# ---- regbank_16x20_wr ----
Figure 1. Cell placement (regbank_16x20_wr).
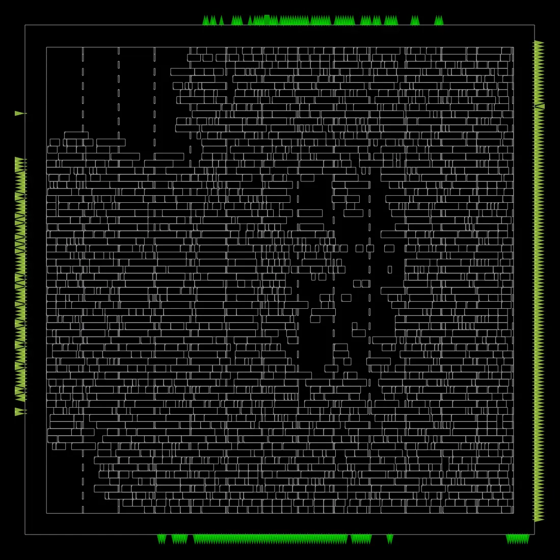

`config.mk`:
```
export PLATFORM = sky130hd
export DESIGN_NAME = regbank_16x20_wr
export DESIGN_NICKNAME = d
export VERILOG_FILES = /design/src/rtl/regbank_16x20_wr.sv
export SDC_FILE = /design/constraint.sdc
export NUM_CORES = 1
export LEC_CHECK = 0
export CAP_MARGIN = 10
export CORE_MARGIN = 8
export CORE_UTILIZATION = 55
export CTS_BUF_LIST = sky130_fd_sc_hd__clkbuf_8
export CTS_CLUSTER_SIZE = 25
export DETAILED_ROUTE_END_ITERATION = 8
export PLACE_DENSITY = 0.91
export SYNTH_ARGS = -nofsm -noshare
export SYNTH_HDL_FRONTEND = slang
export SYNTH_SLANG_ARGS = --single-unit
```
`constraint.sdc`:
```
create_clock -name clk -period 5.1 [get_ports clk]
set_clock_uncertainty 0.1 [all_clocks]
set_input_delay 1.02 -clock clk [delete_from_list [all_inputs] [get_ports clk]]
set_output_delay 1.02 -clock clk [all_outputs]
set_load 0.01 [all_outputs]
```
`src/rtl/regbank_16x20_wr.sv`:
```
// 16x20 register bank with FIFO-buffered writes and sequenced clear.
// Optional: REGBANK_ZERO_REG0_EN hardwires entry 0 to zero.
module regbank_16x20_wr #(
   parameter int NREG       = 16,
   parameter int WIDTH      = 20,
   parameter int FIFO_DEPTH = 2
) (
   input  logic                        clk,
   input  logic                        rst_n,
   input  logic                        wr_valid,
   output logic                        wr_ready,
   input  logic [3:0]                  wr_addr,
   input  logic [WIDTH-1:0]            wr_data,
   input  logic                        clr_start,
   output logic                        clr_busy,
   output logic [WIDTH-1:0][NREG-1:0]  bank_out,
   output logic [NREG-1:0]             dirty
);

   typedef enum logic [1:0] {
      IDLE  = 2'd0,
      DRAIN = 2'd1,
      CLEAR = 2'd2
   } state_t;

`ifdef REGBANK_ZERO_REG0_EN
   localparam bit ZERO0 = 1'b1;
`else
   localparam bit ZERO0 = 1'b0;
`endif

   localparam logic [2:0] FULL = 3'(FIFO_DEPTH);
   localparam logic [1:0] LAST = 2'(FIFO_DEPTH - 1);

   state_t state, state_nxt;

   logic [3:0]       f_addr [4];
   logic [WIDTH-1:0] f_data [4];
   logic [1:0]       rd_ptr, wr_ptr;
   logic [2:0]       cnt, cnt_nxt;
   logic             push, pop, we;
   logic [3:0]       head_addr;
   logic [WIDTH-1:0] head_data;
   logic [3:0]       k;

   logic [WIDTH-1:0] bank [NREG];
   logic [NREG-1:0]  dirty_q;

   assign wr_ready  = (state == IDLE) && (cnt != FULL);
   assign clr_busy  = (state != IDLE);
   assign push      = wr_valid && wr_ready;
   assign pop       = (state != CLEAR) && (cnt != 3'd0);
   assign head_addr = f_addr[rd_ptr];
   assign head_data = f_data[rd_ptr];
   assign we        = !(ZERO0 && (head_addr == 4'd0));
   assign dirty     = dirty_q;

   // Occupancy after this edge; push and pop together leave it unchanged.
   always_comb begin
      cnt_nxt = cnt;
      unique case ({push, pop})
         2'b10:   cnt_nxt = cnt + 3'd1;
         2'b01:   cnt_nxt = cnt - 3'd1;
         default: cnt_nxt = cnt;
      endcase
   end

   // Next-state: drain pending writes, then sweep all entries to zero.
   always_comb begin
      state_nxt = state;
      unique case (state)
         IDLE:    if (clr_start) state_nxt = DRAIN;
         DRAIN:   if (cnt_nxt == 3'd0) state_nxt = CLEAR;
         CLEAR:   if (k == 4'hF) state_nxt = IDLE;
         default: state_nxt = IDLE;
      endcase
   end

   // State, FIFO pointers/occupancy and clear index.
   always_ff @(posedge clk or negedge rst_n) begin
      if (!rst_n) begin
         state  <= IDLE;
         rd_ptr <= 2'd0;
         wr_ptr <= 2'd0;
         cnt    <= 3'd0;
         k      <= 4'd0;
      end else begin
         state <= state_nxt;
         cnt   <= cnt_nxt;
         if (push)
            wr_ptr <= (wr_ptr == LAST) ? 2'd0 : wr_ptr + 2'd1;
         if (pop)
            rd_ptr <= (rd_ptr == LAST) ? 2'd0 : rd_ptr + 2'd1;
         if (state == CLEAR)
            k <= k + 4'd1;
         else
            k <= 4'd0;
      end
   end

   // FIFO payload storage; validity is tracked by cnt alone.
   always_ff @(posedge clk) begin
      if (push) begin
         f_addr[wr_ptr] <= wr_addr;
         f_data[wr_ptr] <= wr_data;
      end
   end

   // Commit the FIFO head, or zero entry k during the clear sweep.
   always_ff @(posedge clk or negedge rst_n) begin
      if (!rst_n) begin
         for (int j = 0; j < NREG; j++)
            bank[j] <= '0;
         dirty_q <= '0;
      end else if (state == CLEAR) begin
         bank[k]    <= '0;
         dirty_q[k] <= 1'b0;
      end else if (pop && we) begin
         bank[head_addr]    <= head_data;
         dirty_q[head_addr] <= 1'b1;
      end
   end

   // Bit-transpose into the per-lane layout the read-select consumes.
   always_comb begin
      bank_out = '0;
      for (int i = 0; i < WIDTH; i++)
         for (int j = 0; j < NREG; j++)
            bank_out[i][j] = bank[j][i];
   end

endmodule
```
# ---- fp_divider ----
==> src/rtl/fp_divider.sv <==
// -----------------------------------------------------------------------------
// fp_divider
//   Multi-cycle IEEE 754 single-precision divider, q = a / b.
//   The mantissa quotient comes from a restoring shift-subtract loop that
//   produces one bit per cycle. Denormal operands are flushed to zero, and the
//   result is truncated (the remainder is dropped).
//
// Ports
//   clk    in   1   clock; all state changes on its rising edge
//   rst    in   1   asynchronous, active-high reset
//   start  in   1   request pulse; sampled only while idle
//   a      in  32   dividend (IEEE 754 single)
//   b      in  32   divisor  (IEEE 754 single)
//   busy   out  1   high in every state except IDLE
//   done   out  1   one-cycle pulse when q is valid
//   q      out 32   quotient; held until a new result is written
//   flags  out  3   {dz, ovf, unf}; present only when FPD_FLAGS_EN is defined
//
// Configuration macro: FPD_FLAGS_EN adds the flags port and its logic.
//
// Latency: normal results assert done after edge 28, and special cases after
// edge 2. Edge 1 is the edge that samples start.
// -----------------------------------------------------------------------------
module fp_divider (
    input  logic        clk,
    input  logic        rst,
    input  logic        start,
    input  logic [31:0] a,
    input  logic [31:0] b,
    output logic        busy,
    output logic        done,
    output logic [31:0] q
`ifdef FPD_FLAGS_EN
    ,
    output logic [2:0]  flags
`endif
);

    typedef enum logic [2:0] {
        IDLE   = 3'd0,
        CHECK  = 3'd1,
        DIVIDE = 3'd2,
        NORM   = 3'd3,
        DONE   = 3'd4
    } state_t;

    state_t      state_r;
    logic [31:0] a_r;
    logic [31:0] b_r;
    logic [24:0] rem_r;     // partial remainder; always < 2*divisor, so 25 bits suffice
    logic [24:0] qt_r;      // quotient bits, MSB first
    logic [4:0]  iter_r;

    // Operand classification and special-case result
    logic        sign_s;
    logic        a_zero_s, b_zero_s, a_inf_s, b_inf_s, a_nan_s, b_nan_s;
    logic        nan_case_s;
    logic        special_s;
    logic [31:0] special_q_s;

    // Classify the latched operands and pick the special-case result by priority.
    always_comb begin
        sign_s      = a_r[31] ^ b_r[31];
        a_zero_s    = (a_r[30:23] == 8'd0);
        b_zero_s    = (b_r[30:23] == 8'd0);
        a_inf_s     = (a_r[30:23] == 8'hFF) && (a_r[22:0] == 23'd0);
        b_inf_s     = (b_r[30:23] == 8'hFF) && (b_r[22:0] == 23'd0);
        a_nan_s     = (a_r[30:23] == 8'hFF) && (a_r[22:0] != 23'd0);
        b_nan_s     = (b_r[30:23] == 8'hFF) && (b_r[22:0] != 23'd0);
        nan_case_s  = a_nan_s || b_nan_s || (a_zero_s && b_zero_s) || (a_inf_s && b_inf_s);
        special_s   = nan_case_s || b_zero_s || a_inf_s || a_zero_s || b_inf_s;
        if (nan_case_s) begin
            special_q_s = 32'h7FC0_0000;
        end else if (b_zero_s || a_inf_s) begin
            special_q_s = {sign_s, 8'hFF, 23'd0};
        end else begin
            special_q_s = {sign_s, 31'd0};
        end
    end

    // One restoring step: subtract the divisor when it fits, then shift left.
    logic [24:0] div_s;
    logic        fits_s;
    logic [24:0] next_rem_s;

    // Compute the next partial remainder and quotient bit.
    always_comb begin
        div_s  = {2'b01, b_r[22:0]};
        fits_s = (rem_r >= div_s);
        if (fits_s) begin
            next_rem_s = rem_r - div_s;
        end else begin
            next_rem_s = rem_r;
        end
    end

    // Normalisation of the quotient into the final result
    logic [9:0]  exp_s;     // two's complement, 10 bits
    logic [22:0] man_s;
    logic        ovf_s;
    logic        unf_s;
    logic [31:0] norm_q_s;

    // Normalise the quotient, bias the exponent, and saturate to inf or zero.
    always_comb begin
        exp_s = {2'b00, a_r[30:23]} - {2'b00, b_r[30:23]} + (qt_r[24] ? 10'd127 : 10'd126);
        if (qt_r[24]) begin
            man_s = qt_r[23:1];
        end else begin
            man_s = qt_r[22:0];
        end
        ovf_s = !exp_s[9] && (exp_s >= 10'd255);
        unf_s = exp_s[9] || (exp_s == 10'd0);
        if (ovf_s) begin
            norm_q_s = {sign_s, 8'hFF, 23'd0};
        end else if (unf_s) begin
            norm_q_s = {sign_s, 31'd0};
        end else begin
            norm_q_s = {sign_s, exp_s[7:0], man_s};
        end
    end

    // Control FSM with registered busy/done/q/flags.
    always_ff @(posedge clk or posedge rst) begin
        if (rst) begin
            state_r <= IDLE;
            busy    <= 1'b0;
            done    <= 1'b0;
            q       <= 32'd0;
            a_r     <= 32'd0;
            b_r     <= 32'd0;
            rem_r   <= 25'd0;
            qt_r    <= 25'd0;
            iter_r  <= 5'd0;
`ifdef FPD_FLAGS_EN
            flags   <= 3'b000;
`endif
        end else begin
            case (state_r)
                IDLE: begin
                    if (start) begin
                        a_r     <= a;
                        b_r     <= b;
                        busy    <= 1'b1;
                        state_r <= CHECK;
                    end
                end
                CHECK: begin
                    if (special_s) begin
                        q       <= special_q_s;
                        done    <= 1'b1;
`ifdef FPD_FLAGS_EN
                        flags   <= {(!nan_case_s && b_zero_s), 2'b00};
`endif
                        state_r <= DONE;
                    end else begin
                        rem_r   <= {1'b0, 1'b1, a_r[22:0]};
                        qt_r    <= 25'd0;
                        iter_r  <= 5'd0;
                        state_r <= DIVIDE;
                    end
                end
                DIVIDE: begin
                    rem_r  <= next_rem_s << 1;
                    qt_r   <= {qt_r[23:0], fits_s};
                    iter_r <= iter_r + 5'd1;
                    if (iter_r == 5'd24) begin
                        state_r <= NORM;
                    end
                end
                NORM: begin
                    q       <= norm_q_s;
                    done    <= 1'b1;
`ifdef FPD_FLAGS_EN
                    flags   <= {1'b0, ovf_s, unf_s};
`endif
                    state_r <= DONE;
                end
                DONE: begin
                    done    <= 1'b0;
                    busy    <= 1'b0;
                    state_r <= IDLE;
                end
                default: begin
                    done    <= 1'b0;
                    busy    <= 1'b0;
                    state_r <= IDLE;
                end
            endcase
        end
    end

endmodule

==> config.mk <==
export PLATFORM = sky130hd
export DESIGN_NAME = fp_divider
export DESIGN_NICKNAME = d
export VERILOG_FILES = /design/src/rtl/fp_divider.sv
export SDC_FILE = /design/constraint.sdc
export NUM_CORES = 1
export LEC_CHECK = 0
export CAP_MARGIN = 40
export CORE_UTILIZATION = 45
export DETAILED_ROUTE_END_ITERATION = 7
export GPL_ROUTABILITY_DRIVEN = 0
export PLACE_DENSITY_LB_ADDON = 0.2
export SETUP_SLACK_MARGIN = 0.2
export SLEW_MARGIN = 20
export SYNTH_ARGS = -nofsm -noshare
export SYNTH_HDL_FRONTEND = slang
export SYNTH_SLANG_ARGS = --single-unit
==> constraint.sdc <==
create_clock -name clk -period 6.6 [get_ports clk]
set_input_delay 1.32 -clock clk [delete_from_list [all_inputs] [get_ports clk]]
set_output_delay 1.32 -clock clk [all_outputs]
set_load 0.05 [all_outputs]
# ---- ahb_dec_ctrl ----
## src/rtl/ahb_pkg.sv

```systemverilog
// rtl/ahb_pkg.sv - shared AHB-Lite transfer, response and default-slave state types
package ahb_pkg;

    typedef enum logic [1:0] {
        TRANS_IDLE   = 2'd0,
        TRANS_BUSY   = 2'd1,
        TRANS_NONSEQ = 2'd2,
        TRANS_SEQ    = 2'd3
    } htrans_e;

    localparam logic OKAY  = 1'b0;
    localparam logic ERROR = 1'b1;

    typedef enum logic [1:0] {
        ST_IDLE = 2'd0,
        ST_ERR1 = 2'd1,
        ST_ERR2 = 2'd2
    } def_state_e;

endpackage

```

## src/rtl/ahb_default_slv.sv

```systemverilog
// rtl/ahb_default_slv.sv - built-in default slave: two-cycle ERROR FSM, error counter, last error address
module ahb_default_slv
    import ahb_pkg::*;
#(
    parameter int ADDR_WIDTH = 32,
    parameter int CNT_WIDTH  = 16
) (
    input  logic                  hclk,
    input  logic                  hresetn,
    input  logic                  def_acc,
    input  logic [ADDR_WIDTH-1:0] haddr,
    input  logic                  err_clr,
    output logic                  def_hready,
    output logic                  def_hresp,
    output logic [CNT_WIDTH-1:0]  err_cnt,
    output logic [ADDR_WIDTH-1:0] err_addr
);

    def_state_e            state_q, state_d;
    logic                  hready_q, hready_d;
    logic                  hresp_q, hresp_d;
    logic [CNT_WIDTH-1:0]  err_cnt_q, err_cnt_d;
    logic [ADDR_WIDTH-1:0] err_addr_q, err_addr_d;
    logic                  err_inc;

    always_comb begin
        state_d  = state_q;
        hready_d = 1'b1;
        hresp_d  = OKAY;
        err_inc  = 1'b0;
        unique case (state_q)
            ST_IDLE, ST_ERR2: begin
                if (def_acc) begin
                    state_d  = ST_ERR1;
                    hready_d = 1'b0;
                    hresp_d  = ERROR;
                    err_inc  = 1'b1;
                end else begin
                    state_d  = ST_IDLE;
                end
            end
            ST_ERR1: begin
                state_d  = ST_ERR2;
                hready_d = 1'b1;
                hresp_d  = ERROR;
            end
            default: state_d = ST_IDLE;
        endcase

        // A clear in the same cycle as a new error leaves that error counted.
        err_cnt_d = err_cnt_q;
        if (err_clr) begin
            err_cnt_d = err_inc ? CNT_WIDTH'(1) : '0;
        end else if (err_inc && err_cnt_q != {CNT_WIDTH{1'b1}}) begin
            err_cnt_d = err_cnt_q + CNT_WIDTH'(1);
        end

        err_addr_d = def_acc ? haddr : err_addr_q;
    end

    always_ff @(posedge hclk or negedge hresetn) begin
        if (!hresetn) begin
            state_q    <= ST_IDLE;
            hready_q   <= 1'b1;
            hresp_q    <= OKAY;
            err_cnt_q  <= '0;
            err_addr_q <= '0;
        end else begin
            state_q    <= state_d;
            hready_q   <= hready_d;
            hresp_q    <= hresp_d;
            err_cnt_q  <= err_cnt_d;
            err_addr_q <= err_addr_d;
        end
    end

    assign def_hready = hready_q;
    assign def_hresp  = hresp_q;
    assign err_cnt    = err_cnt_q;
    assign err_addr   = err_addr_q;

endmodule

```

## src/rtl/ahb_dec_ctrl.sv

```systemverilog
// rtl/ahb_dec_ctrl.sv - AHB-Lite address decoder with data-phase mux select and default slave
module ahb_dec_ctrl
    import ahb_pkg::*;
#(
    parameter int                   ADDR_WIDTH = 32,
    parameter int                   HSLV_NUM   = 5,
    parameter int                   HSLV_LEN   = 32,
    parameter int                   SLOT_SHIFT = 27,
    parameter logic [HSLV_LEN-1:0]  SLV_EN     = 32'h0000_001F,
    parameter int                   DEF_IDX    = HSLV_LEN - 1,
    parameter int                   CNT_WIDTH  = 16
) (
    input  logic                  hclk,
    input  logic                  hresetn,
    input  logic [ADDR_WIDTH-1:0] haddr,
    input  logic [1:0]            htrans,
    input  logic                  hready,
    output logic [HSLV_LEN-1:0]   hsel_o,
    output logic [HSLV_NUM-1:0]   hsel_dp,
    output logic                  def_hready,
    output logic                  def_hresp,
    output logic                  def_hexokay,
    input  logic                  err_clr,
    output logic [CNT_WIDTH-1:0]  err_cnt,
    output logic [ADDR_WIDTH-1:0] err_addr
);

    localparam logic [HSLV_NUM-1:0] DEF_SLOT = HSLV_NUM'(DEF_IDX);

    logic [HSLV_NUM-1:0] slot;
    logic [HSLV_NUM-1:0] dec_idx;
    logic [HSLV_NUM-1:0] hsel_dp_q, hsel_dp_d;
    htrans_e             trans;
    logic                def_acc;

    always_comb begin
        slot    = haddr[SLOT_SHIFT +: HSLV_NUM];
        dec_idx = DEF_SLOT;
        if (SLV_EN[slot] && (slot != DEF_SLOT)) begin
            dec_idx = slot;
        end

        // The default slot has no address-phase select; it is reached only via hsel_dp.
        hsel_o = '0;
        if (dec_idx != DEF_SLOT) begin
            hsel_o[dec_idx] = 1'b1;
        end

        hsel_dp_d = hready ? dec_idx : hsel_dp_q;

        trans   = htrans_e'(htrans);
        def_acc = hready && (trans == TRANS_NONSEQ || trans == TRANS_SEQ)
                  && (dec_idx == DEF_SLOT);
    end

    always_ff @(posedge hclk or negedge hresetn) begin
        if (!hresetn) begin
            hsel_dp_q <= DEF_SLOT;
        end else begin
            hsel_dp_q <= hsel_dp_d;
        end
    end

    assign hsel_dp     = hsel_dp_q;
    assign def_hexokay = 1'b0;

    ahb_default_slv #(
        .ADDR_WIDTH (ADDR_WIDTH),
        .CNT_WIDTH  (CNT_WIDTH)
    ) u_def (
        .hclk       (hclk),
        .hresetn    (hresetn),
        .def_acc    (def_acc),
        .haddr      (haddr),
        .err_clr    (err_clr),
        .def_hready (def_hready),
        .def_hresp  (def_hresp),
        .err_cnt    (err_cnt),
        .err_addr   (err_addr)
    );

endmodule

```

## config.mk

```make
export PLATFORM = sky130hd
export DESIGN_NAME = ahb_dec_ctrl
export DESIGN_NICKNAME = d
export VERILOG_FILES = /design/src/rtl/ahb_pkg.sv /design/src/rtl/ahb_default_slv.sv /design/src/rtl/ahb_dec_ctrl.sv
export SDC_FILE = /design/constraint.sdc
export NUM_CORES = 1
export LEC_CHECK = 0
export CORE_ASPECT_RATIO = 1.75
export CORE_MARGIN = 5
export CORE_UTILIZATION = 45
export DETAILED_ROUTE_END_ITERATION = 8
export PLACE_DENSITY = 0.89
export SYNTH_ARGS = -nofsm -noshare
export SYNTH_HDL_FRONTEND = slang
export SYNTH_HIERARCHICAL = 1
export SYNTH_SLANG_ARGS = --single-unit
```

## constraint.sdc

```tcl
create_clock -name hclk -period 5.4 [get_ports hclk]
set_input_delay 1.08 -clock hclk [delete_from_list [all_inputs] [get_ports hclk]]
set_output_delay 1.08 -clock hclk [all_outputs]
set_load 0.005 [all_outputs]
```

# ---- tt_um_priority_decoder_flat ----
$ cat config.mk
export PLATFORM = sky130hd
export DESIGN_NAME = tt_um_priority_decoder_flat
export DESIGN_NICKNAME = d
export VERILOG_FILES = /design/src/rtl/tt_um_priority_decoder_if.sv /design/src/rtl/tt_um_priority_decoder.sv /design/src/flat_wrapper.sv
export SDC_FILE = /design/constraint.sdc
export NUM_CORES = 1
export LEC_CHECK = 0
export CAP_MARGIN = 20
export CELL_PAD_IN_SITES_DETAIL_PLACEMENT = 0
export CELL_PAD_IN_SITES_GLOBAL_PLACEMENT = 1
export CORE_UTILIZATION = 35
export DETAILED_ROUTE_END_ITERATION = 8
export PLACE_DENSITY = 0.74
export SETUP_SLACK_MARGIN = 0.5
export SYNTH_ARGS = -nofsm -noshare
export SYNTH_HDL_FRONTEND = slang
export SYNTH_SLANG_ARGS = --single-unit
$ cat constraint.sdc
create_clock -name clk -period 1.8 [get_ports clk]
set_input_delay 0.18 -clock clk [delete_from_list [all_inputs] [get_ports clk]]
set_output_delay 0.18 -clock clk [all_outputs]
set_load 0.01 [all_outputs]
$ cat src/rtl/tt_um_priority_decoder_if.sv
// Pin bundle of the priority decoder: enable, position code, control
// inputs, serialized mask byte, status/handshake bits and pad enables.
interface tt_um_priority_decoder_if;
    logic       ena;
    logic [7:0] ui_in;
    logic [7:0] uio_in;
    logic [7:0] uo_out;
    logic [7:0] uio_out;
    logic [7:0] uio_oe;

    // Producer side: drives code and controls, observes the mask bytes.
    modport master (
        output ena, ui_in, uio_in,
        input  uo_out, uio_out, uio_oe
    );

    // Decoder side.
    modport slave (
        input  ena, ui_in, uio_in,
        output uo_out, uio_out, uio_oe
    );
endinterface

$ cat src/rtl/tt_um_priority_decoder.sv
// Sequential one-hot decoder: takes an 8-bit position code, rebuilds the
// 16-bit one-hot pattern into a replace/accumulate mask and sends the mask
// out high byte first, one code every four cycles.
module tt_um_priority_decoder (
    input  logic                           clk,
    input  logic                           rst_n,
    tt_um_priority_decoder_if.slave        bus
);
    typedef enum logic [1:0] {IDLE, DECODE, SEND_HI, SEND_LO} state_t;

    state_t      state;
    logic [7:0]  code_q;
    logic        acc_q;
    logic [15:0] mask;
    logic [7:0]  out_byte;
    logic        in_ready;
    logic        out_valid;
    logic        phase;
    logic        none_q;
    logic        err_q;

    logic        in_valid;
    logic        acc_in;
    logic        clear_in;
    logic        unused_inputs;

    logic        is_pos;
    logic        is_none;
    logic        is_err;
    logic [15:0] onehot;
    logic [15:0] next_mask;

    assign in_valid      = bus.uio_in[0];
    assign acc_in        = bus.uio_in[1];
    assign clear_in      = bus.uio_in[2];
    assign unused_inputs = &{1'b0, bus.uio_in[7:3]};

    // Classify the captured code and form the mask it produces.
    always_comb begin
        // NOTE: every variable gets a default before any branch, so no path
        // can leave one unassigned and turn it into a latch.
        is_pos    = (code_q[7:4] == 4'h0);
        is_none   = (code_q == 8'hF0);
        is_err    = !is_pos && !is_none;
        onehot    = 16'h0000;
        next_mask = mask;
        if (is_pos) begin
            onehot = 16'h0001 << code_q[3:0];
        end
        if (!is_err) begin
            next_mask = acc_q ? (mask | onehot) : onehot;
        end
    end

    // Control FSM with registered outputs; ena low freezes everything.
    always_ff @(posedge clk or negedge rst_n) begin
        if (!rst_n) begin
            state     <= IDLE;
            code_q    <= 8'h00;
            acc_q     <= 1'b0;
            mask      <= 16'h0000;
            out_byte  <= 8'h00;
            in_ready  <= 1'b1;
            out_valid <= 1'b0;
            phase     <= 1'b0;
            none_q    <= 1'b0;
            err_q     <= 1'b0;
        end else if (bus.ena) begin
            // NOTE: non-blocking assignments make every register here update
            // from pre-edge values, so ordering inside the block is irrelevant.
            case (state)
                IDLE: begin
                    // Clear lands at the sampling edge; a code arriving with
                    // it is then decoded against the already-cleared mask.
                    if (clear_in) begin
                        mask <= 16'h0000;
                    end
                    if (in_valid) begin
                        code_q   <= bus.ui_in;
                        acc_q    <= acc_in;
                        in_ready <= 1'b0;
                        state    <= DECODE;
                    end
                end
                DECODE: begin
                    mask      <= next_mask;
                    out_byte  <= next_mask[15:8];
                    out_valid <= 1'b1;
                    phase     <= 1'b1;
                    none_q    <= is_none;
                    err_q     <= is_err;
                    state     <= SEND_HI;
                end
                SEND_HI: begin
                    out_byte <= mask[7:0];
                    phase    <= 1'b0;
                    state    <= SEND_LO;
                end
                SEND_LO: begin
                    out_byte  <= 8'h00;
                    out_valid <= 1'b0;
                    none_q    <= 1'b0;
                    err_q     <= 1'b0;
                    in_ready  <= 1'b1;
                    state     <= IDLE;
                end
                default: state <= IDLE;
            endcase
        end
    end

    assign bus.uo_out  = out_byte;
    assign bus.uio_out = {err_q, none_q, phase, out_valid, in_ready, 3'b000};
    assign bus.uio_oe  = 8'hF8;
endmodule

$ cat src/flat_wrapper.sv
// flat-port wrapper written by rule: the top's interface ports become plain ports
module tt_um_priority_decoder_flat 
  (clk, rst_n, bus_ena, bus_ui_in, bus_uio_in, bus_uo_out, bus_uio_out, bus_uio_oe);
  tt_um_priority_decoder_if bus_i ();
  input  logic clk;
  input  logic rst_n;
  input wire logic [$bits(bus_i.ena)-1:0] bus_ena;
  input wire logic [$bits(bus_i.ui_in)-1:0] bus_ui_in;
  input wire logic [$bits(bus_i.uio_in)-1:0] bus_uio_in;
  output wire logic [$bits(bus_i.uo_out)-1:0] bus_uo_out;
  output wire logic [$bits(bus_i.uio_out)-1:0] bus_uio_out;
  output wire logic [$bits(bus_i.uio_oe)-1:0] bus_uio_oe;
  assign bus_i.ena = bus_ena;
  assign bus_i.ui_in = bus_ui_in;
  assign bus_i.uio_in = bus_uio_in;
  assign bus_uo_out = bus_i.uo_out;
  assign bus_uio_out = bus_i.uio_out;
  assign bus_uio_oe = bus_i.uio_oe;
  tt_um_priority_decoder u_core (.clk(clk), .rst_n(rst_n), .bus(bus_i));
endmodule
# ---- switch_conditioner ----
===== src/rtl/switch_conditioner_pkg.sv =====
// Shared constants and types for the switch input conditioner.
// Imported by the RTL and the testbench so both agree on sizes.
package switch_conditioner_pkg;

  localparam int SW_WIDTH                 = 8;
  localparam int SW_STABLE_CYCLES_DEFAULT = 50_000;
  localparam int SW_CNT_W                 = 16;

  // Per-edge decision of the debounce datapath, highest priority first.
  typedef enum logic [1:0] {
    ACT_LOAD   = 2'd0,
    ACT_COUNT  = 2'd1,
    ACT_COMMIT = 2'd2,
    ACT_HOLD   = 2'd3
  } sw_act_e;

  // Bits that went 0->1 between two words.
  function automatic logic [SW_WIDTH-1:0] sw_rise(
    input logic [SW_WIDTH-1:0] nxt,
    input logic [SW_WIDTH-1:0] cur
  );
    return nxt & ~cur;
  endfunction

  // Bits that went 1->0 between two words.
  function automatic logic [SW_WIDTH-1:0] sw_fall(
    input logic [SW_WIDTH-1:0] nxt,
    input logic [SW_WIDTH-1:0] cur
  );
    return ~nxt & cur;
  endfunction

endpackage


===== src/rtl/switch_conditioner_sync2.sv =====
// Two-flop synchroniser for a whole switch bus.
// Each bit is synchronised independently; the debouncer restores word coherence.
module sync2_bus #(
  parameter int WIDTH = 8
) (
  input  logic             clk,
  input  logic             rst_n,
  input  logic [WIDTH-1:0] d,
  output logic [WIDTH-1:0] q
);

  logic [WIDTH-1:0] sync1;

  // Capture the asynchronous bus and retime it through a second flop.
  always_ff @(posedge clk or negedge rst_n) begin
    if (!rst_n) begin
      sync1 <= '0;
      q     <= '0;
    end else begin
      sync1 <= d;
      q     <= sync1;
    end
  end

endmodule


===== src/rtl/switch_conditioner.sv =====
// Synchronise and word-debounce the switch bus, then publish a stable
// byte with a one-cycle change strobe and per-bit edge pulses.
module switch_conditioner
  import switch_conditioner_pkg::*;
#(
  parameter int WIDTH         = SW_WIDTH,
  parameter int STABLE_CYCLES = SW_STABLE_CYCLES_DEFAULT,
  parameter int CNT_W         = SW_CNT_W
) (
  input  logic             clk,
  input  logic             rst_n,
  input  logic             ena,
  input  logic [WIDTH-1:0] raw_in,
  output logic [WIDTH-1:0] stable_out,
  output logic             changed,
  output logic [WIDTH-1:0] rose,
  output logic [WIDTH-1:0] fell
);

  if (STABLE_CYCLES < 1 ||
      ((longint'(STABLE_CYCLES) - 1) >> CNT_W) != 0) begin : g_bad_cfg
    $error("STABLE_CYCLES-1 must fit in CNT_W bits");
  end

  localparam logic [CNT_W-1:0] CNT_MAX = CNT_W'(STABLE_CYCLES - 1);

  logic [WIDTH-1:0] sync2;
  logic [WIDTH-1:0] cand;
  logic [CNT_W-1:0] cnt;
  sw_act_e          act;
  logic             at_max;
  logic             differs;

  sync2_bus #(
    .WIDTH (WIDTH)
  ) u_sync (
    .clk   (clk),
    .rst_n (rst_n),
    .d     (raw_in),
    .q     (sync2)
  );

  assign at_max  = (cnt == CNT_MAX);
  assign differs = (cand != stable_out);

  // Pick this edge's action; a new candidate always wins, even with ena low.
  always_comb begin
    act = ACT_HOLD;
    if (sync2 != cand) begin
      act = ACT_LOAD;
    end else if (ena && !at_max) begin
      act = ACT_COUNT;
    end else if (ena && at_max && differs) begin
      act = ACT_COMMIT;
    end
  end

  // Candidate, stability counter and committed outputs with one-cycle pulses.
  always_ff @(posedge clk or negedge rst_n) begin
    if (!rst_n) begin
      cand       <= '0;
      cnt        <= '0;
      stable_out <= '0;
      changed    <= 1'b0;
      rose       <= '0;
      fell       <= '0;
    end else begin
      changed <= 1'b0;
      rose    <= '0;
      fell    <= '0;
      unique case (act)
        ACT_LOAD: begin
          cand <= sync2;
          cnt  <= '0;
        end
        ACT_COUNT: begin
          cnt <= cnt + 1'b1;
        end
        ACT_COMMIT: begin
          stable_out <= cand;
          changed    <= 1'b1;
          rose       <= cand & ~stable_out;
          fell       <= ~cand & stable_out;
        end
        ACT_HOLD: begin
          cnt <= cnt;
        end
        default: begin
          cnt <= cnt;
        end
      endcase
    end
  end

endmodule


===== config.mk =====
export PLATFORM = sky130hd
export DESIGN_NAME = switch_conditioner
export DESIGN_NICKNAME = d
export VERILOG_FILES = /design/src/rtl/switch_conditioner_pkg.sv /design/src/rtl/switch_conditioner_sync2.sv /design/src/rtl/switch_conditioner.sv
export SDC_FILE = /design/constraint.sdc
export NUM_CORES = 1
export LEC_CHECK = 0
export ABC_AREA = 1
export ABC_CLOCK_PERIOD_IN_PS = 2600
export CAP_MARGIN = 20
export CORE_ASPECT_RATIO = 0.8
export CORE_MARGIN = 5
export CORE_UTILIZATION = 50
export DETAILED_ROUTE_END_ITERATION = 6
export GPL_TIMING_DRIVEN = 0
export PLACE_DENSITY = 0.74
export SLEW_MARGIN = 20
export SYNTH_ARGS = -nofsm -noshare
export SYNTH_HDL_FRONTEND = slang
export SYNTH_HIERARCHICAL = 1
export SYNTH_SLANG_ARGS = --single-unit

===== constraint.sdc =====
create_clock -name clk -period 2.6 [get_ports clk]
set_input_delay 0.39 -clock clk [delete_from_list [all_inputs] [get_ports clk]]
set_output_delay 0.39 -clock clk [all_outputs]
set_load 0.02 [all_outputs]

Figure 2. Floorplan with the power grid (switch_conditioner).
Drawn at 4 px/um. Pins as bars on the die edge.
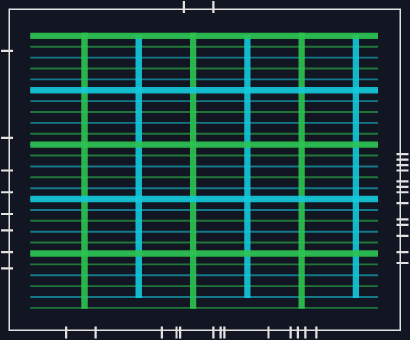
| colour | net |
|---|---|
| cyan | VDD |
| green | VSS |
rows: 25
met1 rails: 26
Core ar.: 0.00591 sq mm
Die X: 97.4 um
Die Span Y: 79.9 um

==> CHANGELOG.md, switch_conditioner <==
## Flow update

- Status: finished, final reports clean
- Crit path DRT: 2.83 ns
- Worst setup path startpoint: stable_out[4]
- Most numerous logic cells after layout: dfrtp_1, nand2_1, inv_1
- Well Taps: 81
- Cell area after synthesis: 0.00305 sq mm
- Register area: 0.00163 sq mm
- Top sig layer: met4
- Metal2 WL: 2570 um
- Layout cell share with drive strength beyond 1: 0.211
- Fill count: 483
- Power Density: 554 mW/mm^2
- Yosys Instances: 317
- TritonCTS clock tree: yes
- Met3 Usage GRT: 0.0507
- Crit path max-delay family: flip-flops
- Final hold slack: 0.347 ns
-- switch_conditioner: power breakdown --
part | switching [mW] | total [mW] | internal [mW]
Clock | 0.405 | 0.952 | 0.547
Combinational | 0.0544 | 0.0891 | 0.0348
Sequential | 0.0138 | 1.04 | 1.03
-- switch_conditioner: flip-flops by register name, summed over array words and instances (netlist names) --
name,flops
u_sync/q,8
u_sync/sync1,8
cand,8
fell,8
cnt,16
stable_out,8
changed,1
rose,8
-- switch_conditioner: what timing repair did --
action                     CTS  global route
buffers inserted             0             0
setup endpoints to repair    0             0
hold buffers                 1             0
hold endpoints to repair    32             0
Figure 3. Clock network drawn from the DEF (ahb_dec_ctrl).
Drawn at 6 px/um.
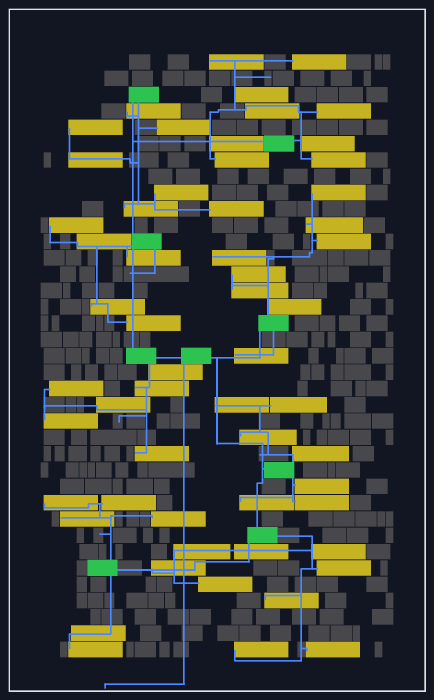
[blue] clock wires | length: 725 um
[green] cells driving clock nets | count: 9
[yellow] flip-flops | count: 57
routed clock nets: 10
Skew-Pair Late Insertion Delay: 0.33 ns
reported clock group power: 0.395 mW
clock power share: 0.355
Clock Skew: 0.00686 ns

Figure 4. Cell placement (ahb_dec_ctrl).
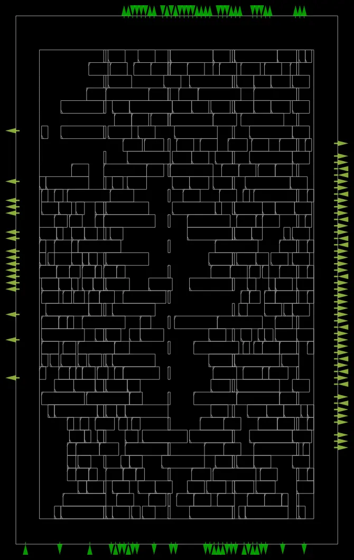
Finished Core Util: 0.654
sequential cells: 57
fill count: 494
fraction of area in registers: 0.370
Core ar.: 0.00593 sq mm

==> CHANGELOG.md, ahb_dec_ctrl <==
## Flow update

- Status: finished, final reports clean
- Period utilization: 0.713
- Root Driver: clkbuf_8
- Min-delay worst type: reg2reg
- Seq group: 0.501 mW
- Slew @ Worst Pin: 0.865 ns
- Number of enable flip-flop cells: 0
- Post-route DRC: 0
- Final WS setup: 1.55 ns
- Peak VDD IR: 0.145 mV
- RSZ-0062 raised after global routing: no
- Power Density: 287 mW/mm^2
- Number of CTS-inserted buffers: 9
- Reg-to-reg endpoint: u_def/err_cnt[15]
- Layout cell share with drive strength beyond 1: 0.199
- P&R area growth vs syn: 40.9%
- Die X: 69.1 um
- Fmax: 0.260 GHz
- Adder share: 0.00455
- Xor/xnor share of the synthesized area: 0
- Met1 Use GR: 0.173
- Row count: 37
- Leading power group: registers
- Grt met2 use: 0.330
- Final hold slack: 0.412 ns
- Vias in the first global route: 2204
- Worst Hold Launch: u_def/state_q[1]
- Nets: 371
- Metal2 WL: 3860 um
- Flop-to-flop setup slack: 3.21 ns
## ahb_dec_ctrl: critical path: stages
cell	delay [ns]
clkdlybuf4s50_1	0.47
nor2_1	0.44
and3_2	0.27
clkdlybuf4s50_1	0.50
## ahb_dec_ctrl: flip-flops by register name (all words and copies together) (netlist names)
register / flops
u_def/def_hready: 1
u_def/err_addr: 32
u_def/state_q: 2
u_def/def_hresp: 1
u_def/err_cnt: 16
hsel_dp: 5
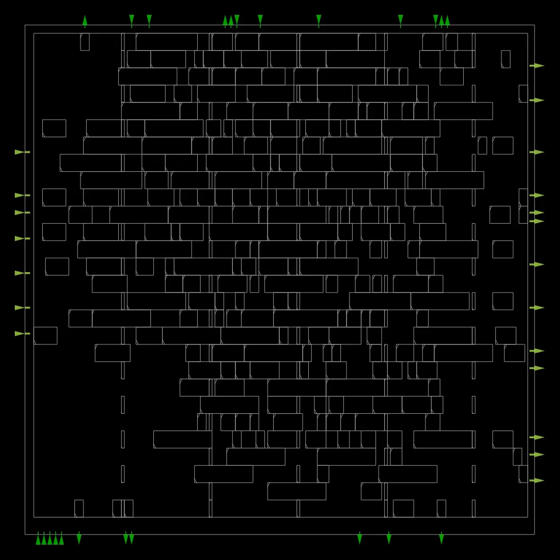
Figure 5: tt_um_priority_decoder_flat, cell placement.
Well Taps: 75
fill count: 515

==> CHANGELOG.md, tt_um_priority_decoder_flat <==
## Flow update

- Synth cell count leaders: dfrtp_1, inv_1, o22ai_1, buf_4, a21oi_1
- Most frequent cell after synthesis: dfrtp_1
- GP Congestion: 0.749
- TritonCTS clock tree: yes
- Ys Warns: 0
- Tally of buffers added on design ports: 26
- Mux cell area share: 0.0579
- Most frequent logic cell in the layout: dfrtp_1
- Seq pwr share: 0.306
- Worst setup EP type: flop
- Routed Antenna Nets: 0
- M1 wire length: 2420 um
- Nets: 297
- Skew-Pair Late Insertion Delay: 0.30 ns
- Post-route DRC: 0
- Die X: 80.2 um
- P&R area growth vs syn: 48.0%
- Status: finished, final reports clean
- Area leader, netlist: dfrtp_1
- Flop-to-flop setup slack: 0.13 ns
- Area figure in the yosys stat output: 0.00214 sq mm
- Cell count after synthesis: 214
- Clock Skew: 0.0127 ns
- Buffer levels on the longest clock path: 2
- Cell area after synthesis: 0.00214 sq mm
- Chip area: 0.00643 sq mm
- Number of cells on the critical path: 8
- Yosys Instances: 214
- Crit path capture: u_core.code_q[1]
- Fp_density: 0.361
- Pre-Repair DR Iteration Count: 4
- Power Density: 1560 mW/mm^2
- Reported clock group power: 0.666 mW
- RSZ-0062 raised after global routing: yes
- Crit path max-delay family: buffers and inverters
- Setup TNS: 0 ns
- Mean Syn Cell Area: 10.0 sq um
- Slew @ Worst Pin: 0.520 ns
- Crit path top cell by count: buf_6
- Met3 Usage GRT: 0.0341
- Crit path DRT: 1.97 ns
- Bufs w/o clock: 68
- Fraction of area in registers: 0.317
- Number of diodes: 0
- Detailed placer's ending HPWL: 3220 um
- Final hold vios: 0
- I/O pin count: 43
- Slowest stage cell, crit path: dfrtp_1
- H-tree levels: 2
- Grt met2 use: 0.273
- Top sig layer: met4
- Root Driver: clkbuf_8
- Xor/xnor share of the synthesized area: 0
- Setup violators final: 0
- Slew HR: 0.653
- Period utilization: 0.927
-- tt_um_priority_decoder_flat: stage by stage --
stage | hold slack [ns] | total power, mW | cell area, sq um | std cells
detailed placement | 0.281 | 3.34 | 2490 | 310
CTS | 0.477 | 4.47 | 2910 | 338
global route | 0.506 | 5.24 | 3170 | 349
global placement | 0.272 | 3.29 | 2490 | 310
floorplan | -0.116 | 2.79 | 2240 | 223
finish | 0.478 | 4.93 | 3170 | 349
Figure 6. Wiring by layer (regbank_16x20_wr).
Drawn at 2 px/um. Only two layers are drawn.
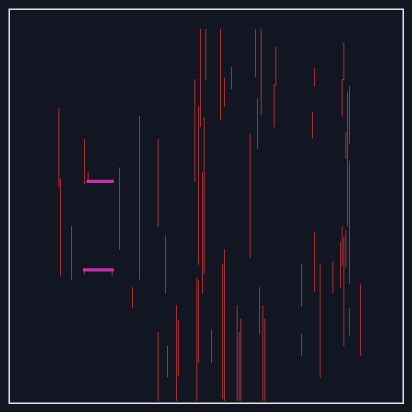
| colour | layer | wire length |
|---|---|---|
| red | met4 | 2110 um |
| magenta | met5 | 25.8 um |

About Figure 1:
row count: 66
Well Taps: 442
Core ar.: 0.0323 sq mm
Finished Layout Cells: 2259

==> CHANGELOG.md, regbank_16x20_wr <==
## Flow update

- #MultiIn Comb: 835
- Status: finished, final reports clean
- Design area: 0.0234 sq mm
- Worst Path Arrival: 4.13 ns
- Final Max Slew Viols: 0
- Most frequent logic cell in the layout: nand2_1
- Worst Hold Launch: dirty[0]
- Most frequent cell after synthesis: nand2_1
- Cell area after synthesis: 0.0179 sq mm
- Post-Synth Simple-Gate Area: 0.0958
- Most numerous logic cells after layout: nand2_1, clkdlybuf4s50_1, dfrtp_1
- Hold path cells: 2
- Detailed placer's ending HPWL: 37900 um
- Post-CTS setup buffer count: 0
- CP Buf/Inv Count: 0
- Mux cell area share: 0.209
- Largest stage delay, worst path: 1.12 ns
- Placed cell count: 2129
- Finished Core Util: 0.726
- FF-to-FF path depth: 4
- Setup TNS: 0 ns
- Clock sinks: 445
- Flop-to-flop setup slack: 1.36 ns
- CP Launch Type: flop
- Fp_density: 0.553
- I/O pin count: 366
-- regbank_16x20_wr: routing by layer --
layer	global-route usage	vias up
met5	0	-
met4	0.123	4
met3	0.0786	139
met2	0.473	740
met1	0.345	6463
li1	-	5494
-- regbank_16x20_wr: report_power, final --
part	switching (mW)	total [mW]	internal, mW	leakage, nW
logic	3.43	6.84	3.41	5.86
registers	1.07	6.19	5.12	4.99
clock network	1.40	2.99	1.59	0.819
total	5.89	16.0	10.1	11.7
Figure 7. Floorplan with the power grid (fp_divider).
Drawn at 3 px/um. Pins as bars on the die edge.
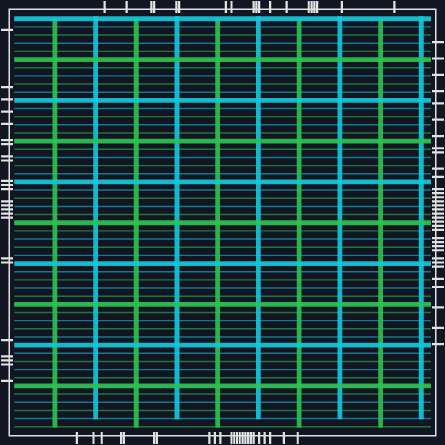
| colour | net |
|---|---|
| green | VSS |
| cyan | VDD |
met4 straps: 10
met5 straps: 10
rows: 50

==> CHANGELOG.md, fp_divider <==
## Flow update

- Die Span Y: 142 um
- Final WS setup: 3.00 ns
- Finished Core Util: 0.564
- Chip area: 0.0201 sq mm
- P&R area growth vs syn: 21.4%
- Fmax: 0.278 GHz
- Fill count: 1763
- Setup violators final: 0
- Adder share: 0.0545
- Design area: 0.0107 sq mm
- Vias in the first global route: 7097
- FF-to-FF Start: a_r[23]
- Yosys Instances: 941
- Max-cap viol count: 0
- Seq group: 1.63 mW
- Most numerous logic cells after layout: nand2_1, dfrtp_1, clkdlybuf4s50_1
- Max-area cell share: 0.445
- Inverters: 50
- Mean Syn Cell Area: 9.32 sq um
- Core ar.: 0.0189 sq mm
- Slowest stage cell, crit path: a2111oi_0
- Bufs w/o clock: 112
- Syn nets: 1045
- RSZ-0062 raised after global routing: no
- Psw: 3.01 mW
- Detailed placer's ending HPWL: 15000 um
- Number of diodes: 0
- Setup WS pre-CTS: 3.03 ns
- Comb/total area: 0.423
- Complex Gates by Area: 0.190
- Well Taps: 260
- Clock Skew: 0.0131 ns
- Total number of vias: 7109
- WHS Endpoint: q[14]
- Die X: 142 um
- TritonCTS clock tree: yes
- Final Max Slew Viols: 0
- Most frequent cell after synthesis: nand2_1
- Cts repair resizes: 0
- Top_reg_cell synth: dfrtp_1
- Via-to-Cell Ratio: 5.48
- Mux cell area share: 0.0839
- Area leader, netlist: dfrtp_1
- Period utilization: 0.545
- Clock sinks: 156
- Number of cells on the critical path: 12
- CP Cell Sequence: inv_1 > ha_1 > inv_1 > fa_1 > xor2_1 > nor3_1 > o21ai_0 > a2111oi_0 > a221oi_2 > o21ai_1 > buf_4 > o21ai_1
- H-tree levels: 4
- Flop-to-flop setup slack: 3.00 ns
- I/O pin count: 101
- Post-route DRC: 0
- Most frequent logic cell in the layout: nand2_1
- Number of CTS-inserted buffers: 17
- Crit path max-delay family: AND-OR/OR-AND gates
- Root Driver: clkbuf_16
- Number of enable flip-flop cells: 0
- Largest net degree at the start of global routing: 62
- Crit Path Max Fanout: 23
- #MultiIn Comb: 688
- Reported clock group power: 0.986 mW
- Status: finished, final reports clean
- CP Buf/Inv Count: 3
- Ys flops: 156
- Final hold slack: 0.482 ns
- Cell area after synthesis: 0.00877 sq mm
- GR Overflow Total: 0
- Area figure in the yosys stat output: 0.00877 sq mm
## fp_divider: metal layers
layer | global-route usage | vias up | part of all wire
met5 | 0 | - | 0
met1 | 0.287 | 3417 | 0.47
met3 | 0.0435 | 28 | 0.032
li1 | - | 3533 | -
met4 | 0.0645 | 0 | 0.016
met2 | 0.363 | 131 | 0.48
## fp_divider: state kept, by name (all words and copies together) (netlist names)
signal   cells
iter_r       5
state_r      3
a_r         32
qt_r        25
rem_r       25
b_r         32
q           32
busy         1
done         1

# ---- y86_trace_buffer ----
Figure 8. Cell placement (y86_trace_buffer).
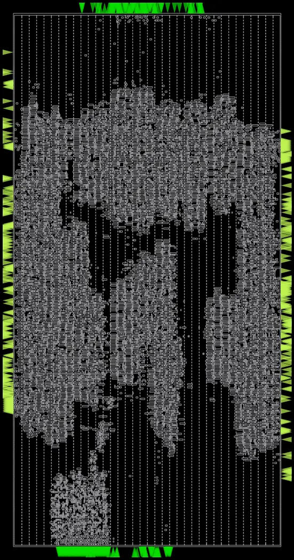

--- config.mk ---
export PLATFORM = sky130hd
export DESIGN_NAME = y86_trace_buffer
export DESIGN_NICKNAME = d
export VERILOG_FILES = /design/src/rtl/y86_trace_pkg.sv /design/src/rtl/trace_fifo.sv /design/src/rtl/y86_trace_buffer.sv
export SDC_FILE = /design/constraint.sdc
export NUM_CORES = 2
export LEC_CHECK = 0
export ABC_AREA = 1
export CAP_MARGIN = 20
export CORE_ASPECT_RATIO = 2
export CORE_MARGIN = 1.5
export CORE_UTILIZATION = 28
export CTS_CLUSTER_DIAMETER = 40
export DETAILED_ROUTE_END_ITERATION = 6
export GPL_TIMING_DRIVEN = 0
export SETUP_SLACK_MARGIN = 0.2
export SLEW_MARGIN = 20
export SYNTH_ARGS = -nofsm -noshare
export SYNTH_HDL_FRONTEND = slang
export SYNTH_SLANG_ARGS = --single-unit
--- constraint.sdc ---
create_clock -name clk -period 11.1 [get_ports clk]
set_input_delay 1.11 -clock clk [delete_from_list [all_inputs] [get_ports clk]]
set_output_delay 1.11 -clock clk [all_outputs]
set_load 0.05 [all_outputs]
--- src/rtl/y86_trace_pkg.sv ---
// rtl/y86_trace_pkg.sv - shared constants, record layout and FSM encoding for the Y86 trace buffer
package y86_trace_pkg;

    localparam logic [1:0] STAT_AOK = 2'b00;
    localparam logic [1:0] STAT_HLT = 2'b01;
    localparam logic [1:0] STAT_ADR = 2'b10;
    localparam logic [1:0] STAT_INS = 2'b11;

    localparam logic [3:0] ICODE_HALT = 4'h0;
    localparam logic [3:0] ICODE_NOP  = 4'h1;

    localparam int TRACE_REC_W = 210;

    // Field LSB offsets within a record, valM occupies the bottom 64 bits.
    localparam int REC_VALM_LSB   = 0;
    localparam int REC_VALE_LSB   = 64;
    localparam int REC_PC_LSB     = 128;
    localparam int REC_RB_LSB     = 192;
    localparam int REC_RA_LSB     = 196;
    localparam int REC_IFUN_LSB   = 200;
    localparam int REC_ICODE_LSB  = 204;
    localparam int REC_STATUS_LSB = 208;

    typedef enum logic [1:0] {
        ST_RUN   = 2'd0,
        ST_DRAIN = 2'd1,
        ST_DONE  = 2'd2
    } trace_state_t;

    function automatic logic [TRACE_REC_W-1:0] pack_rec(
        input logic [1:0]  status,
        input logic [3:0]  icode,
        input logic [3:0]  ifun,
        input logic [3:0]  ra,
        input logic [3:0]  rb,
        input logic [63:0] pc,
        input logic [63:0] val_e,
        input logic [63:0] val_m
    );
        return {status, icode, ifun, ra, rb, pc, val_e, val_m};
    endfunction

endpackage

--- src/rtl/trace_fifo.sv ---
// rtl/trace_fifo.sv - synchronous FIFO with push and pop both accepted when full
module trace_fifo #(
    parameter int DEPTH = 16,
    parameter int W     = 210
) (
    input  logic         clk,
    input  logic         reset,
    input  logic         push,
    input  logic [W-1:0] wdata,
    input  logic         pop,
    output logic [W-1:0] rdata,
    output logic         full,
    output logic         empty
);

    localparam int AW = $clog2(DEPTH);
    localparam int CW = AW + 1;

    logic [W-1:0]  mem [DEPTH];
    logic [AW-1:0] wr_ptr;
    logic [AW-1:0] rd_ptr;
    logic [CW-1:0] count;
    logic          push_ok;
    logic          pop_ok;

    assign empty   = (count == '0);
    assign full    = (count == CW'(DEPTH));
    assign pop_ok  = pop && !empty;
    assign push_ok = push && (!full || pop_ok);

    // Read data is forced to zero while empty so stale RAM never shows after reset.
    assign rdata = empty ? '0 : mem[rd_ptr];

    always_ff @(posedge clk) begin
        if (push_ok) begin
            mem[wr_ptr] <= wdata;
        end
    end

    always_ff @(posedge clk) begin
        if (reset) begin
            wr_ptr <= '0;
            rd_ptr <= '0;
            count  <= '0;
        end else begin
            if (push_ok) begin
                wr_ptr <= wr_ptr + AW'(1);
            end
            if (pop_ok) begin
                rd_ptr <= rd_ptr + AW'(1);
            end
            if (push_ok && !pop_ok) begin
                count <= count + CW'(1);
            end else if (pop_ok && !push_ok) begin
                count <= count - CW'(1);
            end
        end
    end

endmodule

--- src/rtl/y86_trace_buffer.sv ---
// rtl/y86_trace_buffer.sv - retirement trace buffer for SEQ Y86-64; TRACE_SKIP_NOP_EN filters nop records
module y86_trace_buffer
    import y86_trace_pkg::*;
#(
    parameter int DEPTH = 16,
    parameter int CNT_W = 32
) (
    input  logic                   clk,
    input  logic                   reset,
    input  logic [3:0]             icode,
    input  logic [3:0]             ifun,
    input  logic [3:0]             rA,
    input  logic [3:0]             rB,
    input  logic [63:0]            PC,
    input  logic [63:0]            valE,
    input  logic [63:0]            valM,
    input  logic [1:0]             Status,
    output logic [TRACE_REC_W-1:0] out_rec,
    output logic                   out_valid,
    input  logic                   out_ready,
    output logic [CNT_W-1:0]       instr_count,
    output logic [CNT_W-1:0]       cycle_count,
    output logic [CNT_W-1:0]       drop_count,
    output logic                   overflow,
    output logic [1:0]             final_status,
    output logic                   done
);

    trace_state_t state;
    trace_state_t state_next;

    logic fifo_full;
    logic fifo_empty;
    logic stat_term;
    logic push_req;
    logic pop;
    logic drop;

    assign stat_term = (Status != STAT_AOK);
    assign pop       = out_valid && out_ready;

`ifdef TRACE_SKIP_NOP_EN
    assign push_req = (state == ST_RUN) && ((icode != ICODE_NOP) || stat_term);
`else
    assign push_req = (state == ST_RUN);
`endif

    // A same-cycle pop frees the slot, so only an unpaired push into a full FIFO is lost.
    assign drop = push_req && fifo_full && !pop;

    trace_fifo #(
        .DEPTH (DEPTH),
        .W     (TRACE_REC_W)
    ) u_fifo (
        .clk   (clk),
        .reset (reset),
        .push  (push_req && !drop),
        .wdata (pack_rec(Status, icode, ifun, rA, rB, PC, valE, valM)),
        .pop   (pop),
        .rdata (out_rec),
        .full  (fifo_full),
        .empty (fifo_empty)
    );

    assign out_valid = !fifo_empty;
    assign done      = (state == ST_DONE);

    always_comb begin
        state_next = state;
        case (state)
            ST_RUN:   if (stat_term)  state_next = ST_DRAIN;
            ST_DRAIN: if (fifo_empty) state_next = ST_DONE;
            ST_DONE:  state_next = ST_DONE;
            default:  state_next = ST_RUN;
        endcase
    end

    always_ff @(posedge clk) begin
        if (reset) begin
            state <= ST_RUN;
        end else begin
            state <= state_next;
        end
    end

    always_ff @(posedge clk) begin
        if (reset) begin
            instr_count  <= '0;
            cycle_count  <= '0;
            drop_count   <= '0;
            overflow     <= 1'b0;
            final_status <= STAT_AOK;
        end else begin
            cycle_count <= cycle_count + CNT_W'(1);
            if (state == ST_RUN) begin
                instr_count <= instr_count + CNT_W'(1);
                if (stat_term) begin
                    final_status <= Status;
                end
            end
            if (drop) begin
                overflow <= 1'b1;
                if (drop_count != '1) begin
                    drop_count <= drop_count + CNT_W'(1);
                end
            end
        end
    end

endmodule
# ---- frame_load_ctrl_flat ----
File: config.mk
export PLATFORM = sky130hd
export DESIGN_NAME = frame_load_ctrl_flat
export DESIGN_NICKNAME = d
export VERILOG_FILES = /design/src/rtl/frame_load_ctrl_pkg.sv /design/src/rtl/frame_load_ctrl_if.sv /design/src/rtl/frame_load_ctrl_rx_gap_timer.sv /design/src/rtl/frame_load_ctrl.sv /design/src/flat_wrapper.sv
export SDC_FILE = /design/constraint.sdc
export NUM_CORES = 1
export LEC_CHECK = 0
export CORE_MARGIN = 4
export CORE_UTILIZATION = 35
export DETAILED_ROUTE_END_ITERATION = 10
export PLACE_DENSITY = 0.77
export SLEW_MARGIN = 10
export SYNTH_ARGS = -nofsm -noshare
export SYNTH_HDL_FRONTEND = slang
export SYNTH_SLANG_ARGS = --single-unit
File: constraint.sdc
create_clock -name clk -period 4.5 [get_ports clk]
set_input_delay 0.675 -clock clk [delete_from_list [all_inputs] [get_ports clk]]
set_output_delay 0.675 -clock clk [all_outputs]
set_load 0.005 [all_outputs]
File: src/rtl/frame_load_ctrl_pkg.sv
// Shared types and sizing helpers for the frame load controller.
// Counter widths never collapse to zero bits, even for a one-line frame.
package frame_load_pkg;

   typedef enum logic [1:0] {
      IDLE = 2'd0,
      ARM  = 2'd1,
      LOAD = 2'd2,
      DONE = 2'd3
   } state_t;

   typedef logic [23:0] pixel_t;

   localparam int unsigned FIFO_CNT_W = 10;
   localparam int unsigned IMG_W_DEF  = 320;
   localparam int unsigned IMG_H_DEF  = 240;

   function automatic int unsigned cnt_w(input int unsigned n);
      return (n < 2) ? 1 : $clog2(n);
   endfunction

   localparam int unsigned X_W_DEF = cnt_w(IMG_W_DEF);
   localparam int unsigned Y_W_DEF = cnt_w(IMG_H_DEF);

endpackage

File: src/rtl/frame_load_ctrl_if.sv
// Pixel-in / FIFO-write bundle between packer, controller and pixel FIFO.
// master = controller side, slave = packer/FIFO side.
interface frame_load_ctrl_if;
   import frame_load_pkg::*;

   logic                  pixel_ready;
   pixel_t                pixel_rgb;
   logic [FIFO_CNT_W-1:0] fifo_write_count;
   logic                  fifo_full;
   logic                  fifo_wr_en;
   pixel_t                fifo_din;

   modport master (
      input  pixel_ready,
      input  pixel_rgb,
      input  fifo_write_count,
      input  fifo_full,
      output fifo_wr_en,
      output fifo_din
   );

   modport slave (
      output pixel_ready,
      output pixel_rgb,
      output fifo_write_count,
      output fifo_full,
      input  fifo_wr_en,
      input  fifo_din
   );

endinterface

File: src/rtl/frame_load_ctrl_rx_gap_timer.sv
// Counts consecutive cycles without a received byte while run is high.
// expired flags the cycle whose count would reach LIMIT; a byte that cycle wins.
module rx_gap_timer #(
   parameter int unsigned LIMIT = 100000
) (
   input  logic clk,
   input  logic reset,
   input  logic run,
   input  logic rx_ready,
   output logic expired
);

   localparam int unsigned CW = $clog2(LIMIT + 1);

   logic [CW-1:0] cnt_q, cnt_d;

   always_comb begin
      cnt_d = cnt_q + CW'(1);
      if (!run || rx_ready) begin
         cnt_d = '0;
      end
   end

   always_ff @(posedge clk) begin
      if (reset) begin
         cnt_q <= '0;
      end else begin
         cnt_q <= cnt_d;
      end
   end

   assign expired = run && !rx_ready && (cnt_q == CW'(LIMIT - 1));

endmodule

File: src/rtl/frame_load_ctrl.sv
// Frame load sequencer: arms the packer, forwards pixels to the FIFO, tracks x/y.
// Optional byte-gap timeout is compiled in with FRAME_LOAD_TIMEOUT_EN.
module frame_load_ctrl
   import frame_load_pkg::*;
#(
   parameter int unsigned IMG_W       = IMG_W_DEF,
   parameter int unsigned IMG_H       = IMG_H_DEF,
   parameter int unsigned FIFO_DEPTH  = 1024,
   parameter int unsigned HIGH_WM     = 1000,
   parameter int unsigned TIMEOUT_CYC = 100000
) (
   input  logic                      clk,
   input  logic                      reset,
   input  logic                      start,
   input  logic                      rx_ready,
   frame_load_ctrl_if.master         bus,
   output logic                      packer_reset,
   output logic                      cts,
   output logic [cnt_w(IMG_W)-1:0]   x_cnt,
   output logic [cnt_w(IMG_H)-1:0]   y_cnt,
   output logic                      busy,
   output logic                      frame_done,
   output logic                      err_overflow,
   output logic                      err_timeout
);

   localparam int unsigned XW = cnt_w(IMG_W);
   localparam int unsigned YW = cnt_w(IMG_H);

   state_t        state_q, state_d;
   logic [XW-1:0] x_q, x_d;
   logic [YW-1:0] y_q, y_d;
   logic          wr_en_q, wr_en_d;
   pixel_t        din_q, din_d;
   logic          pkr_q, pkr_d;
   logic          cts_q, cts_d;
   logic          busy_q, busy_d;
   logic          done_q, done_d;
   logic          err_ov_q, err_ov_d;
   logic          err_to_q, err_to_d;
   logic          loading;
   logic          gap_expired;
   logic          unused_depth;

   assign loading      = (state_q == LOAD);
   assign unused_depth = (FIFO_DEPTH == 0);

`ifdef FRAME_LOAD_TIMEOUT_EN
   rx_gap_timer #(
      .LIMIT (TIMEOUT_CYC)
   ) u_rx_gap_timer (
      .clk      (clk),
      .reset    (reset),
      .run      (loading),
      .rx_ready (rx_ready),
      .expired  (gap_expired)
   );
`else
   logic unused_rx;
   assign unused_rx   = rx_ready ^ (TIMEOUT_CYC == 0);
   assign gap_expired = 1'b0;
`endif

   always_comb begin
      state_d  = state_q;
      x_d      = x_q;
      y_d      = y_q;
      wr_en_d  = 1'b0;
      din_d    = din_q;
      pkr_d    = 1'b0;
      err_ov_d = err_ov_q;
      err_to_d = err_to_q;

      unique case (state_q)
         IDLE: begin
            if (start) begin
               state_d  = ARM;
               x_d      = '0;
               y_d      = '0;
               err_ov_d = 1'b0;
               err_to_d = 1'b0;
            end
         end
         ARM: begin
            state_d = LOAD;
         end
         LOAD: begin
            // A byte-gap timeout discards any pixel arriving in the same cycle.
            if (gap_expired) begin
               state_d  = IDLE;
               err_to_d = 1'b1;
               pkr_d    = 1'b1;
            end else if (bus.pixel_ready) begin
               if (bus.fifo_full) begin
                  state_d  = IDLE;
                  err_ov_d = 1'b1;
               end else begin
                  wr_en_d = 1'b1;
                  din_d   = bus.pixel_rgb;
                  if (x_q == XW'(IMG_W - 1)) begin
                     x_d = '0;
                     if (y_q == YW'(IMG_H - 1)) begin
                        y_d     = '0;
                        state_d = DONE;
                     end else begin
                        y_d = y_q + YW'(1);
                     end
                  end else begin
                     x_d = x_q + XW'(1);
                  end
               end
            end
         end
         DONE: begin
            state_d = IDLE;
            x_d     = '0;
            y_d     = '0;
         end
         default: begin
            state_d = IDLE;
         end
      endcase

      // Status outputs are decoded from the next state so they line up with it.
      pkr_d  = pkr_d || (state_d == ARM);
      busy_d = (state_d == ARM) || (state_d == LOAD);
      cts_d  = (state_d == LOAD) && (bus.fifo_write_count < FIFO_CNT_W'(HIGH_WM));
      done_d = (state_d == DONE);
   end

   always_ff @(posedge clk) begin
      if (reset) begin
         state_q  <= IDLE;
         x_q      <= '0;
         y_q      <= '0;
         wr_en_q  <= 1'b0;
         din_q    <= '0;
         pkr_q    <= 1'b0;
         cts_q    <= 1'b0;
         busy_q   <= 1'b0;
         done_q   <= 1'b0;
         err_ov_q <= 1'b0;
         err_to_q <= 1'b0;
      end else begin
         state_q  <= state_d;
         x_q      <= x_d;
         y_q      <= y_d;
         wr_en_q  <= wr_en_d;
         din_q    <= din_d;
         pkr_q    <= pkr_d;
         cts_q    <= cts_d;
         busy_q   <= busy_d;
         done_q   <= done_d;
         err_ov_q <= err_ov_d;
         err_to_q <= err_to_d;
      end
   end

   assign bus.fifo_wr_en = wr_en_q;
   assign bus.fifo_din   = din_q;
   assign packer_reset   = pkr_q;
   assign cts            = cts_q;
   assign x_cnt          = x_q;
   assign y_cnt          = y_q;
   assign busy           = busy_q;
   assign frame_done     = done_q;
   assign err_overflow   = err_ov_q;
   assign err_timeout    = err_to_q;

endmodule

File: src/flat_wrapper.sv
// flat-port wrapper written by rule: the top's interface ports become plain ports
module frame_load_ctrl_flat import frame_load_pkg::*;
#(
   parameter int unsigned IMG_W       = IMG_W_DEF,
   parameter int unsigned IMG_H       = IMG_H_DEF,
   parameter int unsigned FIFO_DEPTH  = 1024,
   parameter int unsigned HIGH_WM     = 1000,
   parameter int unsigned TIMEOUT_CYC = 100000
)
  (clk, reset, start, rx_ready, packer_reset, cts, x_cnt, y_cnt, busy, frame_done, err_overflow, err_timeout, bus_pixel_ready, bus_pixel_rgb, bus_fifo_write_count, bus_fifo_full, bus_fifo_wr_en, bus_fifo_din);
  frame_load_ctrl_if bus_i ();
  input  logic clk;
  input  logic reset;
  input  logic start;
  input  logic rx_ready;
  output logic packer_reset;
  output logic cts;
  output logic [cnt_w(IMG_W)-1:0] x_cnt;
  output logic [cnt_w(IMG_H)-1:0] y_cnt;
  output logic busy;
  output logic frame_done;
  output logic err_overflow;
  output logic err_timeout;
  input wire logic [$bits(bus_i.pixel_ready)-1:0] bus_pixel_ready;
  input wire logic [$bits(bus_i.pixel_rgb)-1:0] bus_pixel_rgb;
  input wire logic [$bits(bus_i.fifo_write_count)-1:0] bus_fifo_write_count;
  input wire logic [$bits(bus_i.fifo_full)-1:0] bus_fifo_full;
  output wire logic [$bits(bus_i.fifo_wr_en)-1:0] bus_fifo_wr_en;
  output wire logic [$bits(bus_i.fifo_din)-1:0] bus_fifo_din;
  assign bus_i.pixel_ready = bus_pixel_ready;
  assign bus_i.pixel_rgb = bus_pixel_rgb;
  assign bus_i.fifo_write_count = bus_fifo_write_count;
  assign bus_i.fifo_full = bus_fifo_full;
  assign bus_fifo_wr_en = bus_i.fifo_wr_en;
  assign bus_fifo_din = bus_i.fifo_din;
  frame_load_ctrl #(.IMG_W(IMG_W), .IMG_H(IMG_H), .FIFO_DEPTH(FIFO_DEPTH), .HIGH_WM(HIGH_WM), .TIMEOUT_CYC(TIMEOUT_CYC)) u_core (.clk(clk), .reset(reset), .start(start), .rx_ready(rx_ready), .bus(bus_i), .packer_reset(packer_reset), .cts(cts), .x_cnt(x_cnt), .y_cnt(y_cnt), .busy(busy), .frame_done(frame_done), .err_overflow(err_overflow), .err_timeout(err_timeout));
endmodule
# ---- seg_display_scanner ----
<file path="src/rtl/seg_display_scanner.sv">
// Multiplexes six 7-segment digit codes onto one shared active-low segment bus.
// Latency: outputs are a combinational decode of registered scan state (zero cycles vs state).
// Backpressure: none; the scan free-runs and inputs are sampled once per frame.
//
// Ports:
//   clk        system clock, all state on the rising edge
//   reset      synchronous, active-high reset; outputs are forced dark while it is high
//   seg_in     active-high segment codes, slot k at seg_in[7k+6:7k] (slot 0 = seconds units)
//   set_time   edit mode; enables blinking of the slot selected by sel_digit
//   sel_digit  slot under edit; values >= NUM_DIGITS blink nothing
//   dp_in      per-slot decimal point request, active-high (only with DISP_DP_EN)
//   an_n       anode enables, active-low, at most one low at a time
//   seg_n      segment drive, active-low
//   dp_n       decimal point drive, active-low
//
// Build option: define DISP_DP_EN to drive dp_n from dp_in; otherwise dp_n is tied high.
module seg_display_scanner #(
  parameter int NUM_DIGITS   = 6,
  parameter int SCAN_DIV     = 4,
  parameter int BLANK_CYCLES = 1,
  parameter int BLINK_FRAMES = 2
) (
  input  logic                    clk,
  input  logic                    reset,
  input  logic [7*NUM_DIGITS-1:0] seg_in,
  input  logic                    set_time,
  input  logic [2:0]              sel_digit,
  input  logic [NUM_DIGITS-1:0]   dp_in,
  output logic [NUM_DIGITS-1:0]   an_n,
  output logic [6:0]              seg_n,
  output logic                    dp_n
);

  // Counter widths, guarded so a degenerate parameter of 1 still yields a 1-bit counter.
  localparam int PRESC_W = (SCAN_DIV > 1) ? $clog2(SCAN_DIV) : 1;
  localparam int IDX_W   = (NUM_DIGITS > 1) ? $clog2(NUM_DIGITS) : 1;
  localparam int FRM_W   = (BLINK_FRAMES > 1) ? $clog2(BLINK_FRAMES) : 1;

  localparam logic [PRESC_W-1:0] PRESC_MAX = PRESC_W'(SCAN_DIV - 1);
  localparam logic [PRESC_W-1:0] BLANK_LIM = PRESC_W'(BLANK_CYCLES);
  localparam logic [IDX_W-1:0]   IDX_MAX   = IDX_W'(NUM_DIGITS - 1);
  localparam logic [FRM_W-1:0]   FRM_MAX   = FRM_W'(BLINK_FRAMES - 1);

  // ---------------------------------------------------------------------------
  // Scan state
  // ---------------------------------------------------------------------------
  logic [PRESC_W-1:0]      presc_q,     presc_d;
  logic [IDX_W-1:0]        idx_q,       idx_d;
  logic [FRM_W-1:0]        frame_cnt_q, frame_cnt_d;
  logic                    blink_ph_q,  blink_ph_d;
  logic [7*NUM_DIGITS-1:0] snap_q,      snap_d;

  logic presc_wrap;
  logic frame_end;
  logic frame_start;

  always_comb begin
    presc_wrap  = (presc_q == PRESC_MAX);
    frame_end   = presc_wrap && (idx_q == IDX_MAX);
    frame_start = (presc_q == '0) && (idx_q == '0);

    presc_d = presc_wrap ? '0 : presc_q + 1'b1;

    idx_d = idx_q;
    if (presc_wrap) begin
      idx_d = (idx_q == IDX_MAX) ? '0 : idx_q + 1'b1;
    end

    // Capture every digit at once at the top of the frame so a time update
    // landing mid-frame never shows half old, half new digits.
    snap_d = frame_start ? seg_in : snap_q;

    // Blink phase only runs in edit mode; leaving edit mode parks it at the
    // visible phase so re-entering always starts with the digit shown.
    frame_cnt_d = frame_cnt_q;
    blink_ph_d  = blink_ph_q;
    if (!set_time) begin
      frame_cnt_d = '0;
      blink_ph_d  = 1'b0;
    end else if (frame_end) begin
      if (frame_cnt_q == FRM_MAX) begin
        frame_cnt_d = '0;
        blink_ph_d  = ~blink_ph_q;
      end else begin
        frame_cnt_d = frame_cnt_q + 1'b1;
      end
    end
  end

  always_ff @(posedge clk) begin
    if (reset) begin
      presc_q     <= '0;
      idx_q       <= '0;
      frame_cnt_q <= '0;
      blink_ph_q  <= 1'b0;
      snap_q      <= '0;
    end else begin
      presc_q     <= presc_d;
      idx_q       <= idx_d;
      frame_cnt_q <= frame_cnt_d;
      blink_ph_q  <= blink_ph_d;
      snap_q      <= snap_d;
    end
  end

  // ---------------------------------------------------------------------------
  // Output decode
  // ---------------------------------------------------------------------------
  logic [6:0] cur_code;
  logic       in_blank;
  logic       blink_dark;
  logic       slot_dark;

  always_comb begin
    // Mux the current slot's code out of the snapshot with a compare loop so
    // an idx value beyond NUM_DIGITS-1 can never select outside the vector.
    cur_code = 7'h00;
    for (int k = 0; k < NUM_DIGITS; k++) begin
      if (32'(idx_q) == k) begin
        cur_code = snap_q[7*k +: 7];
      end
    end

    // Leading blank cycles let the previous slot's segments discharge before
    // the next anode turns on (anti-ghosting).
    in_blank   = (presc_q < BLANK_LIM);
    // sel_digit >= NUM_DIGITS never matches because idx never gets there.
    blink_dark = blink_ph_q && (32'(sel_digit) == 32'(idx_q));
    slot_dark  = reset || in_blank || blink_dark;

    an_n  = slot_dark ? '1 : ~(NUM_DIGITS'(1) << idx_q);
    seg_n = slot_dark ? 7'h7F : ~cur_code;
  end

`ifdef DISP_DP_EN
  // Decimal points are read live rather than from the snapshot so a colon
  // can be flashed independently of the digit update rate.
  logic cur_dp;

  always_comb begin
    cur_dp = 1'b0;
    for (int k = 0; k < NUM_DIGITS; k++) begin
      if (32'(idx_q) == k) begin
        cur_dp = dp_in[k];
      end
    end
    dp_n = slot_dark ? 1'b1 : ~cur_dp;
  end
`else
  logic dp_in_unused;

  assign dp_in_unused = ^dp_in;
  assign dp_n         = 1'b1;
`endif

endmodule

</file>
<file path="config.mk">
export PLATFORM = sky130hd
export DESIGN_NAME = seg_display_scanner
export DESIGN_NICKNAME = d
export VERILOG_FILES = /design/src/rtl/seg_display_scanner.sv
export SDC_FILE = /design/constraint.sdc
export NUM_CORES = 1
export LEC_CHECK = 0
export CAP_MARGIN = 15
export CORE_MARGIN = 3
export CORE_UTILIZATION = 45
export DETAILED_ROUTE_END_ITERATION = 16
export GPL_ROUTABILITY_DRIVEN = 0
export PLACE_DENSITY = 0.74
export SYNTH_ARGS = -nofsm -noshare
export SYNTH_HDL_FRONTEND = slang
export SYNTH_SLANG_ARGS = --single-unit
</file>
<file path="constraint.sdc">
create_clock -name clk -period 2.7 [get_ports clk]
set_clock_uncertainty 0.05 [all_clocks]
set_input_delay 0.675 -clock clk [delete_from_list [all_inputs] [get_ports clk]]
set_output_delay 0.675 -clock clk [all_outputs]
set_load 0.05 [all_outputs]
</file>
# ---- john_ring_decoder_flat ----
<file path="config.mk">
export PLATFORM = sky130hd
export DESIGN_NAME = john_ring_decoder_flat
export DESIGN_NICKNAME = d
export VERILOG_FILES = /design/src/rtl/john_ring_decoder_pkg.sv /design/src/rtl/john_ring_decoder_if.sv /design/src/rtl/john_ring_decoder_chan.sv /design/src/rtl/john_ring_decoder.sv /design/src/flat_wrapper.sv
export SDC_FILE = /design/constraint.sdc
export NUM_CORES = 1
export LEC_CHECK = 0
export ABC_AREA = 1
export CAP_MARGIN = 20
export CORE_ASPECT_RATIO = 0.8
export CORE_MARGIN = 2
export CORE_UTILIZATION = 40
export CTS_BUF_LIST = sky130_fd_sc_hd__clkbuf_8
export DETAILED_ROUTE_END_ITERATION = 12
export PLACE_DENSITY = 0.61
export SLEW_MARGIN = 30
export SYNTH_ARGS = -nofsm -noshare
export SYNTH_HDL_FRONTEND = slang
export SYNTH_SLANG_ARGS = --single-unit
</file>
<file path="constraint.sdc">
create_clock -name clk -period 5.2 [get_ports clk]
set_input_delay 1.3 -clock clk [delete_from_list [all_inputs] [get_ports clk]]
set_output_delay 1.3 -clock clk [all_outputs]
set_load 0.005 [all_outputs]
</file>
<file path="src/rtl/john_ring_decoder_pkg.sv">
// Shared types and code helpers for the Johnson/ring counter receive monitor.
// Helpers work on the default code width JR_N.
package john_ring_pkg;

  localparam int JR_N  = 4;
  localparam int JR_CW = 8;

  typedef enum logic [1:0] {
    UNLOCK = 2'd0,
    LOCK   = 2'd1,
    FAULT  = 2'd2
  } chan_state_t;

  typedef logic [JR_N-1:0] code_t;

  // A Johnson code with msb=1 is the bitwise inverse of a code with msb=0.
  // Both must be a run of ones starting at the LSB.
  function automatic logic johnson_legal(input code_t q);
    code_t t;
    code_t inc;
    t   = q[JR_N-1] ? ~q : q;
    inc = t + code_t'(1);
    return (t & inc) == '0;
  endfunction

  function automatic int johnson_idx(input code_t q);
    int pop;
    pop = $countones(q);
    return q[JR_N-1] ? (2 * JR_N - pop) : pop;
  endfunction

  function automatic code_t johnson_next(input code_t q);
    return {q[JR_N-2:0], ~q[JR_N-1]};
  endfunction

  function automatic logic ring_legal(input code_t q);
    return $onehot(q);
  endfunction

  function automatic int ring_idx(input code_t q);
    int r;
    r = 0;
    for (int i = 0; i < JR_N; i++) begin
      if (q[i]) r = i;
    end
    return r;
  endfunction

  function automatic code_t ring_next(input code_t q);
    return {q[JR_N-2:0], q[JR_N-1]};
  endfunction

endpackage

</file>
<file path="src/rtl/john_ring_decoder_if.sv">
// Bus between the counter-health consumer and the decoder: clear, both code
// inputs and every per-channel status output.
interface john_ring_decoder_if
  import john_ring_pkg::*;
#(
  parameter int N  = JR_N,
  parameter int CW = JR_CW
);

  logic                     clr;
  logic [N-1:0]             qin1;
  logic [N-1:0]             qin2;
  logic [$clog2(2*N)-1:0]   idx1;
  logic [$clog2(N)-1:0]     idx2;
  logic                     lock1;
  logic                     lock2;
  logic                     step1;
  logic                     step2;
  logic                     err1;
  logic                     err2;
  logic                     fault1;
  logic                     fault2;
  logic [CW-1:0]            ecnt1;
  logic [CW-1:0]            ecnt2;

  modport master (
    output clr, qin1, qin2,
    input  idx1, idx2, lock1, lock2, step1, step2,
    input  err1, err2, fault1, fault2, ecnt1, ecnt2
  );

  modport slave (
    input  clr, qin1, qin2,
    output idx1, idx2, lock1, lock2, step1, step2,
    output err1, err2, fault1, fault2, ecnt1, ecnt2
  );

endinterface

</file>
<file path="src/rtl/john_ring_decoder_chan.sv">
// One monitored channel: decodes the code, tracks UNLOCK/LOCK/FAULT against the
// last accepted code, and keeps the sticky fault flag and saturating error count.
module john_ring_chan
  import john_ring_pkg::*;
#(
  parameter int MODE = 0,  // 0 = Johnson, 1 = ring
  parameter int N    = JR_N,
  parameter int CW   = JR_CW,
  parameter int IW   = (MODE == 0) ? $clog2(2 * N) : $clog2(N)
) (
  input  logic          clk,
  input  logic          rst,
  input  logic          clr_i,
  input  logic [N-1:0]  code_i,
  output logic [IW-1:0] idx_o,
  output logic          lock_o,
  output logic          step_o,
  output logic          err_o,
  output logic          fault_o,
  output logic [CW-1:0] ecnt_o
);

  localparam logic [1:0] ST_UNLOCK = 2'(UNLOCK);
  localparam logic [1:0] ST_LOCK   = 2'(LOCK);
  localparam logic [1:0] ST_FAULT  = 2'(FAULT);

  logic [1:0]    state_q, state_d;
  logic [N-1:0]  prev_q,  prev_d;
  logic [IW-1:0] idx_q,   idx_d;
  logic          lock_q,  lock_d;
  logic          step_q,  step_d;
  logic          err_q,   err_d;
  logic          fault_q, fault_d;
  logic [CW-1:0] ecnt_q,  ecnt_d;

  logic          code_legal;
  logic [IW-1:0] code_idx;
  logic [N-1:0]  prev_next;

  always_comb begin
    if (MODE == 0) begin
      code_legal = johnson_legal(code_i);
      code_idx   = IW'(johnson_idx(code_i));
      prev_next  = johnson_next(prev_q);
    end else begin
      code_legal = ring_legal(code_i);
      code_idx   = IW'(ring_idx(code_i));
      prev_next  = ring_next(prev_q);
    end
  end

  always_comb begin
    // NOTE: every next-state signal gets a default first so no path through
    // the case below leaves one unassigned and infers a latch.
    state_d = state_q;
    prev_d  = prev_q;
    idx_d   = idx_q;
    step_d  = 1'b0;
    err_d   = 1'b0;
    fault_d = fault_q;
    ecnt_d  = ecnt_q;

    case (state_q)
      ST_LOCK: begin
        if (code_i == prev_q) begin
          state_d = ST_LOCK;
        end else if (code_i == prev_next) begin
          step_d = 1'b1;
          prev_d = code_i;
          idx_d  = code_idx;
        end else begin
          state_d = ST_FAULT;
          err_d   = 1'b1;
          fault_d = 1'b1;
          ecnt_d  = (ecnt_q == '1) ? ecnt_q : ecnt_q + CW'(1);
        end
      end
      default: begin
        // UNLOCK and FAULT both relock silently on any legal code.
        if (code_legal) begin
          state_d = ST_LOCK;
          prev_d  = code_i;
          idx_d   = code_idx;
        end
      end
    endcase

    // Clear beats a coincident error on the count and flag, not on the pulse.
    if (clr_i) begin
      ecnt_d  = '0;
      fault_d = 1'b0;
    end

    lock_d = (state_d == ST_LOCK);
  end

  always_ff @(posedge clk) begin
    // NOTE: state registers use non-blocking assignments so every flop samples
    // the pre-edge values, independent of statement order.
    if (!rst) begin
      state_q <= ST_UNLOCK;
      prev_q  <= '0;
      idx_q   <= '0;
      lock_q  <= 1'b0;
      step_q  <= 1'b0;
      err_q   <= 1'b0;
      fault_q <= 1'b0;
      ecnt_q  <= '0;
    end else begin
      state_q <= state_d;
      prev_q  <= prev_d;
      idx_q   <= idx_d;
      lock_q  <= lock_d;
      step_q  <= step_d;
      err_q   <= err_d;
      fault_q <= fault_d;
      ecnt_q  <= ecnt_d;
    end
  end

  assign idx_o   = idx_q;
  assign lock_o  = lock_q;
  assign step_o  = step_q;
  assign err_o   = err_q;
  assign fault_o = fault_q;
  assign ecnt_o  = ecnt_q;

endmodule

</file>
<file path="src/rtl/john_ring_decoder.sv">
// Receive-side health monitor for john_ring_counter: channel 1 checks the
// Johnson code, channel 2 the ring code. Wiring only.
module john_ring_decoder
  import john_ring_pkg::*;
#(
  parameter int N  = JR_N,
  parameter int CW = JR_CW
) (
  input logic                clk,
  input logic                rst,
  john_ring_decoder_if.slave bus
);

  john_ring_chan #(
    .MODE (0),
    .N    (N),
    .CW   (CW)
  ) u_chan_johnson (
    .clk     (clk),
    .rst     (rst),
    .clr_i   (bus.clr),
    .code_i  (bus.qin1),
    .idx_o   (bus.idx1),
    .lock_o  (bus.lock1),
    .step_o  (bus.step1),
    .err_o   (bus.err1),
    .fault_o (bus.fault1),
    .ecnt_o  (bus.ecnt1)
  );

  john_ring_chan #(
    .MODE (1),
    .N    (N),
    .CW   (CW)
  ) u_chan_ring (
    .clk     (clk),
    .rst     (rst),
    .clr_i   (bus.clr),
    .code_i  (bus.qin2),
    .idx_o   (bus.idx2),
    .lock_o  (bus.lock2),
    .step_o  (bus.step2),
    .err_o   (bus.err2),
    .fault_o (bus.fault2),
    .ecnt_o  (bus.ecnt2)
  );

endmodule

</file>
<file path="src/flat_wrapper.sv">
// flat-port wrapper written by rule: the top's interface ports become plain ports
module john_ring_decoder_flat import john_ring_pkg::*;
#(
  parameter int N  = JR_N,
  parameter int CW = JR_CW
)
  (clk, rst, bus_clr, bus_qin1, bus_qin2, bus_idx1, bus_idx2, bus_lock1, bus_lock2, bus_step1, bus_step2, bus_err1, bus_err2, bus_fault1, bus_fault2, bus_ecnt1, bus_ecnt2);
  john_ring_decoder_if #(.N(N), .CW(CW)) bus_i ();
  input logic clk;
  input logic rst;
  input wire logic [$bits(bus_i.clr)-1:0] bus_clr;
  input wire logic [$bits(bus_i.qin1)-1:0] bus_qin1;
  input wire logic [$bits(bus_i.qin2)-1:0] bus_qin2;
  output wire logic [$bits(bus_i.idx1)-1:0] bus_idx1;
  output wire logic [$bits(bus_i.idx2)-1:0] bus_idx2;
  output wire logic [$bits(bus_i.lock1)-1:0] bus_lock1;
  output wire logic [$bits(bus_i.lock2)-1:0] bus_lock2;
  output wire logic [$bits(bus_i.step1)-1:0] bus_step1;
  output wire logic [$bits(bus_i.step2)-1:0] bus_step2;
  output wire logic [$bits(bus_i.err1)-1:0] bus_err1;
  output wire logic [$bits(bus_i.err2)-1:0] bus_err2;
  output wire logic [$bits(bus_i.fault1)-1:0] bus_fault1;
  output wire logic [$bits(bus_i.fault2)-1:0] bus_fault2;
  output wire logic [$bits(bus_i.ecnt1)-1:0] bus_ecnt1;
  output wire logic [$bits(bus_i.ecnt2)-1:0] bus_ecnt2;
  assign bus_i.clr = bus_clr;
  assign bus_i.qin1 = bus_qin1;
  assign bus_i.qin2 = bus_qin2;
  assign bus_idx1 = bus_i.idx1;
  assign bus_idx2 = bus_i.idx2;
  assign bus_lock1 = bus_i.lock1;
  assign bus_lock2 = bus_i.lock2;
  assign bus_step1 = bus_i.step1;
  assign bus_step2 = bus_i.step2;
  assign bus_err1 = bus_i.err1;
  assign bus_err2 = bus_i.err2;
  assign bus_fault1 = bus_i.fault1;
  assign bus_fault2 = bus_i.fault2;
  assign bus_ecnt1 = bus_i.ecnt1;
  assign bus_ecnt2 = bus_i.ecnt2;
  john_ring_decoder #(.N(N), .CW(CW)) u_core (.clk(clk), .rst(rst), .bus(bus_i));
endmodule
</file>

==> layout pictures side by side <==
Floorplan with the power grid.
shot_01.png
Drawn at 4 px/um. Pins as bars on the die edge.
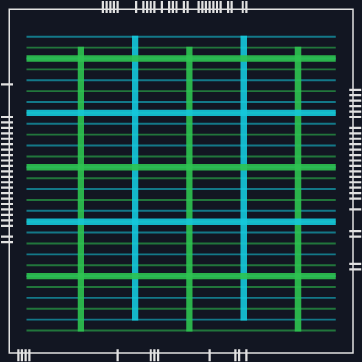
shot_02.png
Drawn at 4 px/um. Pins as bars on the die edge.
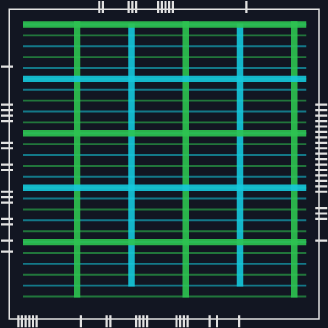
shot_03.png
Drawn at 4 px/um. Pins as bars on the die edge.
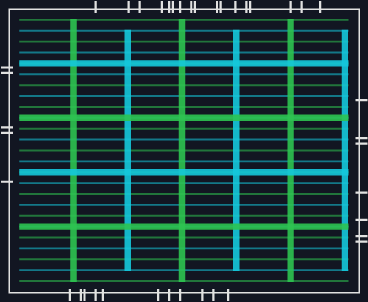
shot_04.png
Drawn at 0.5 px/um. Pins as bars on the die edge.
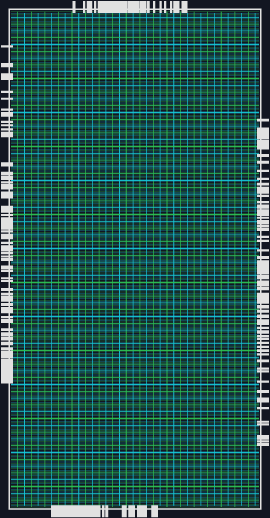
shot_04.png is y86_trace_buffer.
shot_03.png is john_ring_decoder_flat.
shot_02.png is seg_display_scanner.
shot_01.png is frame_load_ctrl_flat.
The one with the largest die is shot_04.png.
The one with the fewest pins is shot_03.png.

Figure 9. Placed cells, one colour a class (john_ring_decoder_flat).
Drawn at 3 px/um. Fill, decap, tap and diode cells in grey.
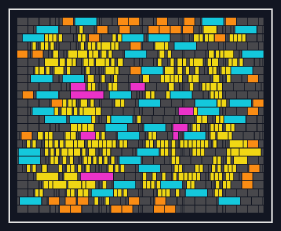
| colour | class | cells | share of their area |
|---|---|---|---|
| magenta | clock drivers and dummy loads | 8 | 4.9% |
| cyan | flip-flops | 41 | 30% |
| orange | other buffers and delay cells | 39 | 14% |
| yellow | all other logic | 294 | 50% |

==> CHANGELOG.md, john_ring_decoder_flat <==
## Flow update

- CP Cell Sequence: clkdlybuf4s50_1 > fa_1 > ha_1 > ha_1 > inv_1 > ha_1 > nand2_1 > o21ai_0 > o21ai_0 > nor2_1
- Flop-to-flop setup slack: 3.72 ns
- Status: finished, final reports clean
- Initial detailed-routing violation count: 59
- FF-to-FF path depth: 9
- H-tree levels: 2
- Clock-cell share: 0.0480
- Leading cell kind: combinational gates
- Skew-Pair Late Insertion Delay: 0.30 ns
- M1 wire length: 2450 um
- Root Driver: clkbuf_8
- GR Overflow Total: 0
- WHS Endpoint: u_core.u_chan_ring.fault_o
- Setup violators final: 0
- Seq pwr share: 0.410
- #MultiIn Comb: 251
- Adder share: 0.0578
- Tool warning count: 26
- Mux cell area share: 0
- Power Density: 326 mW/mm^2
- Routed wl met3: 146 um
- Grt met2 use: 0.243
- Crit path top cell by count: ha_1
- Top logic family: simple AND/OR/NAND/NOR gates
## john_ring_decoder_flat: through the flow
step | hold WS (ns) | power (mW) | setup slack (ns) | area, sq um
after CTS | 0.475 | 0.921 | 1.82 | 2790
final | 0.468 | 0.909 | 1.81 | 2790
after global placement | 0.462 | 0.609 | 1.51 | 2660
after floorplan | 0.429 | 0.537 | 2.23 | 2210
after global routing | 0.506 | 0.973 | 1.64 | 2790
after detailed placement | 0.456 | 0.611 | 1.49 | 2660
## john_ring_decoder_flat: critical path: cells and delay by family
family	cells	cell delay, ns
compound gates	2	0.24
fa+ha+maj	4	1.22
simple gates	2	0.11
buf+inv	2	0.70
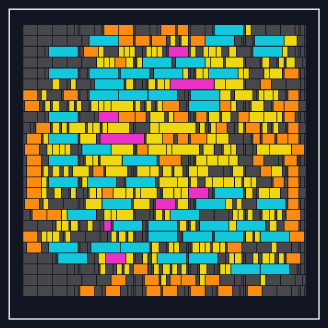
Figure 10: seg_display_scanner, placed cells, one colour a class.
Drawn at 4 px/um. Fill, decap, tap and diode cells in grey.
| colour | class | cells | share of their area |
|---|---|---|---|
| cyan | flip-flops | 49 | 32% |
| yellow | all other logic | 214 | 40% |
| magenta | clock drivers and dummy loads | 8 | 4.4% |
| orange | other buffers and delay cells | 79 | 24% |
Core ar.: 0.00482 sq mm
fraction of area in registers: 0.313

==> CHANGELOG.md, seg_display_scanner <==
## Flow update

- Status: finished, final reports clean
- Adder share: 0.0220
- Most flop-heavy register: snap_q
- Vias in the first global route: 1971
- GR Overflow Total: 0
- Synth cell count leaders: nand2_1, a21oi_1, dfxtp_1, clkbuf_1
- Xor/xnor share of the synthesized area: 0.0231
- Layout cell share with drive strength beyond 1: 0.163
- Top sig layer: met4
- Final non-clock buffer share: 0.230
- Area figure in the yosys stat output: 0.00227 sq mm
- Worst Path Arrival: 1.96 ns
- Crit path capture: seg_n[1]
- Leading cell kind: combinational gates
- Min-delay worst type: reg2reg
- Worst setup EP type: primary output
- Fill count: 436
- Final Max Slew Viols: 0
- Inverters: 3
- Post-Synth Simple-Gate Area: 0.231
- Die Span Y: 77.1 um
- DP Area: 0.00287 sq mm
- Cell count after synthesis: 287
==> seg_display_scanner: power breakdown <==
part	switching (mW)	leakage, nW	total [mW]	internal [mW]
clock network	0.234	0.0681	0.602	0.368
logic	0.232	0.766	0.418	0.186
registers	0.0494	0.405	0.851	0.802
==> seg_display_scanner: worst max-delay path: stages (launching register included) <==
cell      delay, ns
dfxtp_4        0.39
and2_1         0.17
ha_4           0.21
buf_4          0.16
nor2b_1        0.13
o31ai_1        0.27
o211ai_1       0.13
buf_4          0.21
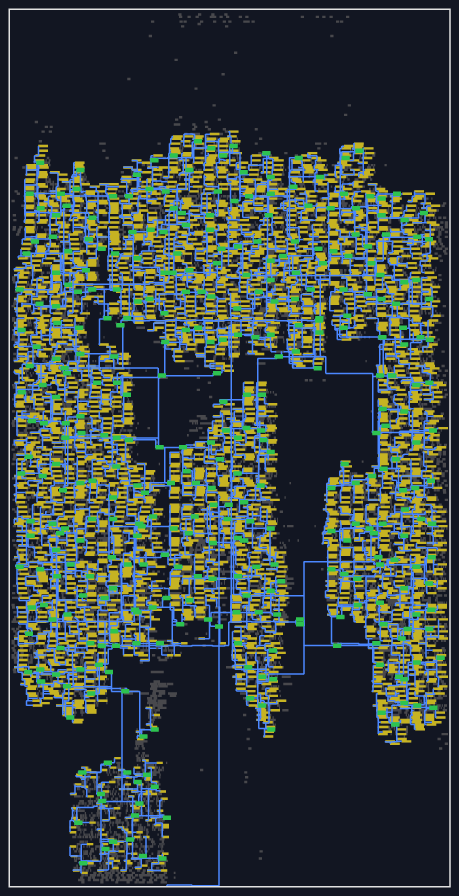
Figure 11: y86_trace_buffer, clock network drawn from the DEF.
[yellow] flip-flops | count: 3478
[blue] clock wires | length: 41.0 mm
[green] cells driving clock nets | count: 364
routed clock nets: 365
clock power share: 0.293
Clock Skew: 0.115 ns
Skew-Pair Late Insertion Delay: 0.96 ns

## Picture notes: Figure 8
Finished Core Util: 0.345
fraction of area in registers: 0.608
row count: 364
Well Taps: 6405

==> CHANGELOG.md, y86_trace_buffer <==
## Flow update

- Status: finished, final reports clean
- Register area: 0.103 sq mm
- Hold buffers post-CTS: 0
- Clk slew on worst S/H paths: 0.06 ns
- H-tree levels: 5
- Routed wl met3: 36700 um
- Final WS setup: 4.22 ns
- Area leader, netlist: edfxtp_1
- Final Max Slew Viols: 0
- RSZ-0062 raised after global routing: no
- Largest stage delay, worst path: 1.03 ns
- Fill count: 47453
- Via-to-Cell Ratio: 5.09
- Largest net degree at the start of global routing: 24
- Cell variety after synth: 31
- Crit path DRT: 9.99 ns
- Die X: 500 um
- Routed Antenna Nets: 0
- Layout cell share with drive strength beyond 1: 0.0872
- Mux cell area share: 0
- Design area: 0.170 sq mm
- Reported clock group power: 12.3 mW
- Buffer levels on the longest clock path: 4
- Cts repair resizes: 0
- Crit path max-delay family: buffers and inverters
- Met1 Use GR: 0.210
- Vias in the first global route: 93853
-- y86_trace_buffer: state kept, by name, summed over array words and instances, names as in the netlist, named ones only --
signal	cells
final_status	2
drop_count	32
overflow	1
cycle_count	32
u_fifo.wr_ptr	4
u_fifo.rd_ptr	4
u_fifo.mem	3360
u_fifo.count	5
state	2
instr_count	32
-- y86_trace_buffer: worst paths after layout --
check                                          end            start  cells after the start
worst max-delay path                   out_rec[27]             flop                     12
worst min-delay path               final_status[1]  final_status[1]                      2
worst max register to register  u_fifo.mem[1][116]         state[0]                     15
worst min register to register     final_status[1]  final_status[1]                      2
Figure 12. Clock network drawn from the DEF (frame_load_ctrl_flat).
Drawn at 6 px/um.
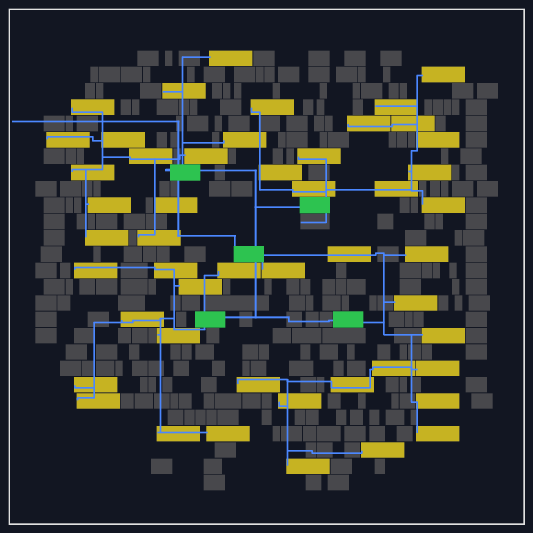
[blue] clock wires | length: 592 um
[green] cells driving clock nets | count: 5
[yellow] flip-flops | count: 49
routed clock nets: 6
clock power share: 0.372
reported clock group power: 0.323 mW
Clock Skew: 0.00742 ns
Skew-Pair Late Insertion Delay: 0.30 ns

==> CHANGELOG.md, frame_load_ctrl_flat <==
## Flow update

- Status: finished, final reports clean
- FFs w/ async S/R, synth: 0
- Die X: 85.6 um
- Max-cap viol count: 0
- Worst Path Arrival: 2.34 ns
- Sequential cells: 49
- Post-synth seq share: 0.466
- I/O pin count: 88
- M1 wire length: 2500 um
- TritonCTS clock tree: yes
- Clk slew on worst S/H paths: 0.08 ns
- Hold buffers post-CTS: 0
- Area leader, netlist: dfxtp_1
- Max reg flops: 24
- Post-Synth Simple-Gate Area: 0.251
- Buffer levels on the longest clock path: 2
- Finished Layout Cells: 402
- Total wire length: 5460 um
- Largest stage delay, worst path: 0.47 ns
- Cts repair resizes: 0
- P_int: 0.677 mW
- Crit Path Max Fanout: 5
- Setup TNS: 0 ns
- Layout cell share with drive strength beyond 1: 0.0455
- Die Span Y: 85.6 um
- Nets: 374
- Slowest stage cell, crit path: clkdlybuf4s50_1
- Metal2 WL: 2430 um
- Ys flops: 49
- Via-to-Cell Ratio: 5.01
- Fill count: 549
- Pleak: 1.03 nW
- Setup violators final: 0
- Psw: 0.191 mW
- Crit path DRT: 4.66 ns
- Well Taps: 72
- Fraction of area in registers: 0.318
- GRT Total Usage: 0.152
- Slew @ Worst Pin: 0.886 ns
- Complex Gates by Area: 0.195
- Met1 Use GR: 0.184
- Global-route wire length before repair: 9180 um
- CP Buf/Inv Count: 2
- Worst setup EP type: flop
- Top sig layer: met4
- Clock buffer count: 7
- Top_reg_cell synth: dfxtp_1
- Peak VDD IR: 0.181 mV
- Period utilization: 0.484
- Syn nets: 298
[frame_load_ctrl_flat: path summary, 6_finish.rpt]
path	to	slack, ns	startpoint	cells past startpoint
worst max-delay path	u_core.frame_done	2.32	bus_fifo_full	7
worst min-delay path	u_core.bus.fifo_din[0]	0.46	u_core.bus.fifo_din[0]	2
worst max register to register	u_core.frame_done	2.58	u_core.y_cnt[0]	7
worst min register to register	u_core.bus.fifo_din[0]	0.46	u_core.bus.fifo_din[0]	2


==> screenshots <==
Placed cells, one colour a class.
picture 1
Drawn at 3 px/um. Fill, decap, tap and diode cells in grey.
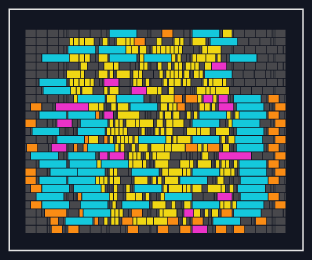
picture 2
Drawn at 2 px/um. Fill, decap, tap and diode cells in grey.
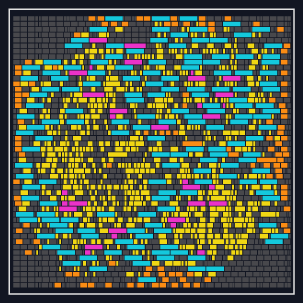
picture 3
Drawn at 3 px/um. Fill, decap, tap and diode cells in grey.
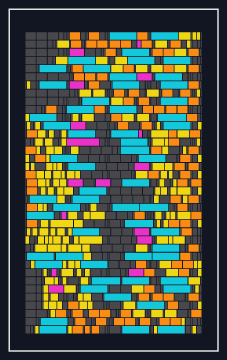
picture 4
Drawn at 1.5 px/um. Fill, decap, tap and diode cells in grey.
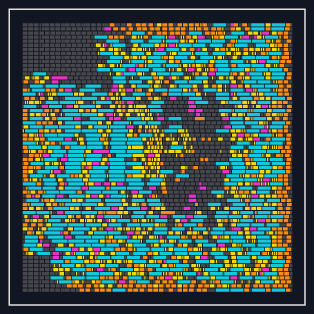
picture 5
Fill, decap, tap and diode cells in grey.
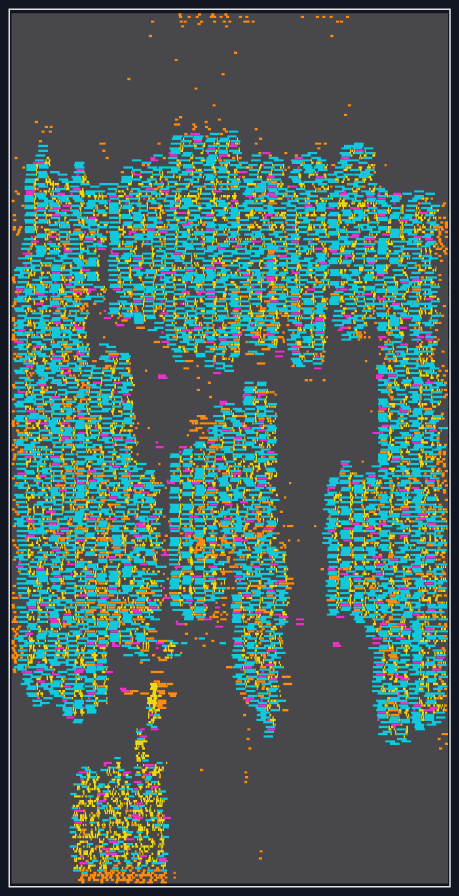
picture 6
Drawn at 3 px/um. Fill, decap, tap and diode cells in grey.
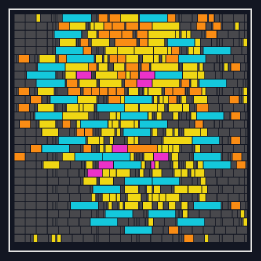
switch_conditioner: picture 1
y86_trace_buffer: picture 5
tt_um_priority_decoder_flat: picture 6
ahb_dec_ctrl: picture 3
regbank_16x20_wr: picture 4
fp_divider: picture 2


==> layout pictures side by side <==
Cell placement.
image #1
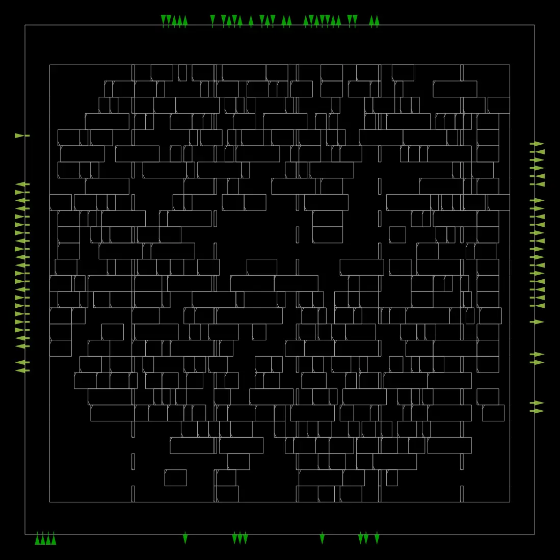
image #2
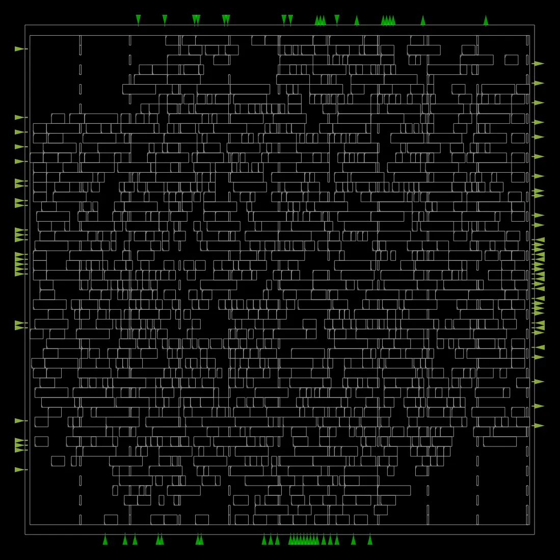
image #3
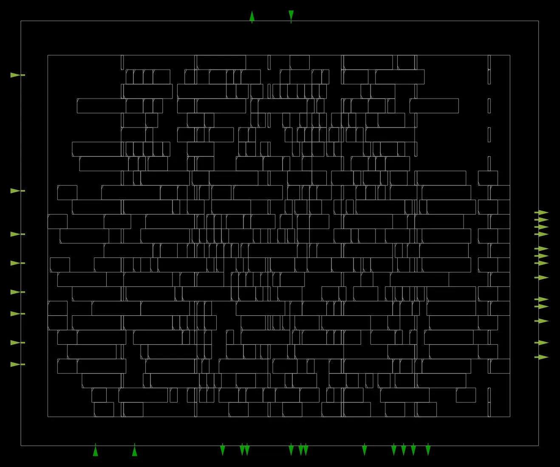
image #4
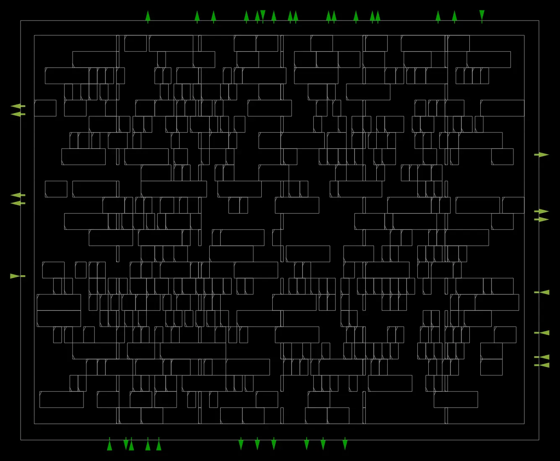
image #5
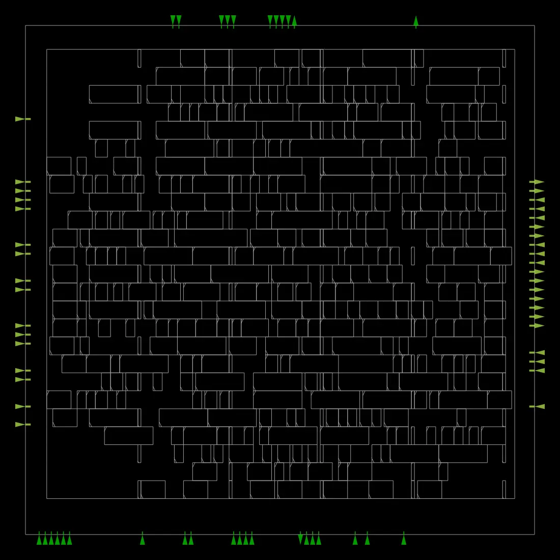
| picture | from |
|---|---|
| image #5 | seg_display_scanner |
| image #4 | john_ring_decoder_flat |
| image #2 | fp_divider |
| image #3 | switch_conditioner |
| image #1 | frame_load_ctrl_flat |
The one with the most sequential cells is image #2.
The one with the most cells is image #2.

Power and IR drop assume default switching activity.
